######## uart_tx_arbiter ########
==> uart_tx_arbiter/pdn.png <==
(3 px per um) Pins as bars on the die edge.
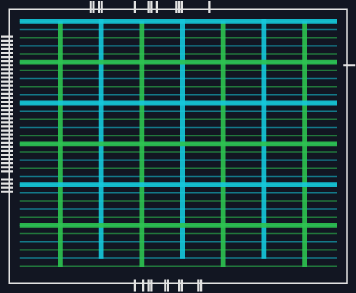
==> uart_tx_arbiter/cell_classes.png <==
(2 px per um) Fill, decap, tap and diode cells in gray.
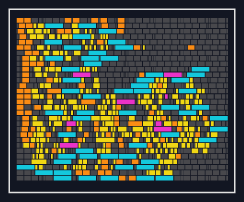
==> uart_tx_arbiter/clock_map.png <==
(4 px per um)
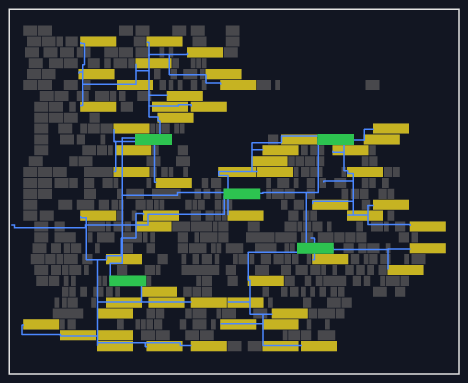
--- config.mk ---
export PLATFORM = sky130hd
export DESIGN_NAME = uart_tx_arbiter
export DESIGN_NICKNAME = d
export VERILOG_FILES = /design/src/rtl/uart_tx_arb_pkg.sv /design/src/rtl/rr_pick.sv /design/src/rtl/uart_tx_arbiter.sv
export SDC_FILE = /design/constraint.sdc
export NUM_CORES = 1
export LEC_CHECK = 0
export CORE_ASPECT_RATIO = 0.8
export CORE_MARGIN = 3
export CORE_UTILIZATION = 35
export DETAILED_ROUTE_END_ITERATION = 16
export PLACE_DENSITY = 0.65
export SLEW_MARGIN = 10
export SYNTH_ARGS = -nofsm -noshare
export SYNTH_HDL_FRONTEND = slang
export SYNTH_SLANG_ARGS = --single-unit
--- constraint.sdc ---
create_clock -name i_clk -period 2.2 [get_ports i_clk]
set_input_delay 0.33 -clock i_clk [delete_from_list [all_inputs] [get_ports i_clk]]
set_output_delay 0.33 -clock i_clk [all_outputs]
set_load 0.02 [all_outputs]
--- src/rtl/uart_tx_arb_pkg.sv ---
// Shared types and tag helpers for the UART transmit arbiter.
package uart_tx_arb_pkg;

  typedef enum logic [1:0] {
    ST_IDLE,
    ST_TAG_WAIT,
    ST_DATA_WAIT,
    ST_DONE
  } state_t;

  localparam logic TAG_MSB   = 1'b1;
  localparam int   TAG_IDX_W = 3;

  // Marker bit plus source index; the caller zero-fills the bits between them.
  function automatic logic [TAG_IDX_W:0] tag_bits(input logic [TAG_IDX_W-1:0] idx);
    return {TAG_MSB, idx};
  endfunction

endpackage

--- src/rtl/rr_pick.sv ---
// Combinational round-robin priority encoder: first request at or after ptr, wrapping.
module rr_pick #(
  parameter int N_REQ = 4,
  parameter int PTR_W = $clog2(N_REQ)
) (
  input  logic [N_REQ-1:0] req,
  input  logic [PTR_W-1:0] ptr,
  output logic [N_REQ-1:0] gnt,
  output logic [PTR_W-1:0] idx,
  output logic             vld
);

  logic [PTR_W:0] sum;

  always_comb begin
    vld = 1'b0;
    idx = '0;
    sum = '0;
    for (int i = 0; i < N_REQ; i++) begin
      sum = {1'b0, ptr} + (PTR_W+1)'(i);
      if (sum >= (PTR_W+1)'(N_REQ)) sum = sum - (PTR_W+1)'(N_REQ);
      if (!vld && req[sum[PTR_W-1:0]]) begin
        vld = 1'b1;
        idx = sum[PTR_W-1:0];
      end
    end
  end

  always_comb begin
    gnt = '0;
    for (int k = 0; k < N_REQ; k++) gnt[k] = vld && (idx == PTR_W'(k));
  end

endmodule

--- src/rtl/uart_tx_arbiter.sv ---
// Round-robin sharing of one UART transmitter, with optional source tag byte
// and a watchdog that aborts a transaction when the transmitter never finishes.
module uart_tx_arbiter
  import uart_tx_arb_pkg::*;
#(
  parameter int NB_BITS = 8,
  parameter int N_REQ   = 4,
  parameter int TAG_EN  = 1,
  parameter int NB_TO   = 20
) (
  input  logic                     i_clk,
  input  logic                     i_rst,
  input  logic [N_REQ-1:0]         i_req,
  input  logic [N_REQ*NB_BITS-1:0] i_data,
  output logic [N_REQ-1:0]         o_ack,
  output logic [N_REQ-1:0]         o_err,
  output logic [N_REQ-1:0]         o_grant,
  output logic                     o_busy,
  output logic                     o_tx_start,
  output logic [NB_BITS-1:0]       o_tx_data,
  input  logic                     i_tx_done
);

  localparam int PTR_W = $clog2(N_REQ);
  localparam logic [NB_TO-1:0] WD_LAST = {NB_TO{1'b1}} - 1'b1;

  state_t               state, state_d;
  logic [PTR_W-1:0]     ptr, ptr_d, win, win_d;
  logic [NB_BITS-1:0]   payload, pay_d, txd_d;
  logic [NB_TO-1:0]     wdog, wdog_d;
  logic [N_REQ-1:0]     grant_d, ack_d, err_d;
  logic                 busy_d, start_d;

  logic [N_REQ-1:0]     pick_gnt;
  logic [PTR_W-1:0]     pick_idx;
  logic                 pick_vld;
  logic [NB_BITS-1:0]   pick_pay, tag_byte;
  logic [TAG_IDX_W:0]   tag_b;
  logic                 done_v, wd_tc;

  rr_pick #(.N_REQ(N_REQ), .PTR_W(PTR_W)) u_pick (
    .req (i_req),
    .ptr (ptr),
    .gnt (pick_gnt),
    .idx (pick_idx),
    .vld (pick_vld)
  );

  assign pick_pay = i_data[pick_idx*NB_BITS +: NB_BITS];
  assign tag_b    = tag_bits(TAG_IDX_W'(pick_idx));
  assign tag_byte = {tag_b[TAG_IDX_W], {(NB_BITS-TAG_IDX_W-1){1'b0}}, tag_b[TAG_IDX_W-1:0]};

  // A done pulse coinciding with our own start pulse belongs to the previous frame.
  assign done_v = i_tx_done && !o_tx_start;
  // The increment taking place this cycle lands on the terminal count.
  assign wd_tc  = (wdog == WD_LAST);

  always_comb begin
    state_d = state;
    ptr_d   = ptr;
    win_d   = win;
    pay_d   = payload;
    wdog_d  = wdog;
    grant_d = o_grant;
    ack_d   = '0;
    err_d   = '0;
    start_d = 1'b0;
    txd_d   = o_tx_data;
    unique case (state)
      ST_IDLE: begin
        if (pick_vld) begin
          grant_d = pick_gnt;
          win_d   = pick_idx;
          pay_d   = pick_pay;
          ptr_d   = (pick_idx == PTR_W'(N_REQ-1)) ? '0 : pick_idx + 1'b1;
          start_d = 1'b1;
          wdog_d  = '0;
          if (TAG_EN != 0) begin
            txd_d   = tag_byte;
            state_d = ST_TAG_WAIT;
          end else begin
            txd_d   = pick_pay;
            state_d = ST_DATA_WAIT;
          end
        end
      end
      ST_TAG_WAIT: begin
        if (done_v) begin
          txd_d   = payload;
          start_d = 1'b1;
          wdog_d  = '0;
          state_d = ST_DATA_WAIT;
        end else if (wd_tc) begin
          err_d[win] = 1'b1;
          state_d    = ST_DONE;
        end else begin
          wdog_d = wdog + 1'b1;
        end
      end
      ST_DATA_WAIT: begin
        if (done_v) begin
          ack_d[win] = 1'b1;
          state_d    = ST_DONE;
        end else if (wd_tc) begin
          err_d[win] = 1'b1;
          state_d    = ST_DONE;
        end else begin
          wdog_d = wdog + 1'b1;
        end
      end
      ST_DONE: begin
        grant_d = '0;
        state_d = ST_IDLE;
      end
      default: state_d = ST_IDLE;
    endcase
    busy_d = (state_d != ST_IDLE);
  end

  always_ff @(posedge i_clk or posedge i_rst) begin
    if (i_rst) begin
      state      <= ST_IDLE;
      ptr        <= '0;
      win        <= '0;
      payload    <= '0;
      wdog       <= '0;
      o_grant    <= '0;
      o_ack      <= '0;
      o_err      <= '0;
      o_busy     <= 1'b0;
      o_tx_start <= 1'b0;
      o_tx_data  <= '0;
    end else begin
      state      <= state_d;
      ptr        <= ptr_d;
      win        <= win_d;
      payload    <= pay_d;
      wdog       <= wdog_d;
      o_grant    <= grant_d;
      o_ack      <= ack_d;
      o_err      <= err_d;
      o_busy     <= busy_d;
      o_tx_start <= start_d;
      o_tx_data  <= txd_d;
    end
  end

endmodule

==> run summary <==
impl run done, here's what came out: vias in the first global route between 2000 and 3000, Setup Fix Bufs, Post-CTS 0, Hold Worst Slack 0.387 ns, # diodes 0, status completed, crit path capture type flip-flop, Setup crit start kind input pin, top cells by count dfrtp_1 (56), nand2_1 (42), nor2_1 (27), Post-Syn Instances approximately 340, Signal buffers about 94, Reg clk slew, reported paths 0.07 ns, GR Util met3 between 5 and 6%, clock root buffer master clkbuf_16, Post-synth ARST share 100%, worst-path cell chain clkdlybuf4s50_1 -> buf_4 -> or4_1 -> o211ai_2 -> a21oi_2 -> a311oi_1, Top-area cell share 44.5%, Routed Antenna Nets 0, pin count of the biggest net entering global routing 23, logic gate share of total power about 50%, buffers added on ports roughly 60, Crit-path slowest cell or4_1, Comb area share between 30 and 40%, library cells used by synthesis around 55, dpl hpwl between 6 and 7 mm, Mean Syn Cell Area between 9 and 10 um^2, dpl ws -0.230 ns, max-cap viol count 0, Setup TNS Final 0 ns, sequential share of cell area between 30% and 40%, cell area after layout 4310 um^2, # DRC 0, Slew headroom roughly three fifths, Largest stage delay, worst path ~0.67 ns, Multi-In Gates between 200 and 300, end point of the critical path wdog[16], Worst Tran Pin Value roughly 0.6 ns, xor/xnor share under 10%, metal3 WL 523 um, Largest Register wdog, sw frac about two fifths, clock network area share roughly 3.5%
Notes on uart_tx_arbiter/pdn.png above:
Key: VDD = cyan; VSS = green
61 signal pins sit on the boundary. 31 met1 rails follow the rows. 7 straps on met4.
DIE HEIGHT: 90.8 um
Chip Width: 112 um
core box area: 8630 um^2
Worst VDD drop: 0.000467 V

Notes on uart_tx_arbiter/cell_classes.png above:
Key: other buffers and delay cells = orange [cells 94, share of their area 21%]; all other logic = yellow [cells 271, share of their area 41%]; flops = cyan [cells 56, share of their area 34%]; clock drivers and dummy loads = magenta [cells 8, share of their area 3.7%]
Final Util: 49.9%
Rows: 30

Notes on uart_tx_arbiter/clock_map.png above:
Key: clock wires = blue [length 700 um]; flip-flops = yellow [count 56]; cells driving clock nets = green [count 5]
There are 6 routed clock nets.
clock group power: 828 uW
Clock power frac: 17.8%
Worst Clk Skew: 0.00377 ns


######## tl_phase_scheduler ########
==> tl_phase_scheduler/cell_classes.png <==
(4 px per um) Fill, decap, tap and diode cells in gray.
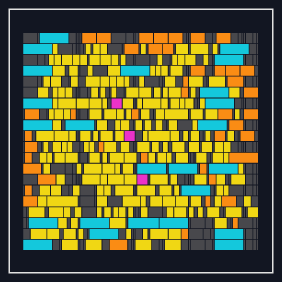
--- src/rtl/tl_sched_pkg.sv ---
// Shared types and constants for the intersection phase scheduler.
// Build option TL_SCHED_FLASH_EN adds the flashing-yellow state.
package tl_sched_pkg;

    localparam int unsigned DEF_MIN_GREEN = 5;
    localparam int unsigned DEF_MAX_GREEN = 20;
    localparam int unsigned DEF_YELLOW    = 3;
    localparam int unsigned DEF_ALL_RED   = 1;
    localparam int unsigned DEF_WALK      = 6;

    typedef enum logic [2:0] {
        ST_INIT,
        ST_H_GREEN,
        ST_H_YELLOW,
        ST_V_GREEN,
        ST_V_YELLOW,
        ST_PED_WALK,
        ST_CLEAR
`ifdef TL_SCHED_FLASH_EN
        ,
        ST_FLASH
`endif
    } tl_state_e;

    // Lamp vectors are ordered {hr, hy, hg, vr, vy, vg}.
    localparam logic [5:0] LAMP_ALL_RED  = 6'b100_100;
    localparam logic [5:0] LAMP_H_GREEN  = 6'b001_100;
    localparam logic [5:0] LAMP_H_YELLOW = 6'b010_100;
    localparam logic [5:0] LAMP_V_GREEN  = 6'b100_001;
    localparam logic [5:0] LAMP_V_YELLOW = 6'b100_010;

    typedef enum logic [1:0] {
        REQ_H = 2'd0,
        REQ_V = 2'd1,
        REQ_P = 2'd2
    } req_id_e;

    typedef struct packed {
        tl_state_e state;
        logic      pend_h;
        logic      pend_v;
        logic      pend_p;
        req_id_e   last_served;
    } tl_dbg_t;

    function automatic req_id_e rot_next(input req_id_e id);
        case (id)
            REQ_H:   rot_next = REQ_V;
            REQ_V:   rot_next = REQ_P;
            default: rot_next = REQ_H;
        endcase
    endfunction

    // Round-robin pick starting after 'last'; H is the fallback when nobody waits.
    function automatic req_id_e next_grant(input req_id_e last, input logic [2:0] pend);
        req_id_e cand;
        req_id_e pick;
        logic    found;
        cand  = last;
        pick  = REQ_H;
        found = 1'b0;
        for (int k = 0; k < 3; k++) begin
            cand = rot_next(cand);
            if (!found && pend[cand]) begin
                pick  = cand;
                found = 1'b1;
            end
        end
        next_grant = pick;
    endfunction

endpackage

--- src/rtl/tl_phase_timer.sv ---
// 8-bit load/decrement interval timer; done marks the last cycle of an interval.
module tl_phase_timer #(
    parameter logic [7:0] RST_VAL = 8'd1
) (
    input  logic       clk,
    input  logic       clr,
    input  logic       load,
    input  logic [7:0] load_val,
    output logic [7:0] count,
    output logic       done
);

    always_ff @(posedge clk) begin
        if (clr) begin
            count <= RST_VAL;
        end else if (load) begin
            count <= load_val;
        end else if (count != 8'd0) begin
            count <= count - 8'd1;
        end
    end

    assign done = (count == 8'd1);

endmodule

--- src/rtl/tl_phase_scheduler.sv ---
// Round-robin phase scheduler for two vehicle approaches and a pedestrian walk.
// Define TL_SCHED_FLASH_EN to add the flash input and flashing-yellow state.
module tl_phase_scheduler
    import tl_sched_pkg::*;
#(
    parameter int unsigned T_MIN_GREEN = DEF_MIN_GREEN,
    parameter int unsigned T_MAX_GREEN = DEF_MAX_GREEN,
    parameter int unsigned T_YELLOW    = DEF_YELLOW,
    parameter int unsigned T_ALL_RED   = DEF_ALL_RED,
    parameter int unsigned T_WALK      = DEF_WALK
) (
    input  logic       clk,
    input  logic       clr,
    input  logic       req_h,
    input  logic       req_v,
    input  logic       ped_req,
`ifdef TL_SCHED_FLASH_EN
    input  logic       flash,
`endif
    output logic       hr,
    output logic       hy,
    output logic       hg,
    output logic       vr,
    output logic       vy,
    output logic       vg,
    output logic       walk,
    output logic [7:0] count,
    output tl_dbg_t    dbg
);

    localparam logic [7:0] MIN_G   = 8'(T_MIN_GREEN);
    localparam logic [7:0] MAX_G   = 8'(T_MAX_GREEN);
    localparam logic [7:0] YEL_T   = 8'(T_YELLOW);
    localparam logic [7:0] RED_T   = 8'(T_ALL_RED);
    localparam logic [7:0] WALK_T  = 8'(T_WALK);

    tl_state_e   state, state_n;
    logic        pend_h, pend_v, pend_p;
    logic        pend_h_n, pend_v_n, pend_p_n;
    logic        raw_h, raw_v, raw_p;
    req_id_e     last_served, last_n, grant;
    logic [7:0]  green_el;
    logic [8:0]  green_lasted;
    logic        own_req, comp_now, comp_reg, green_end;
    logic        t_load, t_done;
    logic [7:0]  t_val, t_count;
    logic [5:0]  lamps;
`ifdef TL_SCHED_FLASH_EN
    logic        flash_ph;
`endif

    tl_phase_timer #(
        .RST_VAL (RED_T)
    ) u_timer (
        .clk      (clk),
        .clr      (clr),
        .load     (t_load),
        .load_val (t_val),
        .count    (t_count),
        .done     (t_done)
    );

    // Demand including this cycle's inputs; a requester is never latched while it holds the grant.
    always_comb begin
        raw_h = pend_h | (req_h   & (state != ST_H_GREEN));
        raw_v = pend_v | (req_v   & (state != ST_V_GREEN));
        raw_p = pend_p | (ped_req & (state != ST_PED_WALK));
    end

    assign grant        = next_grant(last_served, {raw_p, raw_v, raw_h});
    assign green_lasted = {1'b0, green_el} + 9'd1;

    always_comb begin
        own_req  = 1'b0;
        comp_now = 1'b0;
        comp_reg = 1'b0;
        case (state)
            ST_H_GREEN: begin
                own_req  = req_h;
                comp_now = raw_v | raw_p;
                comp_reg = pend_v | pend_p;
            end
            ST_V_GREEN: begin
                own_req  = req_v;
                comp_now = raw_h | raw_p;
                comp_reg = pend_h | pend_p;
            end
            default: ;
        endcase
        green_end = (green_lasted >= 9'(T_MIN_GREEN)) && comp_now &&
                    (!own_req || (green_lasted >= 9'(T_MAX_GREEN)));
    end

    always_comb begin
        state_n = state;
        last_n  = last_served;
        t_load  = 1'b0;
        t_val   = 8'd0;
        case (state)
            ST_INIT, ST_CLEAR: begin
                if (t_done) begin
                    t_load = 1'b1;
                    last_n = grant;
                    case (grant)
                        REQ_V: state_n = ST_V_GREEN;
                        REQ_P: begin
                            state_n = ST_PED_WALK;
                            t_val   = WALK_T;
                        end
                        default: state_n = ST_H_GREEN;
                    endcase
                end
            end
            ST_H_GREEN: begin
                if (green_end) begin
                    state_n = ST_H_YELLOW;
                    t_load  = 1'b1;
                    t_val   = YEL_T;
                end
            end
            ST_V_GREEN: begin
                if (green_end) begin
                    state_n = ST_V_YELLOW;
                    t_load  = 1'b1;
                    t_val   = YEL_T;
                end
            end
            ST_H_YELLOW, ST_V_YELLOW, ST_PED_WALK: begin
                if (t_done) begin
                    state_n = ST_CLEAR;
                    t_load  = 1'b1;
                    t_val   = RED_T;
                end
            end
`ifdef TL_SCHED_FLASH_EN
            ST_FLASH: begin
                if (!flash) begin
                    state_n = ST_CLEAR;
                    t_load  = 1'b1;
                    t_val   = RED_T;
                end
            end
`endif
            default: begin
                state_n = ST_INIT;
                t_load  = 1'b1;
                t_val   = RED_T;
            end
        endcase
`ifdef TL_SCHED_FLASH_EN
        // Flash pre-empts everything except the power-up all-red, and cancels any grant.
        if (flash && (state != ST_INIT) && (state != ST_FLASH)) begin
            state_n = ST_FLASH;
            last_n  = last_served;
            t_load  = 1'b1;
            t_val   = 8'd0;
        end
`endif
    end

    always_comb begin
        pend_h_n = raw_h & ~((state_n == ST_H_GREEN)  && (state != ST_H_GREEN));
        pend_v_n = raw_v & ~((state_n == ST_V_GREEN)  && (state != ST_V_GREEN));
        pend_p_n = raw_p & ~((state_n == ST_PED_WALK) && (state != ST_PED_WALK));
`ifdef TL_SCHED_FLASH_EN
        if (state == ST_FLASH) begin
            pend_h_n = 1'b0;
            pend_v_n = 1'b0;
            pend_p_n = 1'b0;
        end
`endif
    end

    always_ff @(posedge clk) begin
        if (clr) begin
            state       <= ST_INIT;
            pend_h      <= 1'b0;
            pend_v      <= 1'b0;
            pend_p      <= 1'b0;
            last_served <= REQ_P;
            green_el    <= 8'd0;
        end else begin
            state       <= state_n;
            pend_h      <= pend_h_n;
            pend_v      <= pend_v_n;
            pend_p      <= pend_p_n;
            last_served <= last_n;
            if (state_n != state) begin
                green_el <= 8'd0;
            end else if (green_el != 8'hFF) begin
                green_el <= green_el + 8'd1;
            end
        end
    end

`ifdef TL_SCHED_FLASH_EN
    always_ff @(posedge clk) begin
        if (clr || (state != ST_FLASH)) begin
            flash_ph <= 1'b1;
        end else begin
            flash_ph <= ~flash_ph;
        end
    end
`endif

    always_comb begin
        case (state)
            ST_H_GREEN:  lamps = LAMP_H_GREEN;
            ST_H_YELLOW: lamps = LAMP_H_YELLOW;
            ST_V_GREEN:  lamps = LAMP_V_GREEN;
            ST_V_YELLOW: lamps = LAMP_V_YELLOW;
`ifdef TL_SCHED_FLASH_EN
            ST_FLASH:    lamps = {1'b0, flash_ph, 1'b0, 1'b0, flash_ph, 1'b0};
`endif
            default:     lamps = LAMP_ALL_RED;
        endcase
    end

    assign {hr, hy, hg, vr, vy, vg} = lamps;
    assign walk = (state == ST_PED_WALK);

    // Green has no loaded interval: show min-green remaining, then max-green remaining under demand.
    always_comb begin
        count = t_count;
        if ((state == ST_H_GREEN) || (state == ST_V_GREEN)) begin
            if (green_el < MIN_G) begin
                count = MIN_G - green_el;
            end else if (comp_reg && (green_el < MAX_G)) begin
                count = MAX_G - green_el;
            end else begin
                count = 8'd0;
            end
        end
`ifdef TL_SCHED_FLASH_EN
        if (state == ST_FLASH) begin
            count = 8'd0;
        end
`endif
    end

    always_comb begin
        dbg.state       = state;
        dbg.pend_h      = pend_h;
        dbg.pend_v      = pend_v;
        dbg.pend_p      = pend_p;
        dbg.last_served = last_served;
    end

endmodule

--- config.mk ---
export PLATFORM = sky130hd
export DESIGN_NAME = tl_phase_scheduler
export DESIGN_NICKNAME = d
export VERILOG_FILES = /design/src/rtl/tl_sched_pkg.sv /design/src/rtl/tl_phase_timer.sv /design/src/rtl/tl_phase_scheduler.sv
export SDC_FILE = /design/constraint.sdc
export NUM_CORES = 1
export LEC_CHECK = 0
export CAP_MARGIN = 10
export CORE_MARGIN = 3
export CORE_UTILIZATION = 55
export CTS_CLUSTER_DIAMETER = 30
export DETAILED_ROUTE_END_ITERATION = 12
export GPL_TIMING_DRIVEN = 0
export PLACE_DENSITY = 0.81
export SETUP_SLACK_MARGIN = 0.02
export SLEW_MARGIN = 20
export SYNTH_ARGS = -nofsm -noshare
export SYNTH_HDL_FRONTEND = slang
export SYNTH_SLANG_ARGS = --single-unit
--- constraint.sdc ---
create_clock -name clk -period 3.1 [get_ports clk]
set_clock_uncertainty 0.05 [all_clocks]
set_input_delay 0.31 -clock clk [delete_from_list [all_inputs] [get_ports clk]]
set_output_delay 0.31 -clock clk [all_outputs]
set_load 0.03 [all_outputs]
==> run summary <==
impl run done, here's what came out: status completed, Main logic family simple AND/OR/NAND/NOR gates, initial drt markers 135, Chip Width between 60 and 70 um, reg2reg start green_el[0], buffers added on ports 27, FP Util around three fifths, highest routed layer met4, drt wl/cell around 15 um, largest registers green_el (8), u_timer.count (8), state (3), # DRC 0, layout cells sized above 1 between 15 and 20%, largest cell class by area combinational gates, max-cap viol count 0, GP Congestion between 0.9 and 1, Hold Crit Endpoint u_timer.count[3], number of buffers created by CTS 3, Non-clock buffer share 15.7%, ys flops 24, period utilization about 93%, CTS tree done, non-filler cells, final between 300 and 400, 1st-pass router iterations 5, area fraction in mux cells 2.12%, cell area after layout ~2300 um^2, fmax 348 MHz, worst-path cell chain inv_1 -> ha_1 -> a221oi_1 -> nand2_1 -> nor2_4 -> nor2_1 -> a221oi_1 -> nor2_1 -> dlygate4sd2_1, inverter count 11, reg2reg path depth 9, Area Growth Syn to Fin 18.8%, fillers 296, crit path buf inv count 2, most common logic cells in the final layout nor2_1 (28), dfxtp_1 (23), clkdlybuf4s50_1 (20), nand2_1 (18), a21oi_1 (17), fin nets between 200 and 300, Signal buffers 43, GR Util met3 under 10%, core box area about 3200 um^2, Top-area cell share about 25%, Hold Worst Slack slightly below 0.5 ns, Bufs on Longest Clock Path 2
## Picture notes: tl_phase_scheduler/cell_classes.png
Key: all other logic = yellow [cells 208, share of their area 62%]; other buffers and delay cells = orange [cells 43, share of their area 16%]; flops = cyan [cells 24, share of their area 21%]; cells driving clock nets = magenta [cells 3, share of their area 1.0%]


######## pc_source_ctrl ########
**src/rtl/pc_source_ctrl_pkg.sv**
```systemverilog
// Shared definitions for the PC-source controller: FSM states, PC-source
// mux selector codes and exception cause codes.
package pc_source_ctrl_pkg;

  typedef enum logic [1:0] {
    ST_IDLE     = 2'd0,
    ST_COMMIT   = 2'd1,
    ST_EXC_SAVE = 2'd2,
    ST_EXC_WAIT = 2'd3
  } state_t;

  // PC-source mux selector codes
  localparam logic [2:0] PCS_SEQ    = 3'd0;  // PC+4 (ALU result)
  localparam logic [2:0] PCS_BRANCH = 3'd1;  // branch target (ALUOut)
  localparam logic [2:0] PCS_JUMP   = 3'd2;  // {PC[31:28],imm26,2'b00}
  localparam logic [2:0] PCS_REG    = 3'd3;  // register target
  localparam logic [2:0] PCS_VEC    = 3'd4;  // handler vector from memory
  localparam logic [2:0] PCS_EPC    = 3'd5;  // saved EPC

  // Exception cause codes
  localparam logic [1:0] CAUSE_NONE   = 2'd0;
  localparam logic [1:0] CAUSE_OPCODE = 2'd1;
  localparam logic [1:0] CAUSE_OVF    = 2'd2;
  localparam logic [1:0] CAUSE_DIV0   = 2'd3;

endpackage

```
**src/rtl/pc_source_ctrl_prio.sv**
```systemverilog
// pc_req_prio: combinational priority encoder for PC-change requests.
// Order: exc_ovf > exc_opcode > exc_div0 > rte > jr > jump > branch > seq.
// Config macro DIV0_EXC_EN: when undefined, exc_div0 is masked off entirely.
module pc_req_prio
  import pc_source_ctrl_pkg::*;
#(
  parameter logic [7:0] VEC_OPCODE = 8'hFD,
  parameter logic [7:0] VEC_OVF    = 8'hFE,
  parameter logic [7:0] VEC_DIV0   = 8'hFF
) (
  input  logic       i_req_seq,
  input  logic       i_req_branch,
  input  logic       i_branch_cond,
  input  logic       i_req_jump,
  input  logic       i_req_jr,
  input  logic       i_req_rte,
  input  logic       i_exc_opcode,
  input  logic       i_exc_ovf,
  input  logic       i_exc_div0,
  output logic       o_valid,
  output logic       o_is_exc,
  output logic       o_any,
  output logic [2:0] o_code,
  output logic [7:0] o_vector,
  output logic [1:0] o_cause
);

  logic w_div0;

`ifdef DIV0_EXC_EN
  assign w_div0 = i_exc_div0;
`else
  assign w_div0 = 1'b0 & i_exc_div0;
`endif

  // Any raised request line, used for overrun detection while busy
  assign o_any = i_req_seq | i_req_branch | i_req_jump | i_req_jr | i_req_rte |
                 i_exc_opcode | i_exc_ovf | w_div0;

  // Pick the single highest-priority request; a not-taken branch commits nothing
  always_comb begin
    o_valid  = 1'b0;
    o_is_exc = 1'b0;
    o_code   = PCS_SEQ;
    o_vector = 8'h00;
    o_cause  = CAUSE_NONE;
    if (i_exc_ovf) begin
      o_valid = 1'b1; o_is_exc = 1'b1; o_code = PCS_VEC;
      o_vector = VEC_OVF; o_cause = CAUSE_OVF;
    end else if (i_exc_opcode) begin
      o_valid = 1'b1; o_is_exc = 1'b1; o_code = PCS_VEC;
      o_vector = VEC_OPCODE; o_cause = CAUSE_OPCODE;
    end else if (w_div0) begin
      o_valid = 1'b1; o_is_exc = 1'b1; o_code = PCS_VEC;
      o_vector = VEC_DIV0; o_cause = CAUSE_DIV0;
    end else if (i_req_rte) begin
      o_valid = 1'b1; o_code = PCS_EPC;
    end else if (i_req_jr) begin
      o_valid = 1'b1; o_code = PCS_REG;
    end else if (i_req_jump) begin
      o_valid = 1'b1; o_code = PCS_JUMP;
    end else if (i_req_branch) begin
      o_valid = i_branch_cond; o_code = PCS_BRANCH;
    end else if (i_req_seq) begin
      o_valid = 1'b1; o_code = PCS_SEQ;
    end
  end

endmodule

```
**src/rtl/pc_source_ctrl.sv**
```systemverilog
// pc_source_ctrl: sequences every PC update of the multicycle CPU and runs the
// multi-cycle exception entry (save EPC, fetch vector byte, load PC).
// Config macro DIV0_EXC_EN enables the divide-by-zero exception source.
module pc_source_ctrl
  import pc_source_ctrl_pkg::*;
#(
  parameter int         MEM_LAT    = 2,
  parameter logic [7:0] VEC_OPCODE = 8'hFD,
  parameter logic [7:0] VEC_OVF    = 8'hFE,
  parameter logic [7:0] VEC_DIV0   = 8'hFF
) (
  input  logic       clk,
  input  logic       reset,
  input  logic       req_seq,
  input  logic       req_branch,
  input  logic       branch_cond,
  input  logic       req_jump,
  input  logic       req_jr,
  input  logic       req_rte,
  input  logic       exc_opcode,
  input  logic       exc_ovf,
  input  logic       exc_div0,
  output logic [2:0] pc_source,
  output logic       pc_write,
  output logic       epc_write,
  output logic       exc_mem_rd,
  output logic [7:0] exc_mem_addr,
  output logic [1:0] cause,
  output logic       busy,
  output logic       overrun
);

  state_t     r_state, w_state_nxt;
  logic [2:0] r_cnt, w_cnt_nxt;
  logic [2:0] r_pc_source, w_pc_source_nxt;
  logic       r_pc_write, w_pc_write_nxt;
  logic       r_epc_write, w_epc_write_nxt;
  logic       r_mem_rd, w_mem_rd_nxt;
  logic [7:0] r_mem_addr, w_mem_addr_nxt;
  logic [1:0] r_cause, w_cause_nxt;
  logic       r_busy;
  logic       r_overrun, w_overrun_nxt;

  logic       w_valid, w_is_exc, w_any;
  logic [2:0] w_code;
  logic [7:0] w_vector;
  logic [1:0] w_cause;

  pc_req_prio #(
    .VEC_OPCODE (VEC_OPCODE),
    .VEC_OVF    (VEC_OVF),
    .VEC_DIV0   (VEC_DIV0)
  ) u_prio (
    .i_req_seq     (req_seq),
    .i_req_branch  (req_branch),
    .i_branch_cond (branch_cond),
    .i_req_jump    (req_jump),
    .i_req_jr      (req_jr),
    .i_req_rte     (req_rte),
    .i_exc_opcode  (exc_opcode),
    .i_exc_ovf     (exc_ovf),
    .i_exc_div0    (exc_div0),
    .o_valid       (w_valid),
    .o_is_exc      (w_is_exc),
    .o_any         (w_any),
    .o_code        (w_code),
    .o_vector      (w_vector),
    .o_cause       (w_cause)
  );

  // Next state and next registered outputs; pulses default low, selector/cause hold
  always_comb begin
    w_state_nxt     = r_state;
    w_cnt_nxt       = r_cnt;
    w_pc_source_nxt = r_pc_source;
    w_pc_write_nxt  = 1'b0;
    w_epc_write_nxt = 1'b0;
    w_mem_rd_nxt    = 1'b0;
    w_mem_addr_nxt  = 8'h00;
    w_cause_nxt     = r_cause;
    w_overrun_nxt   = r_overrun | ((r_state != ST_IDLE) & w_any);
    case (r_state)
      ST_IDLE: begin
        if (w_valid && w_is_exc) begin
          w_state_nxt     = ST_EXC_SAVE;
          w_epc_write_nxt = 1'b1;
          w_mem_rd_nxt    = 1'b1;
          w_mem_addr_nxt  = w_vector;
          w_cause_nxt     = w_cause;
        end else if (w_valid) begin
          w_state_nxt     = ST_COMMIT;
          w_pc_write_nxt  = 1'b1;
          w_pc_source_nxt = w_code;
        end
      end
      ST_EXC_SAVE: begin
        w_state_nxt = ST_EXC_WAIT;
        w_cnt_nxt   = 3'(MEM_LAT - 1);
      end
      ST_EXC_WAIT: begin
        if (r_cnt == 3'd0) begin
          w_state_nxt     = ST_COMMIT;
          w_pc_write_nxt  = 1'b1;
          w_pc_source_nxt = PCS_VEC;
        end else begin
          w_cnt_nxt = r_cnt - 3'd1;
        end
      end
      default: w_state_nxt = ST_IDLE;  // ST_COMMIT lasts one cycle
    endcase
  end

  // State and output registers; reset aborts any sequence in progress
  always_ff @(posedge clk) begin
    if (reset) begin
      r_state     <= ST_IDLE;
      r_cnt       <= 3'd0;
      r_pc_source <= PCS_SEQ;
      r_pc_write  <= 1'b0;
      r_epc_write <= 1'b0;
      r_mem_rd    <= 1'b0;
      r_mem_addr  <= 8'h00;
      r_cause     <= CAUSE_NONE;
      r_busy      <= 1'b0;
      r_overrun   <= 1'b0;
    end else begin
      r_state     <= w_state_nxt;
      r_cnt       <= w_cnt_nxt;
      r_pc_source <= w_pc_source_nxt;
      r_pc_write  <= w_pc_write_nxt;
      r_epc_write <= w_epc_write_nxt;
      r_mem_rd    <= w_mem_rd_nxt;
      r_mem_addr  <= w_mem_addr_nxt;
      r_cause     <= w_cause_nxt;
      r_busy      <= (w_state_nxt != ST_IDLE);
      r_overrun   <= w_overrun_nxt;
    end
  end

  assign pc_source    = r_pc_source;
  assign pc_write     = r_pc_write;
  assign epc_write    = r_epc_write;
  assign exc_mem_rd   = r_mem_rd;
  assign exc_mem_addr = r_mem_addr;
  assign cause        = r_cause;
  assign busy         = r_busy;
  assign overrun      = r_overrun;

endmodule
```
**config.mk**
```make
export PLATFORM = sky130hd
export DESIGN_NAME = pc_source_ctrl
export DESIGN_NICKNAME = d
export VERILOG_FILES = /design/src/rtl/pc_source_ctrl_pkg.sv /design/src/rtl/pc_source_ctrl_prio.sv /design/src/rtl/pc_source_ctrl.sv
export SDC_FILE = /design/constraint.sdc
export NUM_CORES = 1
export LEC_CHECK = 0
export CAP_MARGIN = 10
export CELL_PAD_IN_SITES_DETAIL_PLACEMENT = 1
export CELL_PAD_IN_SITES_GLOBAL_PLACEMENT = 2
export CORE_MARGIN = 2
export CORE_UTILIZATION = 27
export DETAILED_ROUTE_END_ITERATION = 7
export PLACE_DENSITY_LB_ADDON = 0.1
export SKIP_CTS_REPAIR_TIMING = 1
export SLEW_MARGIN = 20
export SYNTH_ARGS = -nofsm -noshare
export SYNTH_HDL_FRONTEND = slang
export SYNTH_HIERARCHICAL = 1
export SYNTH_SLANG_ARGS = --single-unit
```
**constraint.sdc**
```tcl
create_clock -name clk -period 2.55 [get_ports clk]
set_clock_uncertainty 0.2 [all_clocks]
set_input_delay 0.6375 -clock clk [delete_from_list [all_inputs] [get_ports clk]]
set_output_delay 0.6375 -clock clk [all_outputs]
set_load 0.03 [all_outputs]
```
==> pc_source_ctrl/pdn.png <==
(6 px per um) Pins as bars on the die edge.
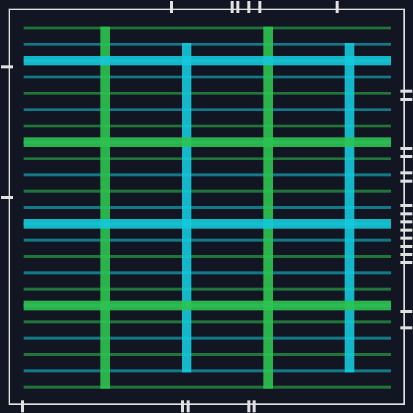
Key: VDD = cyan; VSS = green
23 met1 rails follow the rows. 29 signal pins sit on the boundary.

==> run summary <==
impl run done, here's what came out: status completed, pin count of the biggest net entering global routing 13, ys flops 22, FP Util between 20% and 30%, most numerous logic cell after layout clkdlybuf4s50_1, inverter count 7, initial drt markers 9, metal3 WL 112 um, worst path required time 2.52 ns, total power just over 1 mW, reg2reg setup slack between 0.7 and 0.8 ns, max reg flops 8, Chip Width about 66 um, # diodes 0, crit path buf inv count 2, Inst Count DP 181, delay-heaviest family, CP buffers and inverters, buffers added on ports 27, Worst VDD drop 0.000248 V
==> pc_source_ctrl/cell_classes.png <==
(4 px per um) Fill, decap, tap and diode cells in gray.
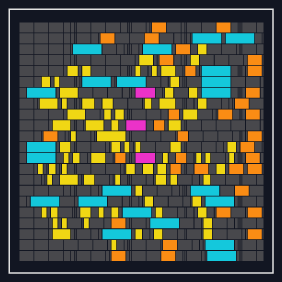
Key: cells driving clock nets = magenta [cells 3, share of their area 3.2%]; other buffers and delay cells = orange [cells 34, share of their area 25%]; flops = cyan [cells 22, share of their area 34%]; all other logic = yellow [cells 77, share of their area 39%]
core box area: 3660 um^2
cell area after layout: 1370 um^2
Rows: 22
Final Util: 37.4%
sequential share of cell area: 32.2%


######## dht_sample_sched ########
==> dht_sample_sched/pdn.png <==
(3 px per um) Pins as bars on the die edge.
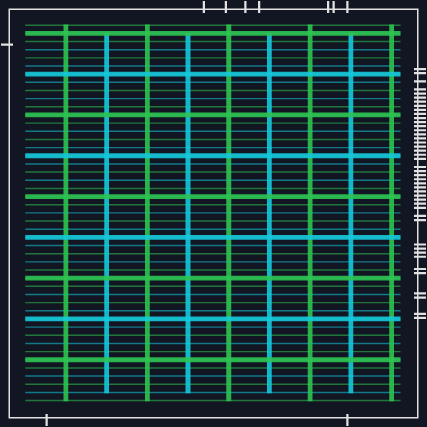
==> dht_sample_sched/cell_classes.png <==
(2 px per um) Fill, decap, tap and diode cells in gray.
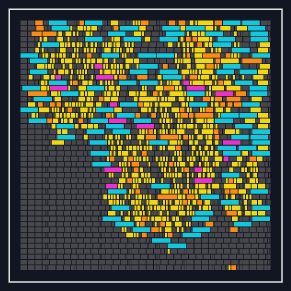
--- config.mk ---
export PLATFORM = sky130hd
export DESIGN_NAME = dht_sample_sched
export DESIGN_NICKNAME = d
export VERILOG_FILES = /design/src/rtl/dht_sched_pkg.sv /design/src/rtl/dht_sample_sched_arb.sv /design/src/rtl/dht_sample_sched.sv
export SDC_FILE = /design/constraint.sdc
export NUM_CORES = 1
export LEC_CHECK = 0
export ABC_AREA = 1
export CORE_MARGIN = 5
export CORE_UTILIZATION = 36
export DETAILED_ROUTE_END_ITERATION = 8
export DONT_BUFFER_PORTS = 1
export GPL_TIMING_DRIVEN = 0
export HOLD_SLACK_MARGIN = 0.05
export PLACE_DENSITY = 0.57
export SETUP_SLACK_MARGIN = 0.4
export SLEW_MARGIN = 30
export SYNTH_ARGS = -nofsm -noshare
export SYNTH_HDL_FRONTEND = slang
export SYNTH_SLANG_ARGS = --single-unit
--- constraint.sdc ---
create_clock -name clk_in -period 1.6 [get_ports clk_in]
set_input_delay 0.32 -clock clk_in [delete_from_list [all_inputs] [get_ports clk_in]]
set_output_delay 0.32 -clock clk_in [all_outputs]
set_load 0.005 [all_outputs]
--- src/rtl/dht_sched_pkg.sv ---
// Shared definitions for the DHT sample scheduler.
//   state_t         : scheduler FSM states
//   SRC_*           : request source indices into pending/grant vectors
//   DEF_*           : parameter defaults used by dht_sample_sched
//   max3 / src_of   : elaboration and encoding helpers
package dht_sched_pkg;

  typedef enum logic [1:0] {
    ST_IDLE,
    ST_TRIG,
    ST_WAIT,
    ST_GAP
  } state_t;

  localparam int SRC_PER  = 0;
  localparam int SRC_UI   = 1;
  localparam int SRC_HOST = 2;

  localparam int unsigned DEF_PULSE_CYC   = 16;
  localparam int unsigned DEF_TIMEOUT_CYC = 5_000_000;
  localparam int unsigned DEF_MIN_GAP_CYC = 200_000_000;
  localparam int unsigned DEF_PERIOD_CYC  = 500_000_000;
  localparam int unsigned DEF_ALARM_HI    = 30;
  localparam int unsigned DEF_ALARM_LO    = 28;

  function automatic int unsigned max3(input int unsigned a, input int unsigned b,
                                       input int unsigned c);
    int unsigned m;
    m = a;
    if (b > m) m = b;
    if (c > m) m = c;
    return m;
  endfunction

  // One-hot grant to source index.
  function automatic logic [1:0] src_of(input logic [2:0] oh);
    if (oh[SRC_HOST]) return 2'(SRC_HOST);
    if (oh[SRC_UI])   return 2'(SRC_UI);
    return 2'(SRC_PER);
  endfunction

endpackage

--- src/rtl/dht_sample_sched_arb.sv ---
// dht_rr_arb3: combinational 3-way round-robin arbiter.
//   pending  in  3 : request flags, indexed by SRC_*
//   last_src in  2 : index of the most recently granted source
//   grant    out 3 : one-hot winner, searching from last_src+1 upward (mod 3); 0 if none
module dht_rr_arb3
  import dht_sched_pkg::*;
(
  input  logic [2:0] pending,
  input  logic [1:0] last_src,
  output logic [2:0] grant
);

  always_comb begin
    grant = '0;
    case (last_src)
      2'(SRC_PER): begin
        if      (pending[SRC_UI])   grant[SRC_UI]   = 1'b1;
        else if (pending[SRC_HOST]) grant[SRC_HOST] = 1'b1;
        else if (pending[SRC_PER])  grant[SRC_PER]  = 1'b1;
      end
      2'(SRC_UI): begin
        if      (pending[SRC_HOST]) grant[SRC_HOST] = 1'b1;
        else if (pending[SRC_PER])  grant[SRC_PER]  = 1'b1;
        else if (pending[SRC_UI])   grant[SRC_UI]   = 1'b1;
      end
      default: begin
        if      (pending[SRC_PER])  grant[SRC_PER]  = 1'b1;
        else if (pending[SRC_UI])   grant[SRC_UI]   = 1'b1;
        else if (pending[SRC_HOST]) grant[SRC_HOST] = 1'b1;
      end
    endcase
  end

endmodule

--- src/rtl/dht_sample_sched.sv ---
// dht_sample_sched: arbitrates periodic / button / host read requests for a
// DHT sensor reader, pulses its trigger, waits for completion or timeout,
// then enforces a minimum idle gap before the next read.
//   clk_in, rst_n (async, active-low)
//   periodic_en        : enables the PERIOD_CYC request timer
//   req_ui, req_host   : single-cycle request pulses
//   sens_done, sens_temp, sens_hum : reader completion and results
//   sample_en, busy, grant[2:0]    : reader trigger, activity, one-hot source
//   temp_out, hum_out, data_valid  : last captured reading
//   err_timeout (pulse), timeout_cnt (saturating), alarm
// Optional: define DHT_SCHED_ALARM_EN to build the temperature alarm with
// hysteresis; otherwise alarm is tied low.
module dht_sample_sched
  import dht_sched_pkg::*;
#(
  parameter int unsigned PULSE_CYC   = DEF_PULSE_CYC,
  parameter int unsigned TIMEOUT_CYC = DEF_TIMEOUT_CYC,
  parameter int unsigned MIN_GAP_CYC = DEF_MIN_GAP_CYC,
  parameter int unsigned PERIOD_CYC  = DEF_PERIOD_CYC,
  parameter int unsigned ALARM_HI    = DEF_ALARM_HI,
  parameter int unsigned ALARM_LO    = DEF_ALARM_LO
) (
  input  logic       clk_in,
  input  logic       rst_n,
  input  logic       periodic_en,
  input  logic       req_ui,
  input  logic       req_host,
  input  logic       sens_done,
  input  logic [7:0] sens_temp,
  input  logic [7:0] sens_hum,
  output logic       sample_en,
  output logic       busy,
  output logic [2:0] grant,
  output logic [7:0] temp_out,
  output logic [7:0] hum_out,
  output logic       data_valid,
  output logic       err_timeout,
  output logic [7:0] timeout_cnt,
  output logic       alarm
);

  // One phase counter serves TRIG, WAIT and GAP, sized for the longest phase.
  localparam int unsigned SEQ_MAX = max3(PULSE_CYC, TIMEOUT_CYC, MIN_GAP_CYC);
  localparam int unsigned CW = (SEQ_MAX > 1) ? $clog2(SEQ_MAX) : 1;
  localparam int unsigned PW = (PERIOD_CYC > 1) ? $clog2(PERIOD_CYC) : 1;

  localparam logic [CW-1:0] PULSE_LAST   = CW'(PULSE_CYC - 1);
  localparam logic [CW-1:0] TIMEOUT_LAST = CW'(TIMEOUT_CYC - 1);
  localparam logic [CW-1:0] GAP_LAST     = CW'(MIN_GAP_CYC - 1);
  localparam logic [PW-1:0] PER_LAST     = PW'(PERIOD_CYC - 1);

  state_t        state;
  logic [CW-1:0] seq_cnt;
  logic [PW-1:0] per_cnt;
  logic          per_tick;
  logic [2:0]    pending;
  logic [2:0]    req_vec;
  logic [2:0]    clr_vec;
  logic [2:0]    arb_grant;
  logic [1:0]    last_src;

  dht_rr_arb3 u_arb (
    .pending  (pending),
    .last_src (last_src),
    .grant    (arb_grant)
  );

  assign per_tick = periodic_en && (per_cnt == PER_LAST);

  always_ff @(posedge clk_in or negedge rst_n) begin
    if (!rst_n)                       per_cnt <= '0;
    else if (!periodic_en || per_tick) per_cnt <= '0;
    else                              per_cnt <= per_cnt + PW'(1);
  end

  always_comb begin
    req_vec           = '0;
    req_vec[SRC_PER]  = per_tick;
    req_vec[SRC_UI]   = req_ui;
    req_vec[SRC_HOST] = req_host;
    clr_vec           = (state == ST_IDLE) ? arb_grant : '0;
  end

  // Set after clear: a request arriving in its grant cycle stays pending.
  always_ff @(posedge clk_in or negedge rst_n) begin
    if (!rst_n) pending <= '0;
    else        pending <= (pending & ~clr_vec) | req_vec;
  end

  always_ff @(posedge clk_in or negedge rst_n) begin
    if (!rst_n) begin
      state       <= ST_IDLE;
      seq_cnt     <= '0;
      sample_en   <= 1'b0;
      busy        <= 1'b0;
      grant       <= '0;
      last_src    <= 2'(SRC_HOST);
      temp_out    <= '0;
      hum_out     <= '0;
      data_valid  <= 1'b0;
      err_timeout <= 1'b0;
      timeout_cnt <= '0;
    end else begin
      err_timeout <= 1'b0;
      case (state)
        ST_IDLE: begin
          if (|arb_grant) begin
            state     <= ST_TRIG;
            seq_cnt   <= '0;
            sample_en <= 1'b1;
            busy      <= 1'b1;
            grant     <= arb_grant;
            last_src  <= src_of(arb_grant);
          end
        end
        ST_TRIG: begin
          if (seq_cnt == PULSE_LAST) begin
            state     <= ST_WAIT;
            seq_cnt   <= '0;
            sample_en <= 1'b0;
          end else begin
            seq_cnt <= seq_cnt + CW'(1);
          end
        end
        ST_WAIT: begin
          if (sens_done) begin
            state      <= ST_GAP;
            seq_cnt    <= '0;
            grant      <= '0;
            temp_out   <= sens_temp;
            hum_out    <= sens_hum;
            data_valid <= 1'b1;
          end else if (seq_cnt == TIMEOUT_LAST) begin
            state       <= ST_GAP;
            seq_cnt     <= '0;
            grant       <= '0;
            err_timeout <= 1'b1;
            if (timeout_cnt != 8'hFF) timeout_cnt <= timeout_cnt + 8'd1;
          end else begin
            seq_cnt <= seq_cnt + CW'(1);
          end
        end
        ST_GAP: begin
          if (seq_cnt == GAP_LAST) begin
            state   <= ST_IDLE;
            seq_cnt <= '0;
            busy    <= 1'b0;
          end else begin
            seq_cnt <= seq_cnt + CW'(1);
          end
        end
        default: state <= ST_IDLE;
      endcase
    end
  end

`ifdef DHT_SCHED_ALARM_EN
  // Hysteresis band: between ALARM_LO and ALARM_HI the alarm holds its state.
  always_ff @(posedge clk_in or negedge rst_n) begin
    if (!rst_n) begin
      alarm <= 1'b0;
    end else if (data_valid) begin
      if (temp_out > 8'(ALARM_HI))      alarm <= 1'b1;
      else if (temp_out < 8'(ALARM_LO)) alarm <= 1'b0;
    end
  end
`else
  assign alarm = 1'b0;
`endif

endmodule

==> run summary <==
impl run done, here's what came out: status complete, but fails checks, failing checks hold timing, setup timing, clock group power 2.15 mW, setup ws final -0.141 ns, worst min-delay path class input pin to async pin, Synth Flop Type dfrtp_1, area fraction in mux cells 3.17%, Inst Count DP between 900 and 1000, I/O pin count about 54, dpl ws -0.431 ns, Hold Worst Slack -0.329 ns, Final Hold Fails 95, clock sink count roughly 95, Seq pwr share 35.4%, max reg flops 29, FP Util 36.3%, CP max FO 7, final setup fails around 47, inverter count roughly 84, Worst Clk Skew about 0.013 ns, max-cap viol count 0, RSZ-0062 raised after global routing yes, Chip Width 136 um, worst-path cell chain inv_2 -> nand2_1 -> nor2_1 -> nand2_1 -> nor2_2 -> nand2_4 -> nand2_4 -> nand3_4 -> clkbuf_16 -> nand2_4 -> nand2_2, sequential power ~3.2 mW, top cells by count nand2_1 (235), nor2_1 (130), dfrtp_1 (94), and-or/or-and share of the synthesized area under 10%, 1st-pass router iterations 5, Lkg Pwr about 3.3 nW
## Picture notes: dht_sample_sched/pdn.png
Key: VDD = cyan; VSS = green
9 straps on met4. 54 signal pins sit on the boundary. 9 straps on met5.
core box area: 15700 um^2
DIE HEIGHT: 136 um

## Picture notes: dht_sample_sched/cell_classes.png
Key: other buffers and delay cells = orange [cells 88, share of their area 12%]; all other logic = yellow [cells 662, share of their area 52%]; flops = cyan [cells 95, share of their area 32%]; clock drivers and dummy loads = magenta [cells 16, share of their area 4.0%]
cell area after layout: 7780 um^2
Rows: 46
Final Util: 49.7%
sequential share of cell area: 30.9%


######## mem_arbiter_flat ########
$ cat src/rtl/mem_arbiter_pkg.sv
// mem_arbiter_pkg
//   Shared types and constants for the mem_arbiter slice: read/write FSM
//   state encodings, read-owner tag, AXI response code and the helper that
//   sizes the data-read streak counter.
//   No ports (package).

package mem_arbiter_pkg;

    typedef enum logic [1:0] {
        R_IDLE = 2'd0,
        R_ADDR = 2'd1,
        R_DATA = 2'd2
    } rd_state_e;

    typedef enum logic [1:0] {
        W_IDLE = 2'd0,
        W_REQ  = 2'd1,
        W_RESP = 2'd2
    } wr_state_e;

    typedef enum logic {
        OWN_IM = 1'b0,
        OWN_DM = 1'b1
    } owner_e;

    localparam logic [1:0] RESP_OKAY = 2'b00;

    localparam int DEFAULT_MAX_DM_STREAK = 4;

    // The streak counter has to hold the value MAX_DM_STREAK itself
    // (saturation point), hence clog2(max + 1).
    function automatic int streak_width(input int max_streak);
        if (max_streak < 1) begin
            return 1;
        end
        return $clog2(max_streak + 1);
    endfunction

    localparam int DEFAULT_STREAK_W = streak_width(DEFAULT_MAX_DM_STREAK);

endpackage

$ cat src/rtl/mem_arbiter_if.sv
// axi5_lite_if
//   AXI5-Lite bundle used on all three sides of mem_arbiter.
//   Handshake rule on every channel: a transfer happens in a cycle where
//   both valid and ready are 1 at the rising clock edge; the payload is
//   sampled in that same cycle.
//   Modports:
//     M - the bus master side (drives AW/W/AR payload + valids, bready, rready)
//     S - the bus slave side  (drives awready, wready, arready, B and R)

interface axi5_lite_if #(
    parameter int XLEN = 32
);
    // Write address
    logic              awvalid;
    logic              awready;
    logic [XLEN-1:0]   awaddr;
    logic [2:0]        awprot;
    // Write data
    logic              wvalid;
    logic              wready;
    logic [XLEN-1:0]   wdata;
    logic [XLEN/8-1:0] wstrb;
    // Write response
    logic              bvalid;
    logic              bready;
    logic [1:0]        bresp;
    // Read address
    logic              arvalid;
    logic              arready;
    logic [XLEN-1:0]   araddr;
    logic [2:0]        arprot;
    // Read data
    logic              rvalid;
    logic              rready;
    logic [XLEN-1:0]   rdata;
    logic [1:0]        rresp;

    modport M (
        output awvalid, awaddr, awprot,
        input  awready,
        output wvalid, wdata, wstrb,
        input  wready,
        input  bvalid, bresp,
        output bready,
        output arvalid, araddr, arprot,
        input  arready,
        input  rvalid, rdata, rresp,
        output rready
    );

    modport S (
        input  awvalid, awaddr, awprot,
        output awready,
        input  wvalid, wdata, wstrb,
        output wready,
        output bvalid, bresp,
        input  bready,
        input  arvalid, araddr, arprot,
        output arready,
        output rvalid, rdata, rresp,
        input  rready
    );

endinterface

$ cat src/rtl/mem_arbiter_wr_chan.sv
// mem_arbiter_wr_chan
//   Data-master write path: accepts one AW+W pair at a time from dm_s,
//   replays it to mem_m with independent AW/W completion, then forwards the
//   B response back. One write outstanding at most.
//   Ports:
//     clk, rst     - clock, synchronous active-high reset
//     dm_s         - data master (AW/W/B channels used here)
//     mem_m        - memory slave (AW/W/B channels used here)
//     rd_holds_dm  - read side owns dm this cycle or is granting it now;
//                    blocks write accept to keep dm read/write ordered
//     wr_state     - current write FSM state (debug/observability)

module mem_arbiter_wr_chan
    import mem_arbiter_pkg::*;
#(
    parameter int XLEN = 32
) (
    input  logic      clk,
    input  logic      rst,
    axi5_lite_if.S    dm_s,
    axi5_lite_if.M    mem_m,
    input  logic      rd_holds_dm,
    output wr_state_e wr_state
);

    logic [XLEN-1:0]   aw_addr_q;
    logic [2:0]        aw_prot_q;
    logic [XLEN-1:0]   w_data_q;
    logic [XLEN/8-1:0] w_strb_q;
    logic              aw_pend_q;
    logic              w_pend_q;

    logic accept;
    logic aw_done;
    logic w_done;
    logic b_hs;

    // Both halves of the write must be offered together; a lone AW or W
    // is left waiting upstream.
    assign accept = (wr_state == W_IDLE) && !rst && dm_s.awvalid
                    && dm_s.wvalid && !rd_holds_dm;

    // A channel counts as done if it already completed earlier or
    // completes in this cycle.
    assign aw_done = !aw_pend_q || mem_m.awready;
    assign w_done  = !w_pend_q  || mem_m.wready;
    assign b_hs    = (wr_state == W_RESP) && mem_m.bvalid && dm_s.bready;

    assign dm_s.awready = accept;
    assign dm_s.wready  = accept;
    assign dm_s.bvalid  = (wr_state == W_RESP) && mem_m.bvalid;
    assign dm_s.bresp   = mem_m.bresp;

    assign mem_m.awvalid = aw_pend_q;
    assign mem_m.awaddr  = aw_addr_q;
    assign mem_m.awprot  = aw_prot_q;
    assign mem_m.wvalid  = w_pend_q;
    assign mem_m.wdata   = w_data_q;
    assign mem_m.wstrb   = w_strb_q;
    assign mem_m.bready  = (wr_state == W_RESP) && dm_s.bready;

    always_ff @(posedge clk) begin
        if (rst) begin
            wr_state  <= W_IDLE;
            aw_addr_q <= '0;
            aw_prot_q <= '0;
            w_data_q  <= '0;
            w_strb_q  <= '0;
            aw_pend_q <= 1'b0;
            w_pend_q  <= 1'b0;
        end else begin
            case (wr_state)
                W_IDLE: begin
                    if (accept) begin
                        aw_addr_q <= dm_s.awaddr;
                        aw_prot_q <= dm_s.awprot;
                        w_data_q  <= dm_s.wdata;
                        w_strb_q  <= dm_s.wstrb;
                        aw_pend_q <= 1'b1;
                        w_pend_q  <= 1'b1;
                        wr_state  <= W_REQ;
                    end
                end
                W_REQ: begin
                    if (aw_pend_q && mem_m.awready) begin
                        aw_pend_q <= 1'b0;
                    end
                    if (w_pend_q && mem_m.wready) begin
                        w_pend_q <= 1'b0;
                    end
                    if (aw_done && w_done) begin
                        wr_state <= W_RESP;
                    end
                end
                W_RESP: begin
                    if (b_hs) begin
                        wr_state <= W_IDLE;
                    end
                end
                default: begin
                    wr_state <= W_IDLE;
                end
            endcase
        end
    end

endmodule

$ cat src/rtl/mem_arbiter.sv
// mem_arbiter
//   Shares one AXI5-Lite memory port between the instruction-fetch master
//   (read only) and the data master (read/write). Reads are arbitrated with
//   data-first priority and a streak limit so fetch cannot starve; each
//   read response is steered back to its owner. Data writes pass through
//   mem_arbiter_wr_chan with one write outstanding.
//   Ports:
//     clk, rst      - clock, synchronous active-high reset
//     im_s          - instruction-fetch master (AR/R only, write side tied off)
//     dm_s          - data master (all five channels)
//     mem_m         - shared memory slave (all five channels)
//     dbg_rd_state  - read FSM state
//     dbg_wr_state  - write FSM state
//     dbg_streak    - consecutive contended data-read grants

module mem_arbiter
    import mem_arbiter_pkg::*;
#(
    parameter  int XLEN          = 32,
    parameter  int MAX_DM_STREAK = DEFAULT_MAX_DM_STREAK,
    localparam int STREAK_W      = streak_width(MAX_DM_STREAK)
) (
    input  logic                clk,
    input  logic                rst,
    axi5_lite_if.S              im_s,
    axi5_lite_if.S              dm_s,
    axi5_lite_if.M              mem_m,
    output rd_state_e           dbg_rd_state,
    output wr_state_e           dbg_wr_state,
    output logic [STREAK_W-1:0] dbg_streak
);

    localparam logic [STREAK_W-1:0] STREAK_MAX = STREAK_W'(MAX_DM_STREAK);

    rd_state_e           rd_state;
    wr_state_e           wr_state;
    owner_e              owner_q;
    logic [XLEN-1:0]     ar_addr_q;
    logic [2:0]          ar_prot_q;
    logic                ar_valid_q;
    logic [STREAK_W-1:0] streak_q;

    logic im_cand;
    logic dm_cand;
    logic rd_idle;
    logic grant_im;
    logic grant_dm;
    logic in_rdata;
    logic owner_rready;
    logic r_hs;
    logic rd_holds_dm;

    // ------------------------------------------------------------------
    // Read arbitration
    // ------------------------------------------------------------------
    // A dm read may only start while no dm write is in flight; this keeps
    // the data master's reads and writes in program order.
    assign rd_idle  = (rd_state == R_IDLE) && !rst;
    assign im_cand  = im_s.arvalid;
    assign dm_cand  = dm_s.arvalid && (wr_state == W_IDLE);
    assign grant_dm = rd_idle && dm_cand && (!im_cand || (streak_q != STREAK_MAX));
    assign grant_im = rd_idle && im_cand && !grant_dm;

    assign im_s.arready = grant_im;
    assign dm_s.arready = grant_dm;

    assign mem_m.arvalid = ar_valid_q;
    assign mem_m.araddr  = ar_addr_q;
    assign mem_m.arprot  = ar_prot_q;

    // ------------------------------------------------------------------
    // Read response steering
    // ------------------------------------------------------------------
    assign in_rdata     = (rd_state == R_DATA);
    assign owner_rready = (owner_q == OWN_IM) ? im_s.rready : dm_s.rready;
    assign r_hs         = in_rdata && mem_m.rvalid && owner_rready;

    assign mem_m.rready = in_rdata && owner_rready;

    assign im_s.rvalid = in_rdata && (owner_q == OWN_IM) && mem_m.rvalid;
    assign im_s.rdata  = mem_m.rdata;
    assign im_s.rresp  = mem_m.rresp;
    assign dm_s.rvalid = in_rdata && (owner_q == OWN_DM) && mem_m.rvalid;
    assign dm_s.rdata  = mem_m.rdata;
    assign dm_s.rresp  = mem_m.rresp;

    // Fetch master never writes.
    assign im_s.awready = 1'b0;
    assign im_s.wready  = 1'b0;
    assign im_s.bvalid  = 1'b0;
    assign im_s.bresp   = RESP_OKAY;

    logic unused_im_wr;
    assign unused_im_wr = &{1'b0, im_s.awvalid, im_s.awaddr, im_s.awprot,
                            im_s.wvalid, im_s.wdata, im_s.wstrb, im_s.bready};

    // ------------------------------------------------------------------
    // Read FSM + streak counter
    // ------------------------------------------------------------------
    always_ff @(posedge clk) begin
        if (rst) begin
            rd_state   <= R_IDLE;
            owner_q    <= OWN_IM;
            ar_addr_q  <= '0;
            ar_prot_q  <= '0;
            ar_valid_q <= 1'b0;
            streak_q   <= '0;
        end else begin
            case (rd_state)
                R_IDLE: begin
                    if (grant_im) begin
                        owner_q    <= OWN_IM;
                        ar_addr_q  <= im_s.araddr;
                        ar_prot_q  <= im_s.arprot;
                        ar_valid_q <= 1'b1;
                        rd_state   <= R_ADDR;
                    end else if (grant_dm) begin
                        owner_q    <= OWN_DM;
                        ar_addr_q  <= dm_s.araddr;
                        ar_prot_q  <= dm_s.arprot;
                        ar_valid_q <= 1'b1;
                        rd_state   <= R_ADDR;
                    end
                    // The streak only measures dm wins that actually made
                    // fetch wait; any gap in fetch demand resets it.
                    if (grant_im || !im_s.arvalid) begin
                        streak_q <= '0;
                    end else if (grant_dm && (streak_q != STREAK_MAX)) begin
                        streak_q <= streak_q + 1'b1;
                    end
                end
                R_ADDR: begin
                    if (mem_m.arready) begin
                        ar_valid_q <= 1'b0;
                        rd_state   <= R_DATA;
                    end
                end
                R_DATA: begin
                    if (r_hs) begin
                        rd_state <= R_IDLE;
                    end
                end
                default: begin
                    rd_state <= R_IDLE;
                end
            endcase
        end
    end

    // ------------------------------------------------------------------
    // Write channel
    // ------------------------------------------------------------------
    // Same-cycle dm AR and AW/W: the read grant wins and the write waits
    // until the read's response has been taken.
    assign rd_holds_dm = grant_dm || ((rd_state != R_IDLE) && (owner_q == OWN_DM));

    mem_arbiter_wr_chan #(
        .XLEN (XLEN)
    ) u_wr_chan (
        .clk         (clk),
        .rst         (rst),
        .dm_s        (dm_s),
        .mem_m       (mem_m),
        .rd_holds_dm (rd_holds_dm),
        .wr_state    (wr_state)
    );

    assign dbg_rd_state = rd_state;
    assign dbg_wr_state = wr_state;
    assign dbg_streak   = streak_q;

endmodule

$ cat src/flat_wrapper.sv
// flat-port wrapper written by rule: the top's interface ports become plain ports
module mem_arbiter_flat import mem_arbiter_pkg::*;
#(
    parameter  int XLEN          = 32,
    parameter  int MAX_DM_STREAK = DEFAULT_MAX_DM_STREAK,
    localparam int STREAK_W      = streak_width(MAX_DM_STREAK)
)
  (clk, rst, dbg_rd_state, dbg_wr_state, dbg_streak, im_s_awvalid, im_s_awaddr, im_s_awprot, im_s_awready, im_s_wvalid, im_s_wdata, im_s_wstrb, im_s_wready, im_s_bvalid, im_s_bresp, im_s_bready, im_s_arvalid, im_s_araddr, im_s_arprot, im_s_arready, im_s_rvalid, im_s_rdata, im_s_rresp, im_s_rready, dm_s_awvalid, dm_s_awaddr, dm_s_awprot, dm_s_awready, dm_s_wvalid, dm_s_wdata, dm_s_wstrb, dm_s_wready, dm_s_bvalid, dm_s_bresp, dm_s_bready, dm_s_arvalid, dm_s_araddr, dm_s_arprot, dm_s_arready, dm_s_rvalid, dm_s_rdata, dm_s_rresp, dm_s_rready, mem_m_awvalid, mem_m_awaddr, mem_m_awprot, mem_m_awready, mem_m_wvalid, mem_m_wdata, mem_m_wstrb, mem_m_wready, mem_m_bvalid, mem_m_bresp, mem_m_bready, mem_m_arvalid, mem_m_araddr, mem_m_arprot, mem_m_arready, mem_m_rvalid, mem_m_rdata, mem_m_rresp, mem_m_rready);
  axi5_lite_if #(.XLEN(XLEN)) im_s_i ();
  axi5_lite_if #(.XLEN(XLEN)) dm_s_i ();
  axi5_lite_if #(.XLEN(XLEN)) mem_m_i ();
  input  logic clk;
  input  logic rst;
  output rd_state_e dbg_rd_state;
  output wr_state_e dbg_wr_state;
  output logic [STREAK_W-1:0] dbg_streak;
  input wire logic [$bits(im_s_i.awvalid)-1:0] im_s_awvalid;
  input wire logic [$bits(im_s_i.awaddr)-1:0] im_s_awaddr;
  input wire logic [$bits(im_s_i.awprot)-1:0] im_s_awprot;
  output wire logic [$bits(im_s_i.awready)-1:0] im_s_awready;
  input wire logic [$bits(im_s_i.wvalid)-1:0] im_s_wvalid;
  input wire logic [$bits(im_s_i.wdata)-1:0] im_s_wdata;
  input wire logic [$bits(im_s_i.wstrb)-1:0] im_s_wstrb;
  output wire logic [$bits(im_s_i.wready)-1:0] im_s_wready;
  output wire logic [$bits(im_s_i.bvalid)-1:0] im_s_bvalid;
  output wire logic [$bits(im_s_i.bresp)-1:0] im_s_bresp;
  input wire logic [$bits(im_s_i.bready)-1:0] im_s_bready;
  input wire logic [$bits(im_s_i.arvalid)-1:0] im_s_arvalid;
  input wire logic [$bits(im_s_i.araddr)-1:0] im_s_araddr;
  input wire logic [$bits(im_s_i.arprot)-1:0] im_s_arprot;
  output wire logic [$bits(im_s_i.arready)-1:0] im_s_arready;
  output wire logic [$bits(im_s_i.rvalid)-1:0] im_s_rvalid;
  output wire logic [$bits(im_s_i.rdata)-1:0] im_s_rdata;
  output wire logic [$bits(im_s_i.rresp)-1:0] im_s_rresp;
  input wire logic [$bits(im_s_i.rready)-1:0] im_s_rready;
  input wire logic [$bits(dm_s_i.awvalid)-1:0] dm_s_awvalid;
  input wire logic [$bits(dm_s_i.awaddr)-1:0] dm_s_awaddr;
  input wire logic [$bits(dm_s_i.awprot)-1:0] dm_s_awprot;
  output wire logic [$bits(dm_s_i.awready)-1:0] dm_s_awready;
  input wire logic [$bits(dm_s_i.wvalid)-1:0] dm_s_wvalid;
  input wire logic [$bits(dm_s_i.wdata)-1:0] dm_s_wdata;
  input wire logic [$bits(dm_s_i.wstrb)-1:0] dm_s_wstrb;
  output wire logic [$bits(dm_s_i.wready)-1:0] dm_s_wready;
  output wire logic [$bits(dm_s_i.bvalid)-1:0] dm_s_bvalid;
  output wire logic [$bits(dm_s_i.bresp)-1:0] dm_s_bresp;
  input wire logic [$bits(dm_s_i.bready)-1:0] dm_s_bready;
  input wire logic [$bits(dm_s_i.arvalid)-1:0] dm_s_arvalid;
  input wire logic [$bits(dm_s_i.araddr)-1:0] dm_s_araddr;
  input wire logic [$bits(dm_s_i.arprot)-1:0] dm_s_arprot;
  output wire logic [$bits(dm_s_i.arready)-1:0] dm_s_arready;
  output wire logic [$bits(dm_s_i.rvalid)-1:0] dm_s_rvalid;
  output wire logic [$bits(dm_s_i.rdata)-1:0] dm_s_rdata;
  output wire logic [$bits(dm_s_i.rresp)-1:0] dm_s_rresp;
  input wire logic [$bits(dm_s_i.rready)-1:0] dm_s_rready;
  output wire logic [$bits(mem_m_i.awvalid)-1:0] mem_m_awvalid;
  output wire logic [$bits(mem_m_i.awaddr)-1:0] mem_m_awaddr;
  output wire logic [$bits(mem_m_i.awprot)-1:0] mem_m_awprot;
  input wire logic [$bits(mem_m_i.awready)-1:0] mem_m_awready;
  output wire logic [$bits(mem_m_i.wvalid)-1:0] mem_m_wvalid;
  output wire logic [$bits(mem_m_i.wdata)-1:0] mem_m_wdata;
  output wire logic [$bits(mem_m_i.wstrb)-1:0] mem_m_wstrb;
  input wire logic [$bits(mem_m_i.wready)-1:0] mem_m_wready;
  input wire logic [$bits(mem_m_i.bvalid)-1:0] mem_m_bvalid;
  input wire logic [$bits(mem_m_i.bresp)-1:0] mem_m_bresp;
  output wire logic [$bits(mem_m_i.bready)-1:0] mem_m_bready;
  output wire logic [$bits(mem_m_i.arvalid)-1:0] mem_m_arvalid;
  output wire logic [$bits(mem_m_i.araddr)-1:0] mem_m_araddr;
  output wire logic [$bits(mem_m_i.arprot)-1:0] mem_m_arprot;
  input wire logic [$bits(mem_m_i.arready)-1:0] mem_m_arready;
  input wire logic [$bits(mem_m_i.rvalid)-1:0] mem_m_rvalid;
  input wire logic [$bits(mem_m_i.rdata)-1:0] mem_m_rdata;
  input wire logic [$bits(mem_m_i.rresp)-1:0] mem_m_rresp;
  output wire logic [$bits(mem_m_i.rready)-1:0] mem_m_rready;
  assign im_s_i.awvalid = im_s_awvalid;
  assign im_s_i.awaddr = im_s_awaddr;
  assign im_s_i.awprot = im_s_awprot;
  assign im_s_awready = im_s_i.awready;
  assign im_s_i.wvalid = im_s_wvalid;
  assign im_s_i.wdata = im_s_wdata;
  assign im_s_i.wstrb = im_s_wstrb;
  assign im_s_wready = im_s_i.wready;
  assign im_s_bvalid = im_s_i.bvalid;
  assign im_s_bresp = im_s_i.bresp;
  assign im_s_i.bready = im_s_bready;
  assign im_s_i.arvalid = im_s_arvalid;
  assign im_s_i.araddr = im_s_araddr;
  assign im_s_i.arprot = im_s_arprot;
  assign im_s_arready = im_s_i.arready;
  assign im_s_rvalid = im_s_i.rvalid;
  assign im_s_rdata = im_s_i.rdata;
  assign im_s_rresp = im_s_i.rresp;
  assign im_s_i.rready = im_s_rready;
  assign dm_s_i.awvalid = dm_s_awvalid;
  assign dm_s_i.awaddr = dm_s_awaddr;
  assign dm_s_i.awprot = dm_s_awprot;
  assign dm_s_awready = dm_s_i.awready;
  assign dm_s_i.wvalid = dm_s_wvalid;
  assign dm_s_i.wdata = dm_s_wdata;
  assign dm_s_i.wstrb = dm_s_wstrb;
  assign dm_s_wready = dm_s_i.wready;
  assign dm_s_bvalid = dm_s_i.bvalid;
  assign dm_s_bresp = dm_s_i.bresp;
  assign dm_s_i.bready = dm_s_bready;
  assign dm_s_i.arvalid = dm_s_arvalid;
  assign dm_s_i.araddr = dm_s_araddr;
  assign dm_s_i.arprot = dm_s_arprot;
  assign dm_s_arready = dm_s_i.arready;
  assign dm_s_rvalid = dm_s_i.rvalid;
  assign dm_s_rdata = dm_s_i.rdata;
  assign dm_s_rresp = dm_s_i.rresp;
  assign dm_s_i.rready = dm_s_rready;
  assign mem_m_awvalid = mem_m_i.awvalid;
  assign mem_m_awaddr = mem_m_i.awaddr;
  assign mem_m_awprot = mem_m_i.awprot;
  assign mem_m_i.awready = mem_m_awready;
  assign mem_m_wvalid = mem_m_i.wvalid;
  assign mem_m_wdata = mem_m_i.wdata;
  assign mem_m_wstrb = mem_m_i.wstrb;
  assign mem_m_i.wready = mem_m_wready;
  assign mem_m_i.bvalid = mem_m_bvalid;
  assign mem_m_i.bresp = mem_m_bresp;
  assign mem_m_bready = mem_m_i.bready;
  assign mem_m_arvalid = mem_m_i.arvalid;
  assign mem_m_araddr = mem_m_i.araddr;
  assign mem_m_arprot = mem_m_i.arprot;
  assign mem_m_i.arready = mem_m_arready;
  assign mem_m_i.rvalid = mem_m_rvalid;
  assign mem_m_i.rdata = mem_m_rdata;
  assign mem_m_i.rresp = mem_m_rresp;
  assign mem_m_rready = mem_m_i.rready;
  mem_arbiter #(.XLEN(XLEN), .MAX_DM_STREAK(MAX_DM_STREAK)) u_core (.clk(clk), .rst(rst), .im_s(im_s_i), .dm_s(dm_s_i), .mem_m(mem_m_i), .dbg_rd_state(dbg_rd_state), .dbg_wr_state(dbg_wr_state), .dbg_streak(dbg_streak));
endmodule
$ cat config.mk
export PLATFORM = sky130hd
export DESIGN_NAME = mem_arbiter_flat
export DESIGN_NICKNAME = d
export VERILOG_FILES = /design/src/rtl/mem_arbiter_pkg.sv /design/src/rtl/mem_arbiter_if.sv /design/src/rtl/mem_arbiter_wr_chan.sv /design/src/rtl/mem_arbiter.sv /design/src/flat_wrapper.sv
export SDC_FILE = /design/constraint.sdc
export NUM_CORES = 1
export LEC_CHECK = 0
export CELL_PAD_IN_SITES_DETAIL_PLACEMENT = 1
export CELL_PAD_IN_SITES_GLOBAL_PLACEMENT = 1
export CORE_AREA = 8 8 175 177
export DETAILED_ROUTE_END_ITERATION = 10
export DIE_AREA = 0 0 183 185
export GPL_ROUTABILITY_DRIVEN = 0
export HOLD_SLACK_MARGIN = 0.08
export PLACE_DENSITY = 0.79
export SYNTH_ARGS = -nofsm -noshare
export SYNTH_HDL_FRONTEND = slang
export SYNTH_SLANG_ARGS = --single-unit
$ cat constraint.sdc
create_clock -name clk -period 3.6 [get_ports clk]
set_input_delay 0.72 -clock clk [delete_from_list [all_inputs] [get_ports clk]]
set_output_delay 0.72 -clock clk [all_outputs]
set_load 0.05 [all_outputs]
==> mem_arbiter_flat/pdn.png <==
(2 px per um) Pins as bars on the die edge.
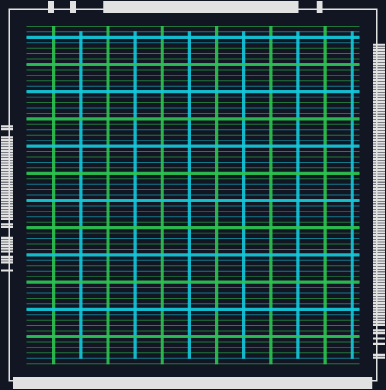
Key: VSS = green; VDD = cyan
12 straps on met5. The core has 62 rows. 465 signal pins sit on the boundary.

==> mem_arbiter_flat/cell_classes.png <==
(1.5 px per um) Fill, decap, tap and diode cells in gray.
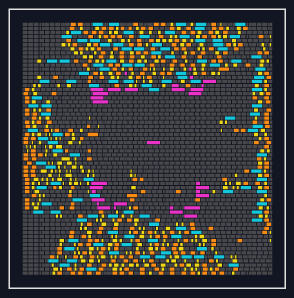
Key: other buffers and delay cells = orange [cells 290, share of their area 35%]; flops = cyan [cells 117, share of their area 28%]; all other logic = yellow [cells 363, share of their area 29%]; clock drivers and dummy loads = magenta [cells 32, share of their area 7.5%]

==> run summary <==
impl run done, here's what came out: ys cells ~600, Final Hold Fails 0, xor/xnor share 0%, Rows 62, Comb area share a little over a quarter, seq_cells roughly 120, most common logic cells in the final layout clkdlybuf4s50_1 (274), dfxtp_1 (117), and3_1 (68), o21ai_0 (43), a21oi_1 (42), status completed, logic gate share of total power 25.1%, antenna violations before repair 1, Bufs on Longest Clock Path 2, period utilization between 80 and 90%, dpl ws 0.393 ns, gr busiest metal met2, final setup fails 0, metal3 WL 1.47 mm, crit path capture type primary output, Synth area leader dfxtp_1, PwrDens around 500 nW/um^2, Worst Tran Pin Value between 0.8 and 0.9 ns, Hold Worst Slack roughly 0.47 ns, DIE HEIGHT ~190 um, reg2reg setup slack around 1.3 ns, clk ins delay skew pair around 0.40 ns, Largest stage delay, worst path 0.47 ns, Post-Syn Instances 600, crit path buf inv count 3, hold_sp u_core.u_wr_chan.mem_m.awaddr[1], WL met1 8.59 mm, yosys warning tally 0, Multi-In Gates approximately 350, via/cell ratio 4.30

######## divider_restoring ########
==> divider_restoring/pdn.png <==
(4 px per um) Pins as bars on the die edge.
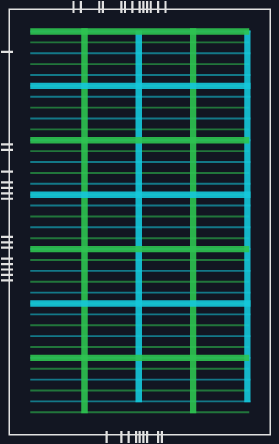
==> divider_restoring/cell_classes.png <==
(3 px per um) Fill, decap, tap and diode cells in gray.
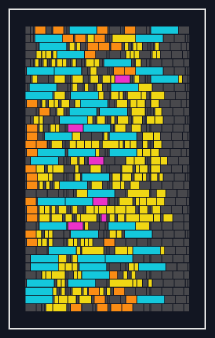
==> divider_restoring/clock_map.png <==
(8 px per um)
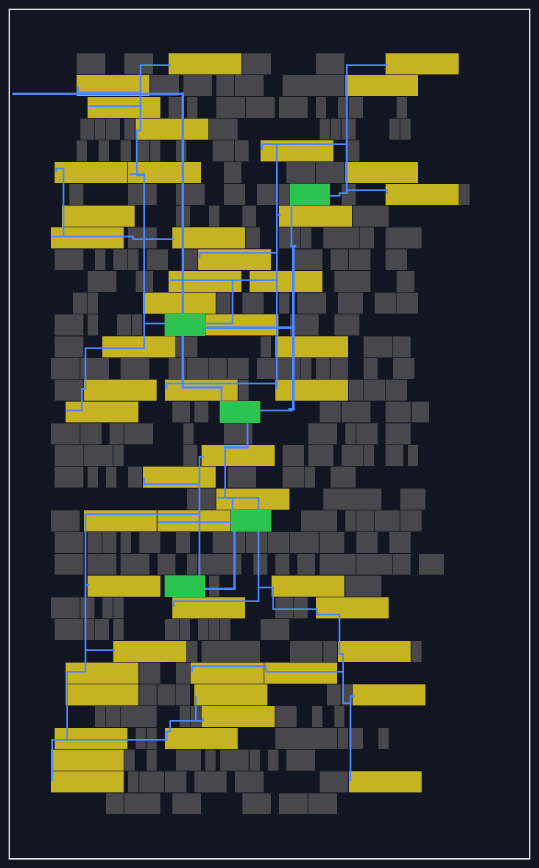
**src/rtl/div_pkg.sv**
```systemverilog
// Shared types and sizing helpers for the restoring divider.
package div_pkg;

  typedef enum logic [1:0] {IDLE, CALC, DONE} div_state_t;

  localparam int DIV_TAMANO_DEF = 8;
  localparam int DIV_CNT_W_DEF  = $clog2(DIV_TAMANO_DEF + 1);

  // Counter must hold the value tamano itself, hence +1.
  function automatic int div_cnt_w(input int t);
    return $clog2(t + 1);
  endfunction

endpackage

```
**src/rtl/div_datapath.sv**
```systemverilog
// Restoring divider datapath: M/RR/QR registers, trial subtract, restore mux, Q/R outputs.
module div_datapath
  import div_pkg::*;
#(
  parameter int tamano = DIV_TAMANO_DEF
) (
  input  logic              CLOCK,
  input  logic              RESET,
  input  logic              i_load,
  input  logic              i_step,
  input  logic              i_latch,
  input  logic              i_zero,
  input  logic [tamano-1:0] i_a,
  input  logic [tamano-1:0] i_b,
  output logic [tamano-1:0] o_q,
  output logic [tamano-1:0] o_r
);

  logic [tamano-1:0] r_m, r_qr, r_q, r_r;
  logic [tamano:0]   r_rr;
  logic [tamano:0]   w_sh, w_t, w_rr_nxt;
  logic [tamano-1:0] w_qr_nxt;
  logic              w_ok;

  // RR is one bit wider than M so the trial subtraction cannot overflow.
  assign w_sh     = {r_rr[tamano-1:0], r_qr[tamano-1]};
  assign w_t      = w_sh - {1'b0, r_m};
  assign w_ok     = ~w_t[tamano];
  assign w_rr_nxt = w_ok ? w_t : w_sh;
  assign w_qr_nxt = {r_qr[tamano-2:0], w_ok};

  always_ff @(posedge CLOCK or posedge RESET) begin
    if (RESET) begin
      r_m  <= '0;
      r_qr <= '0;
      r_rr <= '0;
      r_q  <= '0;
      r_r  <= '0;
    end else begin
      if (i_load) begin
        r_m  <= i_b;
        r_qr <= i_a;
        r_rr <= '0;
      end else if (i_step) begin
        r_rr <= w_rr_nxt;
        r_qr <= w_qr_nxt;
      end
      // Latch captures the result of the final step in the same edge.
      if (i_latch) begin
        r_q <= w_qr_nxt;
        r_r <= w_rr_nxt[tamano-1:0];
      end else if (i_zero) begin
        r_q <= '1;
        r_r <= i_a;
      end
    end
  end

  assign o_q = r_q;
  assign o_r = r_r;

endmodule

```
**src/rtl/divider_restoring.sv**
```systemverilog
// Sequential unsigned restoring divider: FSM and bit counter, one quotient bit per clock.
module divider_restoring
  import div_pkg::*;
#(
  parameter int tamano = DIV_TAMANO_DEF
) (
  input  logic              CLOCK,
  input  logic              RESET,
  input  logic              START,
  input  logic [tamano-1:0] A,
  input  logic [tamano-1:0] B,
  output logic [tamano-1:0] Q,
  output logic [tamano-1:0] R,
  output logic              BUSY,
  output logic              END_DIV,
  output logic              DIV_ZERO
);

  localparam int CW = div_cnt_w(tamano);

  div_state_t    r_state, w_state_nxt;
  logic [CW-1:0] r_cnt;
  logic          r_busy, r_end, r_dz;
  logic          w_load, w_step, w_latch, w_zero;

  always_comb begin
    w_state_nxt = r_state;
    w_load      = 1'b0;
    w_step      = 1'b0;
    w_latch     = 1'b0;
    w_zero      = 1'b0;
    case (r_state)
      IDLE: if (START) begin
        if (B != '0) begin
          w_load      = 1'b1;
          w_state_nxt = CALC;
        end else begin
          w_zero      = 1'b1;
          w_state_nxt = DONE;
        end
      end
      CALC: begin
        w_step = 1'b1;
        if (r_cnt == CW'(1)) begin
          w_latch     = 1'b1;
          w_state_nxt = DONE;
        end
      end
      DONE:    w_state_nxt = IDLE;
      default: w_state_nxt = IDLE;
    endcase
  end

  // Status outputs are registered from the next state so they line up with it.
  always_ff @(posedge CLOCK or posedge RESET) begin
    if (RESET) begin
      r_state <= IDLE;
      r_cnt   <= '0;
      r_busy  <= 1'b0;
      r_end   <= 1'b0;
      r_dz    <= 1'b0;
    end else begin
      r_state <= w_state_nxt;
      if (w_load)      r_cnt <= CW'(tamano);
      else if (w_step) r_cnt <= r_cnt - CW'(1);
      r_busy <= (w_state_nxt != IDLE);
      r_end  <= (w_state_nxt == DONE);
      if (w_load)      r_dz <= 1'b0;
      else if (w_zero) r_dz <= 1'b1;
    end
  end

  div_datapath #(.tamano(tamano)) u_dp (
    .CLOCK   (CLOCK),
    .RESET   (RESET),
    .i_load  (w_load),
    .i_step  (w_step),
    .i_latch (w_latch),
    .i_zero  (w_zero),
    .i_a     (A),
    .i_b     (B),
    .o_q     (Q),
    .o_r     (R)
  );

  assign BUSY     = r_busy;
  assign END_DIV  = r_end;
  assign DIV_ZERO = r_dz;

endmodule

```
**config.mk**
```make
export PLATFORM = sky130hd
export DESIGN_NAME = divider_restoring
export DESIGN_NICKNAME = d
export VERILOG_FILES = /design/src/rtl/div_pkg.sv /design/src/rtl/div_datapath.sv /design/src/rtl/divider_restoring.sv
export SDC_FILE = /design/constraint.sdc
export NUM_CORES = 1
export LEC_CHECK = 0
export CAP_MARGIN = 20
export CORE_ASPECT_RATIO = 1.75
export CORE_MARGIN = 5
export CORE_UTILIZATION = 50
export DETAILED_ROUTE_END_ITERATION = 12
export PLACE_DENSITY = 0.74
export SYNTH_ARGS = -nofsm -noshare
export SYNTH_HDL_FRONTEND = slang
export SYNTH_HIERARCHICAL = 1
export SYNTH_SLANG_ARGS = --single-unit
```
**constraint.sdc**
```tcl
create_clock -name CLOCK -period 4.15 [get_ports CLOCK]
set_clock_uncertainty 0.05 [all_clocks]
set_input_delay 0.83 -clock CLOCK [delete_from_list [all_inputs] [get_ports CLOCK]]
set_output_delay 0.83 -clock CLOCK [all_outputs]
set_load 0.1 [all_outputs]
```
==> run summary <==
impl run done, here's what came out: area fraction in mux cells ~6%, worst min-delay path class flip-flop to flip-flop, Setup crit start kind flip-flop, library cells used by synthesis approximately 45, Synth area leader dfrtp_1, antenna violations before repair 0, metal3 WL ~200 um, Tap Count ~55, Met2 Routed Length just over 3 mm, status completed, Area Growth Syn to Fin 17.8%, Slew Viols, Final 0, reg-to-reg endpoint u_dp/o_r[5], die area 6880 um^2, clock root buffer master clkbuf_8, dpl ws around 1.2 ns, Multi-In Gates roughly 190, WL met1 2.39 mm, GP Congestion 0.895, Synth Area in Simple Gates between 10% and 20%, sequential share of cell area 39.5%, Comb area share around two fifths, clock sink count 49, GR Util met3 between 3 and 4%, yosys warning tally 6, Worst Setup SP u_dp/r_qr[7], delay-heaviest family, CP AND-OR/OR-AND gates, and-or/or-and share of the synthesized area between 10% and 20%, Post-synth EDFFs 0, worst-path cell chain inv_1 -> ha_1 -> inv_1 -> fa_1 -> a211oi_1 -> o211a_1 -> o211a_1 -> mux2i_1 -> a21oi_1, worst path required time between 4 and 5 ns, fin nets ~330, fmax around 350 MHz, Worst Tran Pin Value between 0.9 and 1 ns, most numerous logic cell after layout dfrtp_1, setup ws final ~1.3 ns, number of buffers created by CTS 5
## Picture notes: divider_restoring/pdn.png
Key: VSS = green; VDD = cyan
4 straps on met4. 38 signal pins sit on the boundary. 36 met1 rails follow the rows.
Chip Width: 64.9 um
core box area: 5210 um^2

## Picture notes: divider_restoring/cell_classes.png
Key: flops = cyan [cells 49, share of their area 40%]; clock drivers and dummy loads = magenta [cells 6, share of their area 2.4%]; all other logic = yellow [cells 206, share of their area 45%]; other buffers and delay cells = orange [cells 38, share of their area 12%]

## Picture notes: divider_restoring/clock_map.png
Key: flip-flops = yellow [count 49]; clock wires = blue [length 577 um]; cells driving clock nets = green [count 5]
There are 6 routed clock nets.


######## mcse_bus_arbiter ########
===== config.mk =====
export PLATFORM = sky130hd
export DESIGN_NAME = mcse_bus_arbiter
export DESIGN_NICKNAME = d
export VERILOG_FILES = /design/src/rtl/mcse_bus_arbiter.sv
export SDC_FILE = /design/constraint.sdc
export NUM_CORES = 2
export LEC_CHECK = 0
export CORE_AREA = 2 2 639 641
export CTS_BUF_LIST = sky130_fd_sc_hd__clkbuf_8
export CTS_CLUSTER_SIZE = 10
export DETAILED_ROUTE_END_ITERATION = 16
export DIE_AREA = 0 0 641 643
export GPL_TIMING_DRIVEN = 0
export HOLD_SLACK_MARGIN = 0.02
export PLACE_DENSITY_LB_ADDON = 0.12
export SLEW_MARGIN = 30
export SYNTH_ARGS = -nofsm -noshare
export SYNTH_HDL_FRONTEND = slang
export SYNTH_SLANG_ARGS = --single-unit

===== constraint.sdc =====
create_clock -name clk -period 23.4 [get_ports clk]
set_input_delay 5.85 -clock clk [delete_from_list [all_inputs] [get_ports clk]]
set_output_delay 5.85 -clock clk [all_outputs]
set_load 0.01 [all_outputs]

===== src/rtl/mcse_bus_arbiter.sv =====
// mcse_bus_arbiter
// Two-requester (boot, fw) arbiter in front of a single downstream bus port.
// Each requester owns a one-deep request buffer. The FSM grants one buffered
// request at a time, issues it downstream, waits for completion or timeout,
// and returns the result to the requester that issued it.
// Ties alternate between the requesters, starting with boot after reset.

module mcse_bus_arbiter #(
    parameter int pAHB_ADDR_WIDTH    = 32,
    parameter int pPAYLOAD_SIZE_BITS = 256,
    parameter int TIMEOUT_CYCLES     = 1024
) (
    input  logic                          clk,
    input  logic                          rst,

    // boot requester
    input  logic                          boot_go,
    input  logic [pAHB_ADDR_WIDTH-1:0]    boot_addr,
    input  logic [pPAYLOAD_SIZE_BITS-1:0] boot_wdata,
    input  logic                          boot_rw,
    output logic                          boot_done,
    output logic [pPAYLOAD_SIZE_BITS-1:0] boot_rdata,
    output logic                          boot_err,
    output logic                          boot_drop,

    // fw requester
    input  logic                          fw_go,
    input  logic [pAHB_ADDR_WIDTH-1:0]    fw_addr,
    input  logic [pPAYLOAD_SIZE_BITS-1:0] fw_wdata,
    input  logic                          fw_rw,
    output logic                          fw_done,
    output logic [pPAYLOAD_SIZE_BITS-1:0] fw_rdata,
    output logic                          fw_err,
    output logic                          fw_drop,

    // downstream port
    output logic                          bus_go,
    output logic [pAHB_ADDR_WIDTH-1:0]    bus_addr,
    output logic [pPAYLOAD_SIZE_BITS-1:0] bus_write,
    output logic                          bus_RW,
    input  logic                          bus_done,
    input  logic [pPAYLOAD_SIZE_BITS-1:0] bus_rdData,

    // status
    output logic                          busy,
    output logic                          grant_id
);

    localparam int CNT_W = (TIMEOUT_CYCLES > 1) ? $clog2(TIMEOUT_CYCLES) : 1;
    localparam logic [CNT_W-1:0] CNT_MAX = CNT_W'(TIMEOUT_CYCLES - 1);

    typedef enum logic [1:0] {
        S_IDLE  = 2'd0,
        S_ISSUE = 2'd1,
        S_WAIT  = 2'd2,
        S_RESP  = 2'd3
    } state_t;

    state_t state;
    state_t state_nxt;

    // Per-requester request buffers
    logic                          pending_boot;
    logic [pAHB_ADDR_WIDTH-1:0]    boot_addr_q;
    logic [pPAYLOAD_SIZE_BITS-1:0] boot_wdata_q;
    logic                          boot_rw_q;

    logic                          pending_fw;
    logic [pAHB_ADDR_WIDTH-1:0]    fw_addr_q;
    logic [pPAYLOAD_SIZE_BITS-1:0] fw_wdata_q;
    logic                          fw_rw_q;

    // Arbitration and transaction tracking
    logic             last_grant;
    logic             grant_nxt;
    logic             grant_fire;
    logic             wait_end;
    logic             timeout_hit;
    logic [CNT_W-1:0] wait_cnt;
    logic             err_q;

    logic resp_boot;
    logic resp_fw;
    logic boot_accept;
    logic fw_accept;

    // grant_id always names the owner of the transaction in flight, so RESP
    // can route the completion with it directly.
    assign resp_boot = (state == S_RESP) && (grant_id == 1'b0);
    assign resp_fw   = (state == S_RESP) && (grant_id == 1'b1);

    // A request is taken when the buffer is free, or when the buffer is
    // being released in this very cycle by its own RESP (set wins over clear).
    assign boot_accept = boot_go && (!pending_boot || resp_boot);
    assign fw_accept   = fw_go   && (!pending_fw   || resp_fw);

    assign timeout_hit = (state == S_WAIT) && (wait_cnt == CNT_MAX);
    assign grant_fire  = (state == S_IDLE) && (state_nxt == S_ISSUE);
    assign wait_end    = (state == S_WAIT) && (state_nxt == S_RESP);

    // State register
    always_ff @(posedge clk) begin
        // NOTE: sequential state uses non-blocking assignments so every
        // register samples pre-edge values, independent of block order.
        if (rst) begin
            state <= S_IDLE;
        end else begin
            state <= state_nxt;
        end
    end

    // Next-state and arbitration decision
    always_comb begin
        // NOTE: defaults first so every path assigns every output; a missing
        // branch would otherwise infer a latch.
        state_nxt = state;
        grant_nxt = 1'b0;
        case (state)
            S_IDLE: begin
                if (pending_boot && pending_fw) begin
                    grant_nxt = ~last_grant;
                    state_nxt = S_ISSUE;
                end else if (pending_boot) begin
                    grant_nxt = 1'b0;
                    state_nxt = S_ISSUE;
                end else if (pending_fw) begin
                    grant_nxt = 1'b1;
                    state_nxt = S_ISSUE;
                end
            end
            S_ISSUE: state_nxt = S_WAIT;
            S_WAIT: begin
                if (bus_done || timeout_hit) begin
                    state_nxt = S_RESP;
                end
            end
            S_RESP:  state_nxt = S_IDLE;
            default: state_nxt = S_IDLE;
        endcase
    end

    // Completion and status outputs decoded from the current state
    always_comb begin
        busy      = (state != S_IDLE);
        boot_done = resp_boot;
        fw_done   = resp_fw;
        boot_err  = resp_boot && err_q;
        fw_err    = resp_fw && err_q;
    end

    // Request capture: pending flags and drop pulses
    always_ff @(posedge clk) begin
        if (rst) begin
            pending_boot <= 1'b0;
            pending_fw   <= 1'b0;
            boot_drop    <= 1'b0;
            fw_drop      <= 1'b0;
        end else begin
            if (boot_accept) begin
                pending_boot <= 1'b1;
            end else if (resp_boot) begin
                pending_boot <= 1'b0;
            end

            if (fw_accept) begin
                pending_fw <= 1'b1;
            end else if (resp_fw) begin
                pending_fw <= 1'b0;
            end

            boot_drop <= boot_go && !boot_accept;
            fw_drop   <= fw_go && !fw_accept;
        end
    end

    // Request payload buffers
    always_ff @(posedge clk) begin
        // NOTE: payload buffers carry no reset; they are only read after
        // their pending flag (which is reset) has been set by a capture.
        if (boot_accept) begin
            boot_addr_q  <= boot_addr;
            boot_wdata_q <= boot_wdata;
            boot_rw_q    <= boot_rw;
        end
        if (fw_accept) begin
            fw_addr_q  <= fw_addr;
            fw_wdata_q <= fw_wdata;
            fw_rw_q    <= fw_rw;
        end
    end

    // Transaction datapath: grant, issue pulse, wait counter, response capture
    always_ff @(posedge clk) begin
        if (rst) begin
            last_grant <= 1'b1;
            grant_id   <= 1'b0;
            bus_go     <= 1'b0;
            bus_addr   <= '0;
            bus_write  <= '0;
            bus_RW     <= 1'b0;
            wait_cnt   <= '0;
            err_q      <= 1'b0;
            boot_rdata <= '0;
            fw_rdata   <= '0;
        end else begin
            bus_go <= (state == S_ISSUE);

            if (grant_fire) begin
                last_grant <= grant_nxt;
                grant_id   <= grant_nxt;
                bus_addr   <= grant_nxt ? fw_addr_q  : boot_addr_q;
                bus_write  <= grant_nxt ? fw_wdata_q : boot_wdata_q;
                bus_RW     <= grant_nxt ? fw_rw_q    : boot_rw_q;
            end

            if ((state == S_WAIT) && (state_nxt == S_WAIT)) begin
                wait_cnt <= wait_cnt + CNT_W'(1);
            end else begin
                wait_cnt <= '0;
            end

            // bus_done takes priority over an expiry in the same cycle
            if (wait_end) begin
                err_q <= !bus_done;
                if (grant_id == 1'b0) begin
                    boot_rdata <= bus_done ? bus_rdData : '0;
                end else begin
                    fw_rdata <= bus_done ? bus_rdData : '0;
                end
            end
        end
    end

endmodule


==> mcse_bus_arbiter/pdn.png <==
(0.5 px per um) Pins as bars on the die edge.
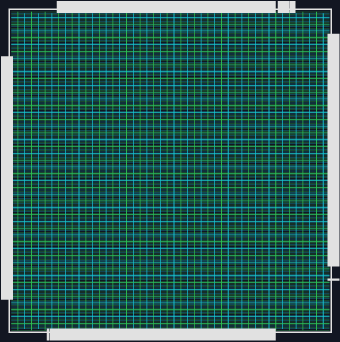
Key: VDD = cyan; VSS = green
The core has 234 rows. 46 straps on met4. 46 straps on met5. 1649 signal pins sit on the boundary.
core box area: 405000 um^2
Chip Width: 641 um

==> mcse_bus_arbiter/cell_classes.png <==
(1 px per um) Fill, decap, tap and diode cells in gray.
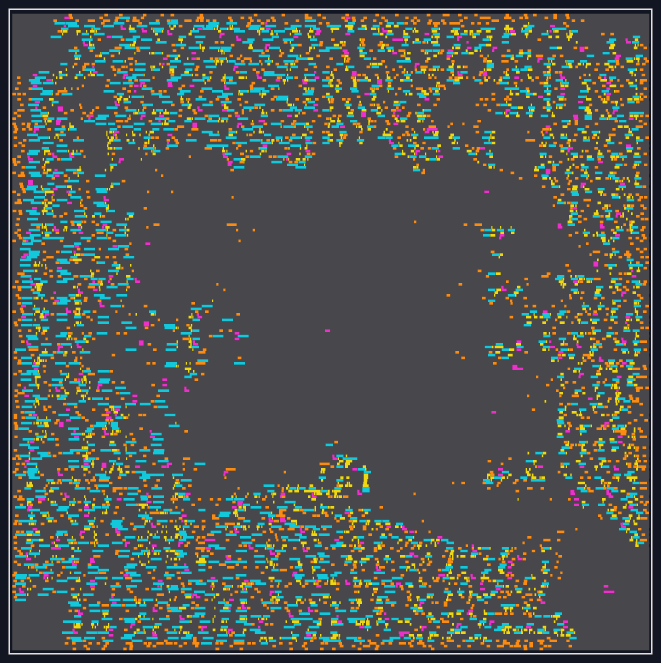
Key: other buffers and delay cells = orange [cells 2007, share of their area 26%]; clock drivers and dummy loads = magenta [cells 543, share of their area 8.0%]; all other logic = yellow [cells 2517, share of their area 20%]; flops = cyan [cells 1399, share of their area 46%]

==> run summary <==
impl run done, here's what came out: ys cells between 4000 and 5000, pin count of the biggest net entering global routing 46, stage-log warning count 30, most numerous logic cell after layout clkdlybuf4s50_1, Worst Tran Pin Value about 0.96 ns, # diodes 29, cell area after layout between 70000 and 80000 um^2, status completed, Resized cells post-CTS 0, Reg clk slew, reported paths around 0.060 ns, WL met1 ~110 mm, Worst path depth 4, initial drt markers ~2000, reg-to-reg endpoint boot_wdata_q[145], I/O pin count ~1600, GR Util met3 about 4.5%, Worst VDD drop about 0.000040 V, and-or/or-and share of the synthesized area 5.19%

######## trap_ctrl ########
==> trap_ctrl/pdn.png <==
(2 px per um) Pins as bars on the die edge.
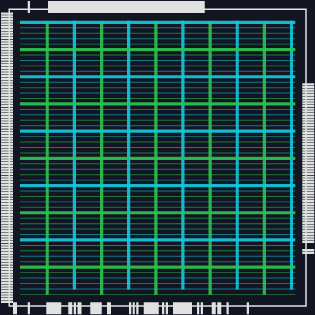
==> trap_ctrl/cell_classes.png <==
(2 px per um) Fill, decap, tap and diode cells in gray.
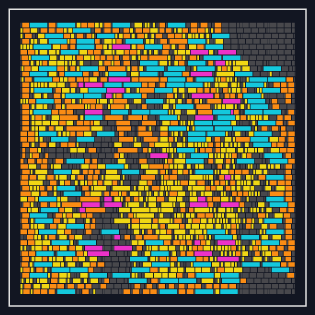
==> trap_ctrl/clock_map.png <==
(4 px per um)
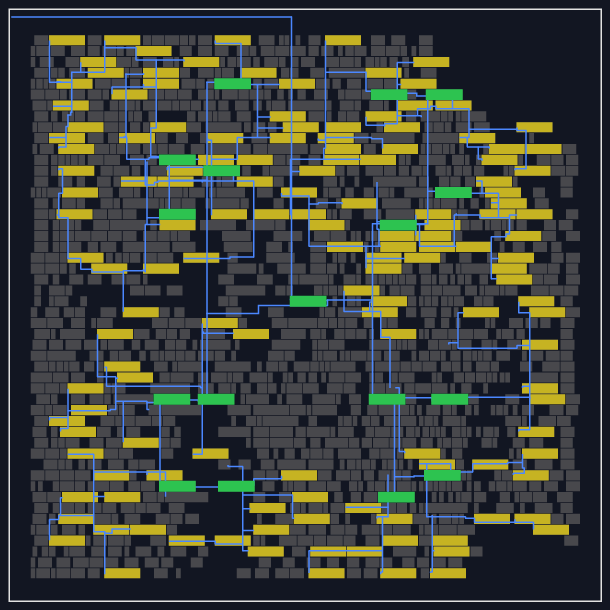
<file path="config.mk">
export PLATFORM = sky130hd
export DESIGN_NAME = trap_ctrl
export DESIGN_NICKNAME = d
export VERILOG_FILES = /design/src/rtl/trap_ctrl_pkg.sv /design/src/rtl/trap_ctrl_arbiter.sv /design/src/rtl/trap_ctrl.sv
export SDC_FILE = /design/constraint.sdc
export NUM_CORES = 1
export LEC_CHECK = 0
export ABC_AREA = 1
export CAP_MARGIN = 20
export CORE_MARGIN = 5
export CORE_UTILIZATION = 39
export DETAILED_ROUTE_END_ITERATION = 16
export MAX_ROUTING_LAYER = met4
export PLACE_DENSITY = 0.79
export SYNTH_ARGS = -nofsm -noshare
export SYNTH_HDL_FRONTEND = slang
export SYNTH_SLANG_ARGS = --single-unit
</file>
<file path="constraint.sdc">
create_clock -name clk -period 1.4 [get_ports clk]
set_input_delay 0.28 -clock clk [delete_from_list [all_inputs] [get_ports clk]]
set_output_delay 0.28 -clock clk [all_outputs]
set_load 0.005 [all_outputs]
</file>
<file path="src/rtl/trap_ctrl_pkg.sv">
// Shared definitions for the machine-mode trap sequencer: cause codes,
// mtvec modes, FSM encoding and the handler-address helper.
package trap_ctrl_pkg;

    localparam logic [3:0] EXC_INSN_MISALIGN  = 4'd0;
    localparam logic [3:0] EXC_INSN_FAULT     = 4'd1;
    localparam logic [3:0] EXC_ILLEGAL_INSN   = 4'd2;
    localparam logic [3:0] EXC_BREAKPOINT     = 4'd3;
    localparam logic [3:0] EXC_LOAD_MISALIGN  = 4'd4;
    localparam logic [3:0] EXC_LOAD_FAULT     = 4'd5;
    localparam logic [3:0] EXC_STORE_MISALIGN = 4'd6;
    localparam logic [3:0] EXC_STORE_FAULT    = 4'd7;
    localparam logic [3:0] EXC_ECALL_M        = 4'd11;

    localparam logic [3:0] IRQ_MSI = 4'd3;
    localparam logic [3:0] IRQ_MTI = 4'd7;
    localparam logic [3:0] IRQ_MEI = 4'd11;

    localparam logic [1:0] MODE_DIRECT   = 2'd0;
    localparam logic [1:0] MODE_VECTORED = 2'd1;

    typedef enum logic [1:0] {
        ST_IDLE     = 2'd0,
        ST_FLUSH    = 2'd1,
        ST_REDIRECT = 2'd2
    } state_e;

    // Vectored mode only applies to interrupts; exceptions always use BASE.
    function automatic logic [31:0] handler_target(input logic [31:0] tvec,
                                                   input logic        is_irq,
                                                   input logic [3:0]  code);
        logic [31:0] base;
        base = {tvec[31:2], 2'b00};
        if (is_irq && (tvec[1:0] == MODE_VECTORED)) begin
            return base + {26'd0, code, 2'b00};
        end else begin
            return base;
        end
    endfunction

endpackage

</file>
<file path="src/rtl/trap_ctrl_arbiter.sv">
// Combinational request arbiter: exception > enabled interrupt at retire > mret.
module trap_ctrl_arbiter
    import trap_ctrl_pkg::*;
(
    input  logic        exc_valid_i,
    input  logic [3:0]  exc_code_i,
    input  logic [31:0] exc_pc_i,
    input  logic [31:0] exc_tval_i,
    input  logic [2:0]  irq_pending_i,
    input  logic [2:0]  irq_enable_i,
    input  logic        mstatus_mie_i,
    input  logic        retire_i,
    input  logic [31:0] next_pc_i,
    input  logic        mret_i,
    output logic        take_o,
    output logic        is_irq_o,
    output logic        is_mret_o,
    output logic [31:0] cause_o,
    output logic [31:0] epc_o,
    output logic [31:0] tval_o
);

    logic [2:0] irq_act_s;
    logic       irq_ok_s;
    logic [3:0] irq_code_s;

    // Interrupt selection; bit order is {MEI, MTI, MSI}, priority MEI > MSI > MTI.
    always_comb begin
        irq_act_s = irq_pending_i & irq_enable_i;
        irq_ok_s  = retire_i & mstatus_mie_i & (|irq_act_s);
        if (irq_act_s[2]) begin
            irq_code_s = IRQ_MEI;
        end else if (irq_act_s[0]) begin
            irq_code_s = IRQ_MSI;
        end else begin
            irq_code_s = IRQ_MTI;
        end
    end

    // Final request selection and captured-value formation.
    always_comb begin
        take_o    = 1'b0;
        is_irq_o  = 1'b0;
        is_mret_o = 1'b0;
        cause_o   = 32'd0;
        epc_o     = 32'd0;
        tval_o    = 32'd0;
        if (exc_valid_i) begin
            take_o  = 1'b1;
            cause_o = {28'd0, exc_code_i};
            epc_o   = exc_pc_i;
            tval_o  = exc_tval_i;
        end else if (irq_ok_s) begin
            take_o   = 1'b1;
            is_irq_o = 1'b1;
            cause_o  = {1'b1, 27'd0, irq_code_s};
            epc_o    = next_pc_i;
        end else if (mret_i) begin
            take_o    = 1'b1;
            is_mret_o = 1'b1;
        end else begin
            take_o = 1'b0;
        end
    end

endmodule

</file>
<file path="src/rtl/trap_ctrl.sv">
// Trap sequencer beside the M-mode CSR file: accepts a trap or mret, flushes
// the pipeline for FLUSH_CYCLES, then redirects fetch to the handler or mepc.
module trap_ctrl
    import trap_ctrl_pkg::*;
#(
    parameter int unsigned FLUSH_CYCLES = 32'd2,
    parameter logic [31:0] RESET_VEC    = 32'h0000_0000
) (
    input  logic        clk,
    input  logic        rst,
    input  logic        exc_valid,
    input  logic [3:0]  exc_code,
    input  logic [31:0] exc_pc,
    input  logic [31:0] exc_tval,
    input  logic [2:0]  irq_pending,
    input  logic [2:0]  irq_enable,
    input  logic        mstatus_mie,
    input  logic        retire,
    input  logic [31:0] next_pc,
    input  logic        mret,
    input  logic [31:0] mtvec,
    input  logic [31:0] mepc,
    output logic        flush,
    output logic        redirect_valid,
    output logic [31:0] redirect_pc,
    output logic        trap_wr,
    output logic [31:0] trap_cause,
    output logic [31:0] trap_epc,
    output logic [31:0] trap_tval,
    output logic        mret_wr,
    output logic        busy
);

    if ((FLUSH_CYCLES < 32'd1) || (FLUSH_CYCLES > 32'd15)) begin : g_bad_flush_cycles
        $error("trap_ctrl: FLUSH_CYCLES must be within 1..15");
    end
    if (RESET_VEC[1:0] != 2'b00) begin : g_bad_reset_vec
        $error("trap_ctrl: RESET_VEC must be word aligned");
    end

    localparam logic [3:0] FLUSH_INIT = 4'(FLUSH_CYCLES - 32'd1);

    logic        arb_take_s;
    logic        arb_is_irq_s;
    logic        arb_is_mret_s;
    logic [31:0] arb_cause_s;
    logic [31:0] arb_epc_s;
    logic [31:0] arb_tval_s;

    state_e      state_q, state_d;
    logic [3:0]  cnt_q, cnt_d;
    logic [31:0] cause_q, cause_d;
    logic [31:0] epc_q, epc_d;
    logic [31:0] tval_q, tval_d;
    logic [31:0] target_q, target_d;
    logic        trap_wr_q, trap_wr_d;
    logic        mret_wr_q, mret_wr_d;
    logic        flush_q, flush_d;
    logic        busy_q, busy_d;
    logic        redir_q, redir_d;
    logic [31:0] redir_pc_q, redir_pc_d;

    trap_ctrl_arbiter u_arbiter (
        .exc_valid_i   (exc_valid),
        .exc_code_i    (exc_code),
        .exc_pc_i      (exc_pc),
        .exc_tval_i    (exc_tval),
        .irq_pending_i (irq_pending),
        .irq_enable_i  (irq_enable),
        .mstatus_mie_i (mstatus_mie),
        .retire_i      (retire),
        .next_pc_i     (next_pc),
        .mret_i        (mret),
        .take_o        (arb_take_s),
        .is_irq_o      (arb_is_irq_s),
        .is_mret_o     (arb_is_mret_s),
        .cause_o       (arb_cause_s),
        .epc_o         (arb_epc_s),
        .tval_o        (arb_tval_s)
    );

    // Next-state, capture and output-strobe logic.
    always_comb begin
        state_d   = state_q;
        cnt_d     = cnt_q;
        cause_d   = cause_q;
        epc_d     = epc_q;
        tval_d    = tval_q;
        target_d  = target_q;
        trap_wr_d = 1'b0;
        mret_wr_d = 1'b0;
        case (state_q)
            ST_IDLE: begin
                if (arb_take_s) begin
                    state_d = ST_FLUSH;
                    cnt_d   = FLUSH_INIT;
                    if (arb_is_mret_s) begin
                        mret_wr_d = 1'b1;
                        target_d  = mepc & ~32'h0000_0003;
                    end else begin
                        trap_wr_d = 1'b1;
                        cause_d   = arb_cause_s;
                        epc_d     = arb_epc_s;
                        tval_d    = arb_tval_s;
                        target_d  = handler_target(mtvec, arb_is_irq_s, arb_cause_s[3:0]);
                    end
                end else begin
                    state_d = ST_IDLE;
                end
            end
            ST_FLUSH: begin
                if (cnt_q == 4'd0) begin
                    state_d = ST_REDIRECT;
                end else begin
                    cnt_d = cnt_q - 4'd1;
                end
            end
            ST_REDIRECT: begin
                state_d = ST_IDLE;
            end
            default: begin
                state_d = ST_IDLE;
            end
        endcase

        flush_d    = (state_d != ST_IDLE);
        busy_d     = (state_d != ST_IDLE);
        redir_d    = (state_d == ST_REDIRECT);
        redir_pc_d = redir_d ? target_d : 32'd0;
    end

    // State and output registers; reset clears every output immediately.
    always_ff @(posedge clk or negedge rst) begin
        if (!rst) begin
            state_q    <= ST_IDLE;
            cnt_q      <= 4'd0;
            cause_q    <= 32'd0;
            epc_q      <= 32'd0;
            tval_q     <= 32'd0;
            target_q   <= 32'd0;
            trap_wr_q  <= 1'b0;
            mret_wr_q  <= 1'b0;
            flush_q    <= 1'b0;
            busy_q     <= 1'b0;
            redir_q    <= 1'b0;
            redir_pc_q <= 32'd0;
        end else begin
            state_q    <= state_d;
            cnt_q      <= cnt_d;
            cause_q    <= cause_d;
            epc_q      <= epc_d;
            tval_q     <= tval_d;
            target_q   <= target_d;
            trap_wr_q  <= trap_wr_d;
            mret_wr_q  <= mret_wr_d;
            flush_q    <= flush_d;
            busy_q     <= busy_d;
            redir_q    <= redir_d;
            redir_pc_q <= redir_pc_d;
        end
    end

    assign flush          = flush_q;
    assign busy           = busy_q;
    assign trap_wr        = trap_wr_q;
    assign mret_wr        = mret_wr_q;
    assign redirect_valid = redir_q;
    assign redirect_pc    = redir_pc_q;
    assign trap_cause     = cause_q;
    assign trap_epc       = epc_q;
    assign trap_tval      = tval_q;

endmodule

</file>
==> run summary <==
impl run done, here's what came out: Signal buffers 454, Non-clock buffer share roughly a third, cell area after layout ~14000 um^2, failing checks setup timing, vias in the first global route around 7900, Inst Count DP around 1400, status complete, but fails checks, setup ws final -0.707 ns, via count ~8000, WL met1 11.3 mm, metal3 WL roughly 1.9 mm, Seq share, synth 48.4%, Main logic family simple AND/OR/NAND/NOR gates, clock root buffer master clkbuf_16, 1st-pass router iterations 5, crit path capture type flip-flop, Sequential Area between 3000 and 4000 um^2, gr busiest metal met2, max-cap viol count 0, final setup fails about 130, Synth Area in Simple Gates between 30% and 40%, Post-DP Area approximately 11000 um^2, sequential share of cell area 25.9%, total power ~24 mW, largest cell class by area buffers, Post-synth ARST share 100%, Mean Syn Cell Area between 8 and 9 um^2, non-filler cells, final 1544, Adder Share, Synth 1.29%, Bufs on Longest Clock Path 2, top cells by count nand2_1 (245), nand3_1 (153), dfrtp_1 (143), RSZ-0062 raised after global routing yes, Yosys chip area about 7400 um^2, Seq pwr share 28.0%
## Picture notes: trap_ctrl/pdn.png
Key: VDD = cyan; VSS = green
51 met1 rails follow the rows. 309 signal pins sit on the boundary. 10 straps on met4.
Chip Width: 148 um
DIE HEIGHT: 148 um
core box area: 18700 um^2
Worst VDD drop: 0.000946 V

## Picture notes: trap_ctrl/cell_classes.png
Key: flops = cyan [cells 143, share of their area 26%]; clock drivers and dummy loads = magenta [cells 32, share of their area 4.9%]; all other logic = yellow [cells 681, share of their area 35%]; other buffers and delay cells = orange [cells 454, share of their area 34%]
Rows: 50
Final Util: 73.9%

## Picture notes: trap_ctrl/clock_map.png
Key: cells driving clock nets = green [count 17]; clock wires = blue [length 2020 um]; flip-flops = yellow [count 143]
There are 18 routed clock nets.
Worst Clk Skew: 0.0115 ns
clk ins delay skew pair: 0.43 ns
Clock power frac: 21.4%
clock group power: 5.22 mW


######## instruction_sequencer_flat ########
==> instruction_sequencer_flat/pdn.png <==
(3 px per um) Pins as bars on the die edge.
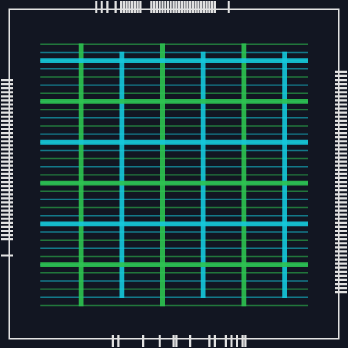
===== src/rtl/instruction_sequencer_pkg.sv =====
// -----------------------------------------------------------------------------
// controlpath_pkg
// Shared definitions for the RAPIDS instruction sequencer control path:
//   - FSM state encoding (S_IDLE .. S_HALT)
//   - trap cause codes (TRAP_NONE, TRAP_INVALID, TRAP_TIMEOUT)
//   - instruction word width
// -----------------------------------------------------------------------------
package controlpath_pkg;

    localparam int unsigned INSTR_WIDTH = 32;
    localparam int unsigned CNT_WIDTH   = 8;

    typedef enum logic [2:0] {
        S_IDLE      = 3'd0,
        S_FETCH     = 3'd1,
        S_DECODE    = 3'd2,
        S_EXECUTE   = 3'd3,
        S_WRITEBACK = 3'd4,
        S_HALT      = 3'd5
    } state_e;

    localparam logic [1:0] TRAP_NONE    = 2'd0;
    localparam logic [1:0] TRAP_INVALID = 2'd1;
    localparam logic [1:0] TRAP_TIMEOUT = 2'd2;

endpackage


===== src/rtl/instruction_sequencer_if.sv =====
// -----------------------------------------------------------------------------
// instruction_sequencer_if
// Groups the instruction-memory handshake and the decoder/ALU handshake that
// the sequencer drives.
//   master : sequencer side (drives imem_req/imem_addr/instruction/alu_start/
//            alu_write, samples imem_ack/imem_data/invalid_instruction/
//            alu_done/alu_write_req)
//   slave  : memory / decoder / ALU side (mirror directions)
// -----------------------------------------------------------------------------
interface instruction_sequencer_if #(
    parameter int unsigned PC_WIDTH = 32
) ();
    import controlpath_pkg::*;

    logic                   imem_req;
    logic [PC_WIDTH-1:0]    imem_addr;
    logic                   imem_ack;
    logic [INSTR_WIDTH-1:0] imem_data;
    logic [INSTR_WIDTH-1:0] instruction;
    logic                   invalid_instruction;
    logic                   alu_start;
    logic                   alu_done;
    logic [1:0]             alu_write_req;
    logic [1:0]             alu_write;

    modport master (
        output imem_req, imem_addr, instruction, alu_start, alu_write,
        input  imem_ack, imem_data, invalid_instruction, alu_done, alu_write_req
    );

    modport slave (
        input  imem_req, imem_addr, instruction, alu_start, alu_write,
        output imem_ack, imem_data, invalid_instruction, alu_done, alu_write_req
    );

endinterface


===== src/rtl/instruction_sequencer_program_counter.sv =====
// -----------------------------------------------------------------------------
// program_counter
// Holds the program counter. Loads RESET_PC on synchronous reset and advances
// by PC_STEP (modulo 2^PC_WIDTH) on each cycle where inc is high.
//   clk   : system clock, rising edge
//   reset : synchronous active-high reset
//   inc   : advance strobe (one cycle per retired instruction)
//   pc    : current program counter
// -----------------------------------------------------------------------------
module program_counter #(
    parameter int unsigned PC_WIDTH = 32,
    parameter logic [31:0] RESET_PC = 32'd0,
    parameter logic [31:0] PC_STEP  = 32'd1
) (
    input  logic                clk,
    input  logic                reset,
    input  logic                inc,
    output logic [PC_WIDTH-1:0] pc
);

    localparam logic [PC_WIDTH-1:0] PC_INIT = PC_WIDTH'(RESET_PC);
    localparam logic [PC_WIDTH-1:0] PC_INCR = PC_WIDTH'(PC_STEP);

    logic [PC_WIDTH-1:0] pc_d;
    logic [PC_WIDTH-1:0] pc_q;

    // Next PC: the add truncates to PC_WIDTH, so the counter wraps silently.
    always_comb begin
        pc_d = pc_q;
        if (inc) begin
            pc_d = pc_q + PC_INCR;
        end else begin
            pc_d = pc_q;
        end
    end

    // PC register with synchronous reset to the boot address.
    always_ff @(posedge clk) begin
        if (reset) begin
            pc_q <= PC_INIT;
        end else begin
            pc_q <= pc_d;
        end
    end

    assign pc = pc_q;

endmodule


===== src/rtl/instruction_sequencer.sv =====
// -----------------------------------------------------------------------------
// instruction_sequencer
// Fetch / decode / execute / writeback sequencer for the RAPIDS datapath.
// Fetches one instruction word per iteration over a req/ack handshake, holds it
// in the instruction register for the decoder, pulses alu_start, waits for
// alu_done (bounded by EXEC_TIMEOUT), gates register writeback and advances
// the PC. Invalid instructions and ALU timeouts trap into a sticky HALT.
//   clk, reset  : clock and synchronous active-high reset
//   run         : keep issuing instructions while high
//   bus         : imem/decoder/ALU handshakes (master modport)
//   pc_inc      : one-cycle pulse when the PC advances
//   pc          : current program counter (also drives imem_addr)
//   halted      : sticky halt flag
//   trap_cause  : 0 none, 1 invalid instruction, 2 execute timeout
//   state       : current FSM state for debug
// -----------------------------------------------------------------------------
module instruction_sequencer
    import controlpath_pkg::*;
#(
    parameter int unsigned PC_WIDTH     = 32,
    parameter logic [31:0] RESET_PC     = 32'd0,
    parameter logic [31:0] PC_STEP      = 32'd1,
    parameter int unsigned EXEC_TIMEOUT = 255
) (
    input  logic                    clk,
    input  logic                    reset,
    input  logic                    run,
    instruction_sequencer_if.master bus,
    output logic                    pc_inc,
    output logic [PC_WIDTH-1:0]     pc,
    output logic                    halted,
    output logic [1:0]              trap_cause,
    output logic [2:0]              state
);

    localparam logic [CNT_WIDTH-1:0] TIMEOUT_CNT = CNT_WIDTH'(EXEC_TIMEOUT);

    state_e                 state_d, state_q;
    logic [INSTR_WIDTH-1:0] instr_d, instr_q;
    logic [CNT_WIDTH-1:0]   cnt_d, cnt_q;
    logic [1:0]             trap_d, trap_q;
    logic                   halted_d, halted_q;

    logic                   imem_req_s;
    logic                   alu_start_s;
    logic [1:0]             alu_write_s;
    logic                   pc_inc_s;
    logic [PC_WIDTH-1:0]    pc_s;

    // Next-state, datapath register updates and state-decoded strobes.
    always_comb begin
        state_d     = state_q;
        instr_d     = instr_q;
        cnt_d       = cnt_q;
        trap_d      = trap_q;
        halted_d    = halted_q;
        imem_req_s  = 1'b0;
        alu_start_s = 1'b0;
        alu_write_s = 2'b00;
        pc_inc_s    = 1'b0;

        case (state_q)
            S_IDLE: begin
                if (run) begin
                    state_d = S_FETCH;
                end else begin
                    state_d = S_IDLE;
                end
            end

            S_FETCH: begin
                // Request stays up at the current pc until memory answers.
                imem_req_s = 1'b1;
                if (bus.imem_ack) begin
                    instr_d = bus.imem_data;
                    state_d = S_DECODE;
                end else begin
                    state_d = S_FETCH;
                end
            end

            S_DECODE: begin
                if (bus.invalid_instruction) begin
                    state_d  = S_HALT;
                    trap_d   = TRAP_INVALID;
                    halted_d = 1'b1;
                end else begin
                    state_d = S_EXECUTE;
                    cnt_d   = {CNT_WIDTH{1'b0}};
                end
            end

            S_EXECUTE: begin
                // Counter is zero only on entry, so it doubles as the
                // first-cycle marker for the start pulse.
                if (cnt_q == {CNT_WIDTH{1'b0}}) begin
                    alu_start_s = 1'b1;
                end else begin
                    alu_start_s = 1'b0;
                end
                // alu_done has priority over the timeout check.
                if (bus.alu_done) begin
                    state_d = S_WRITEBACK;
                end else if (cnt_q == TIMEOUT_CNT) begin
                    state_d  = S_HALT;
                    trap_d   = TRAP_TIMEOUT;
                    halted_d = 1'b1;
                end else begin
                    cnt_d = cnt_q + {{(CNT_WIDTH-1){1'b0}}, 1'b1};
                end
            end

            S_WRITEBACK: begin
                alu_write_s = bus.alu_write_req;
                pc_inc_s    = 1'b1;
                if (run) begin
                    state_d = S_FETCH;
                end else begin
                    state_d = S_IDLE;
                end
            end

            S_HALT: begin
                state_d  = S_HALT;
                halted_d = 1'b1;
            end

            default: begin
                // Unused encodings park in HALT; trap cause is left as-is.
                state_d  = S_HALT;
                halted_d = 1'b1;
            end
        endcase
    end

    // Control-path registers: state, instruction, timeout counter, trap info.
    always_ff @(posedge clk) begin
        if (reset) begin
            state_q  <= S_IDLE;
            instr_q  <= {INSTR_WIDTH{1'b0}};
            cnt_q    <= {CNT_WIDTH{1'b0}};
            trap_q   <= TRAP_NONE;
            halted_q <= 1'b0;
        end else begin
            state_q  <= state_d;
            instr_q  <= instr_d;
            cnt_q    <= cnt_d;
            trap_q   <= trap_d;
            halted_q <= halted_d;
        end
    end

    program_counter #(
        .PC_WIDTH (PC_WIDTH),
        .RESET_PC (RESET_PC),
        .PC_STEP  (PC_STEP)
    ) u_pc (
        .clk   (clk),
        .reset (reset),
        .inc   (pc_inc_s),
        .pc    (pc_s)
    );

    assign bus.imem_req    = imem_req_s;
    assign bus.imem_addr   = pc_s;
    assign bus.instruction = instr_q;
    assign bus.alu_start   = alu_start_s;
    assign bus.alu_write   = alu_write_s;

    assign pc_inc     = pc_inc_s;
    assign pc         = pc_s;
    assign halted     = halted_q;
    assign trap_cause = trap_q;
    assign state      = state_q;

endmodule


===== src/flat_wrapper.sv =====
// flat-port wrapper written by rule: the top's interface ports become plain ports
module instruction_sequencer_flat import controlpath_pkg::*;
#(
    parameter int unsigned PC_WIDTH     = 32,
    parameter logic [31:0] RESET_PC     = 32'd0,
    parameter logic [31:0] PC_STEP      = 32'd1,
    parameter int unsigned EXEC_TIMEOUT = 255
)
  (clk, reset, run, pc_inc, pc, halted, trap_cause, state, bus_imem_req, bus_imem_addr, bus_instruction, bus_alu_start, bus_alu_write, bus_imem_ack, bus_imem_data, bus_invalid_instruction, bus_alu_done, bus_alu_write_req);
  instruction_sequencer_if #(.PC_WIDTH(PC_WIDTH)) bus_i ();
  input  logic clk;
  input  logic reset;
  input  logic run;
  output logic pc_inc;
  output logic [PC_WIDTH-1:0] pc;
  output logic halted;
  output logic [1:0] trap_cause;
  output logic [2:0] state;
  output wire logic [$bits(bus_i.imem_req)-1:0] bus_imem_req;
  output wire logic [$bits(bus_i.imem_addr)-1:0] bus_imem_addr;
  output wire logic [$bits(bus_i.instruction)-1:0] bus_instruction;
  output wire logic [$bits(bus_i.alu_start)-1:0] bus_alu_start;
  output wire logic [$bits(bus_i.alu_write)-1:0] bus_alu_write;
  input wire logic [$bits(bus_i.imem_ack)-1:0] bus_imem_ack;
  input wire logic [$bits(bus_i.imem_data)-1:0] bus_imem_data;
  input wire logic [$bits(bus_i.invalid_instruction)-1:0] bus_invalid_instruction;
  input wire logic [$bits(bus_i.alu_done)-1:0] bus_alu_done;
  input wire logic [$bits(bus_i.alu_write_req)-1:0] bus_alu_write_req;
  assign bus_imem_req = bus_i.imem_req;
  assign bus_imem_addr = bus_i.imem_addr;
  assign bus_instruction = bus_i.instruction;
  assign bus_alu_start = bus_i.alu_start;
  assign bus_alu_write = bus_i.alu_write;
  assign bus_i.imem_ack = bus_imem_ack;
  assign bus_i.imem_data = bus_imem_data;
  assign bus_i.invalid_instruction = bus_invalid_instruction;
  assign bus_i.alu_done = bus_alu_done;
  assign bus_i.alu_write_req = bus_alu_write_req;
  instruction_sequencer #(.PC_WIDTH(PC_WIDTH), .RESET_PC(RESET_PC), .PC_STEP(PC_STEP), .EXEC_TIMEOUT(EXEC_TIMEOUT)) u_core (.clk(clk), .reset(reset), .run(run), .bus(bus_i), .pc_inc(pc_inc), .pc(pc), .halted(halted), .trap_cause(trap_cause), .state(state));
endmodule

===== config.mk =====
export PLATFORM = sky130hd
export DESIGN_NAME = instruction_sequencer_flat
export DESIGN_NICKNAME = d
export VERILOG_FILES = /design/src/rtl/instruction_sequencer_pkg.sv /design/src/rtl/instruction_sequencer_if.sv /design/src/rtl/instruction_sequencer_program_counter.sv /design/src/rtl/instruction_sequencer.sv /design/src/flat_wrapper.sv
export SDC_FILE = /design/constraint.sdc
export NUM_CORES = 1
export LEC_CHECK = 0
export CORE_MARGIN = 10
export CORE_UTILIZATION = 47
export DETAILED_ROUTE_END_ITERATION = 16
export GPL_TIMING_DRIVEN = 0
export PLACE_DENSITY = 0.85
export SLEW_MARGIN = 40
export SYNTH_ARGS = -nofsm -noshare
export SYNTH_HDL_FRONTEND = slang
export SYNTH_SLANG_ARGS = --single-unit

===== constraint.sdc =====
create_clock -name clk -period 5.4 [get_ports clk]
set_clock_uncertainty 0.2 [all_clocks]
set_input_delay 1.08 -clock clk [delete_from_list [all_inputs] [get_ports clk]]
set_output_delay 1.08 -clock clk [all_outputs]
set_load 0.005 [all_outputs]

==> run summary <==
impl run done, here's what came out: fin nets 653, end point of the critical path bus_alu_start, die area 12000 um^2, inverter count 7, Global Route met1 Usage between 20% and 30%, cell-internal power about 910 uW, Synth Flop Type dfxtp_1, layout cells sized above 1 a little under an eighth, buffers added on ports roughly 150, Post-synth EDFFs 0, status completed, Area Growth Syn to Fin 47.7%, Top-area cell share between 40% and 50%, period utilization about two thirds, ys cells between 400 and 500, Sequential Area 1560 um^2, hold_buf cts 0, stage-log warning count 27, vias in the first global route around 3700, library cells used by synthesis 52, Slew headroom between 60% and 70%, Setup TNS Final 0 ns, sw frac 23.6%, reg2reg path depth 6
Notes on instruction_sequencer_flat/pdn.png above:
Key: VDD = cyan; VSS = green
6 straps on met5. 33 met1 rails follow the rows.
Worst VDD drop: 0.000166 V
Chip Width: 109 um
core box area: 7770 um^2
DIE HEIGHT: 109 um



==> screenshots <==
Cell outlines without signal wires.
panel A
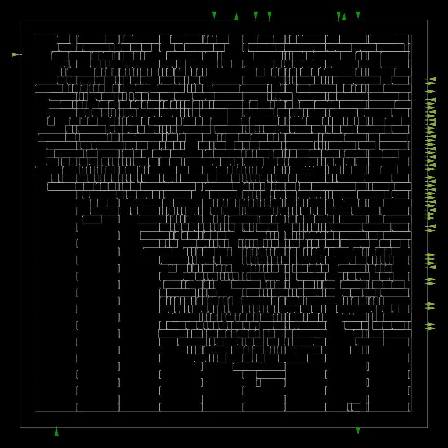
panel B
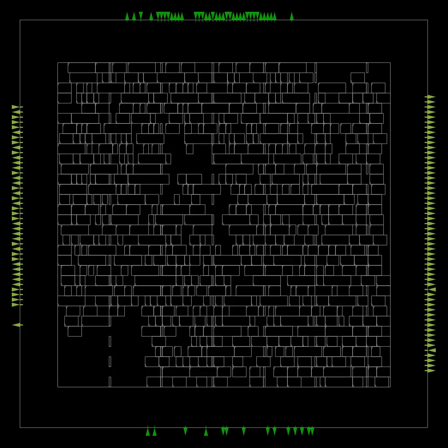
panel C
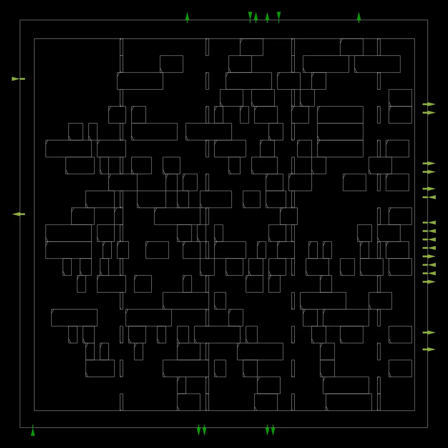
panel D
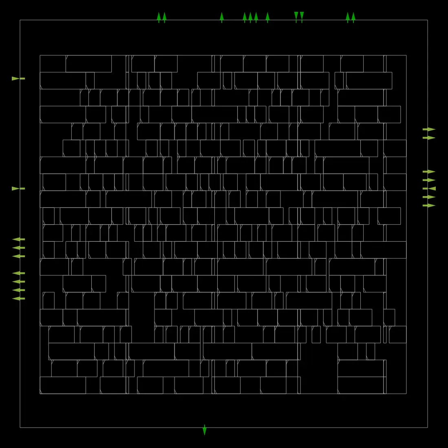
panel E
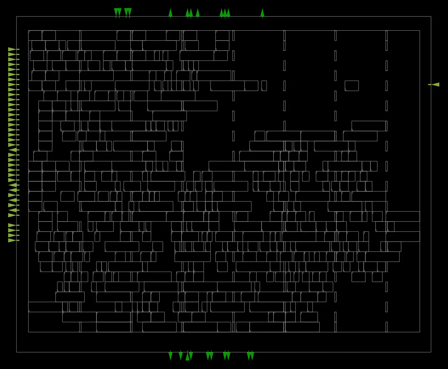
panel F
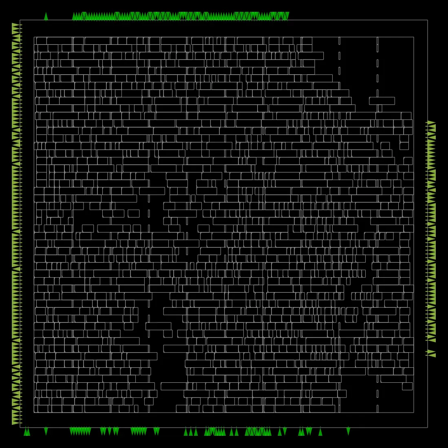
- lowest utilization: panel C
- most sequential cells: panel F
panel F -> trap_ctrl
panel E -> uart_tx_arbiter
panel B -> instruction_sequencer_flat
panel A -> dht_sample_sched
panel D -> tl_phase_scheduler
panel C -> pc_source_ctrl


==> notes/layouts.md <==
Pictures saved along the way, in no particular order.

Metal layers overlaid.
picture 1
(2 px per um) Two of the layers only.
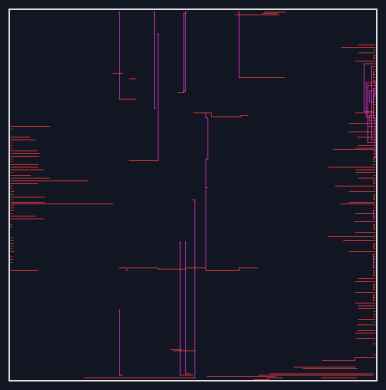
picture 2
(1 px per um) Two of the layers only.
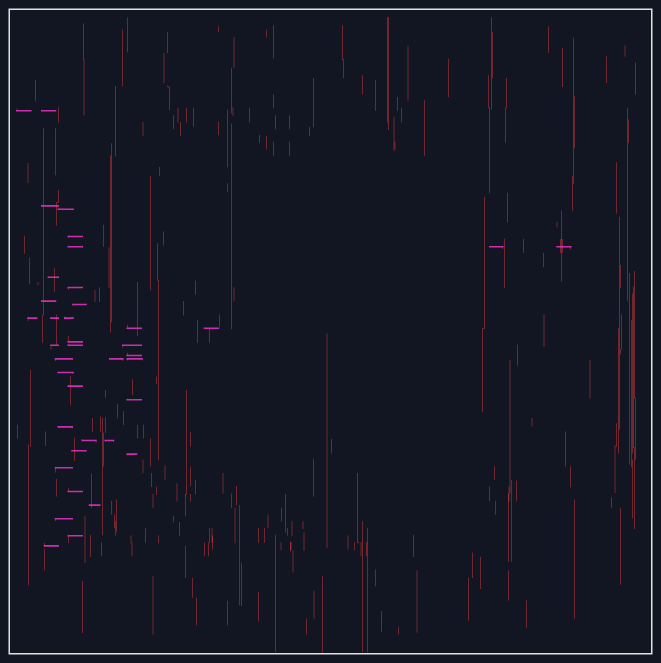
picture 3
(6 px per um) Two of the layers only.
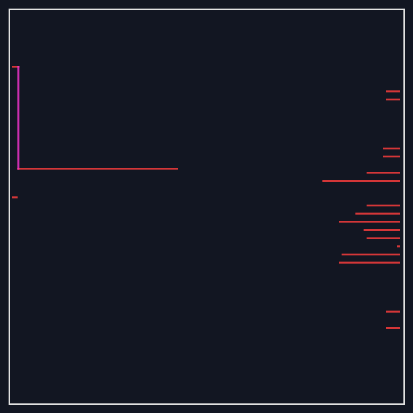
picture 4
(2 px per um) Two of the layers only.
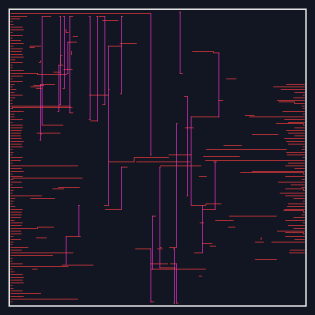
picture 5
(6 px per um) Two of the layers only.
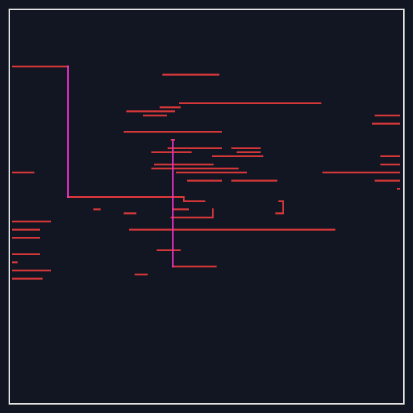
picture 6
(4 px per um) Two of the layers only.
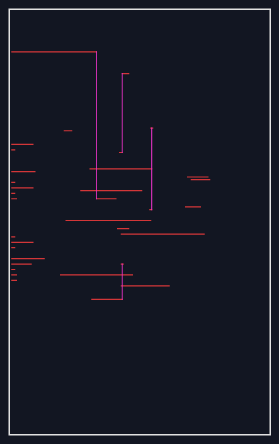
- largest die: picture 2
| from | picture |
|---|---|
| divider_restoring | picture 6 |
| mem_arbiter_flat | picture 1 |
| trap_ctrl | picture 4 |
| tl_phase_scheduler | picture 5 |
| mcse_bus_arbiter | picture 2 |
| pc_source_ctrl | picture 3 |

Key to picture 6:
Key: met3 = red [wire length 199 um]; met4 = magenta [wire length 85.7 um]

Power and IR drop assume default switching activity.
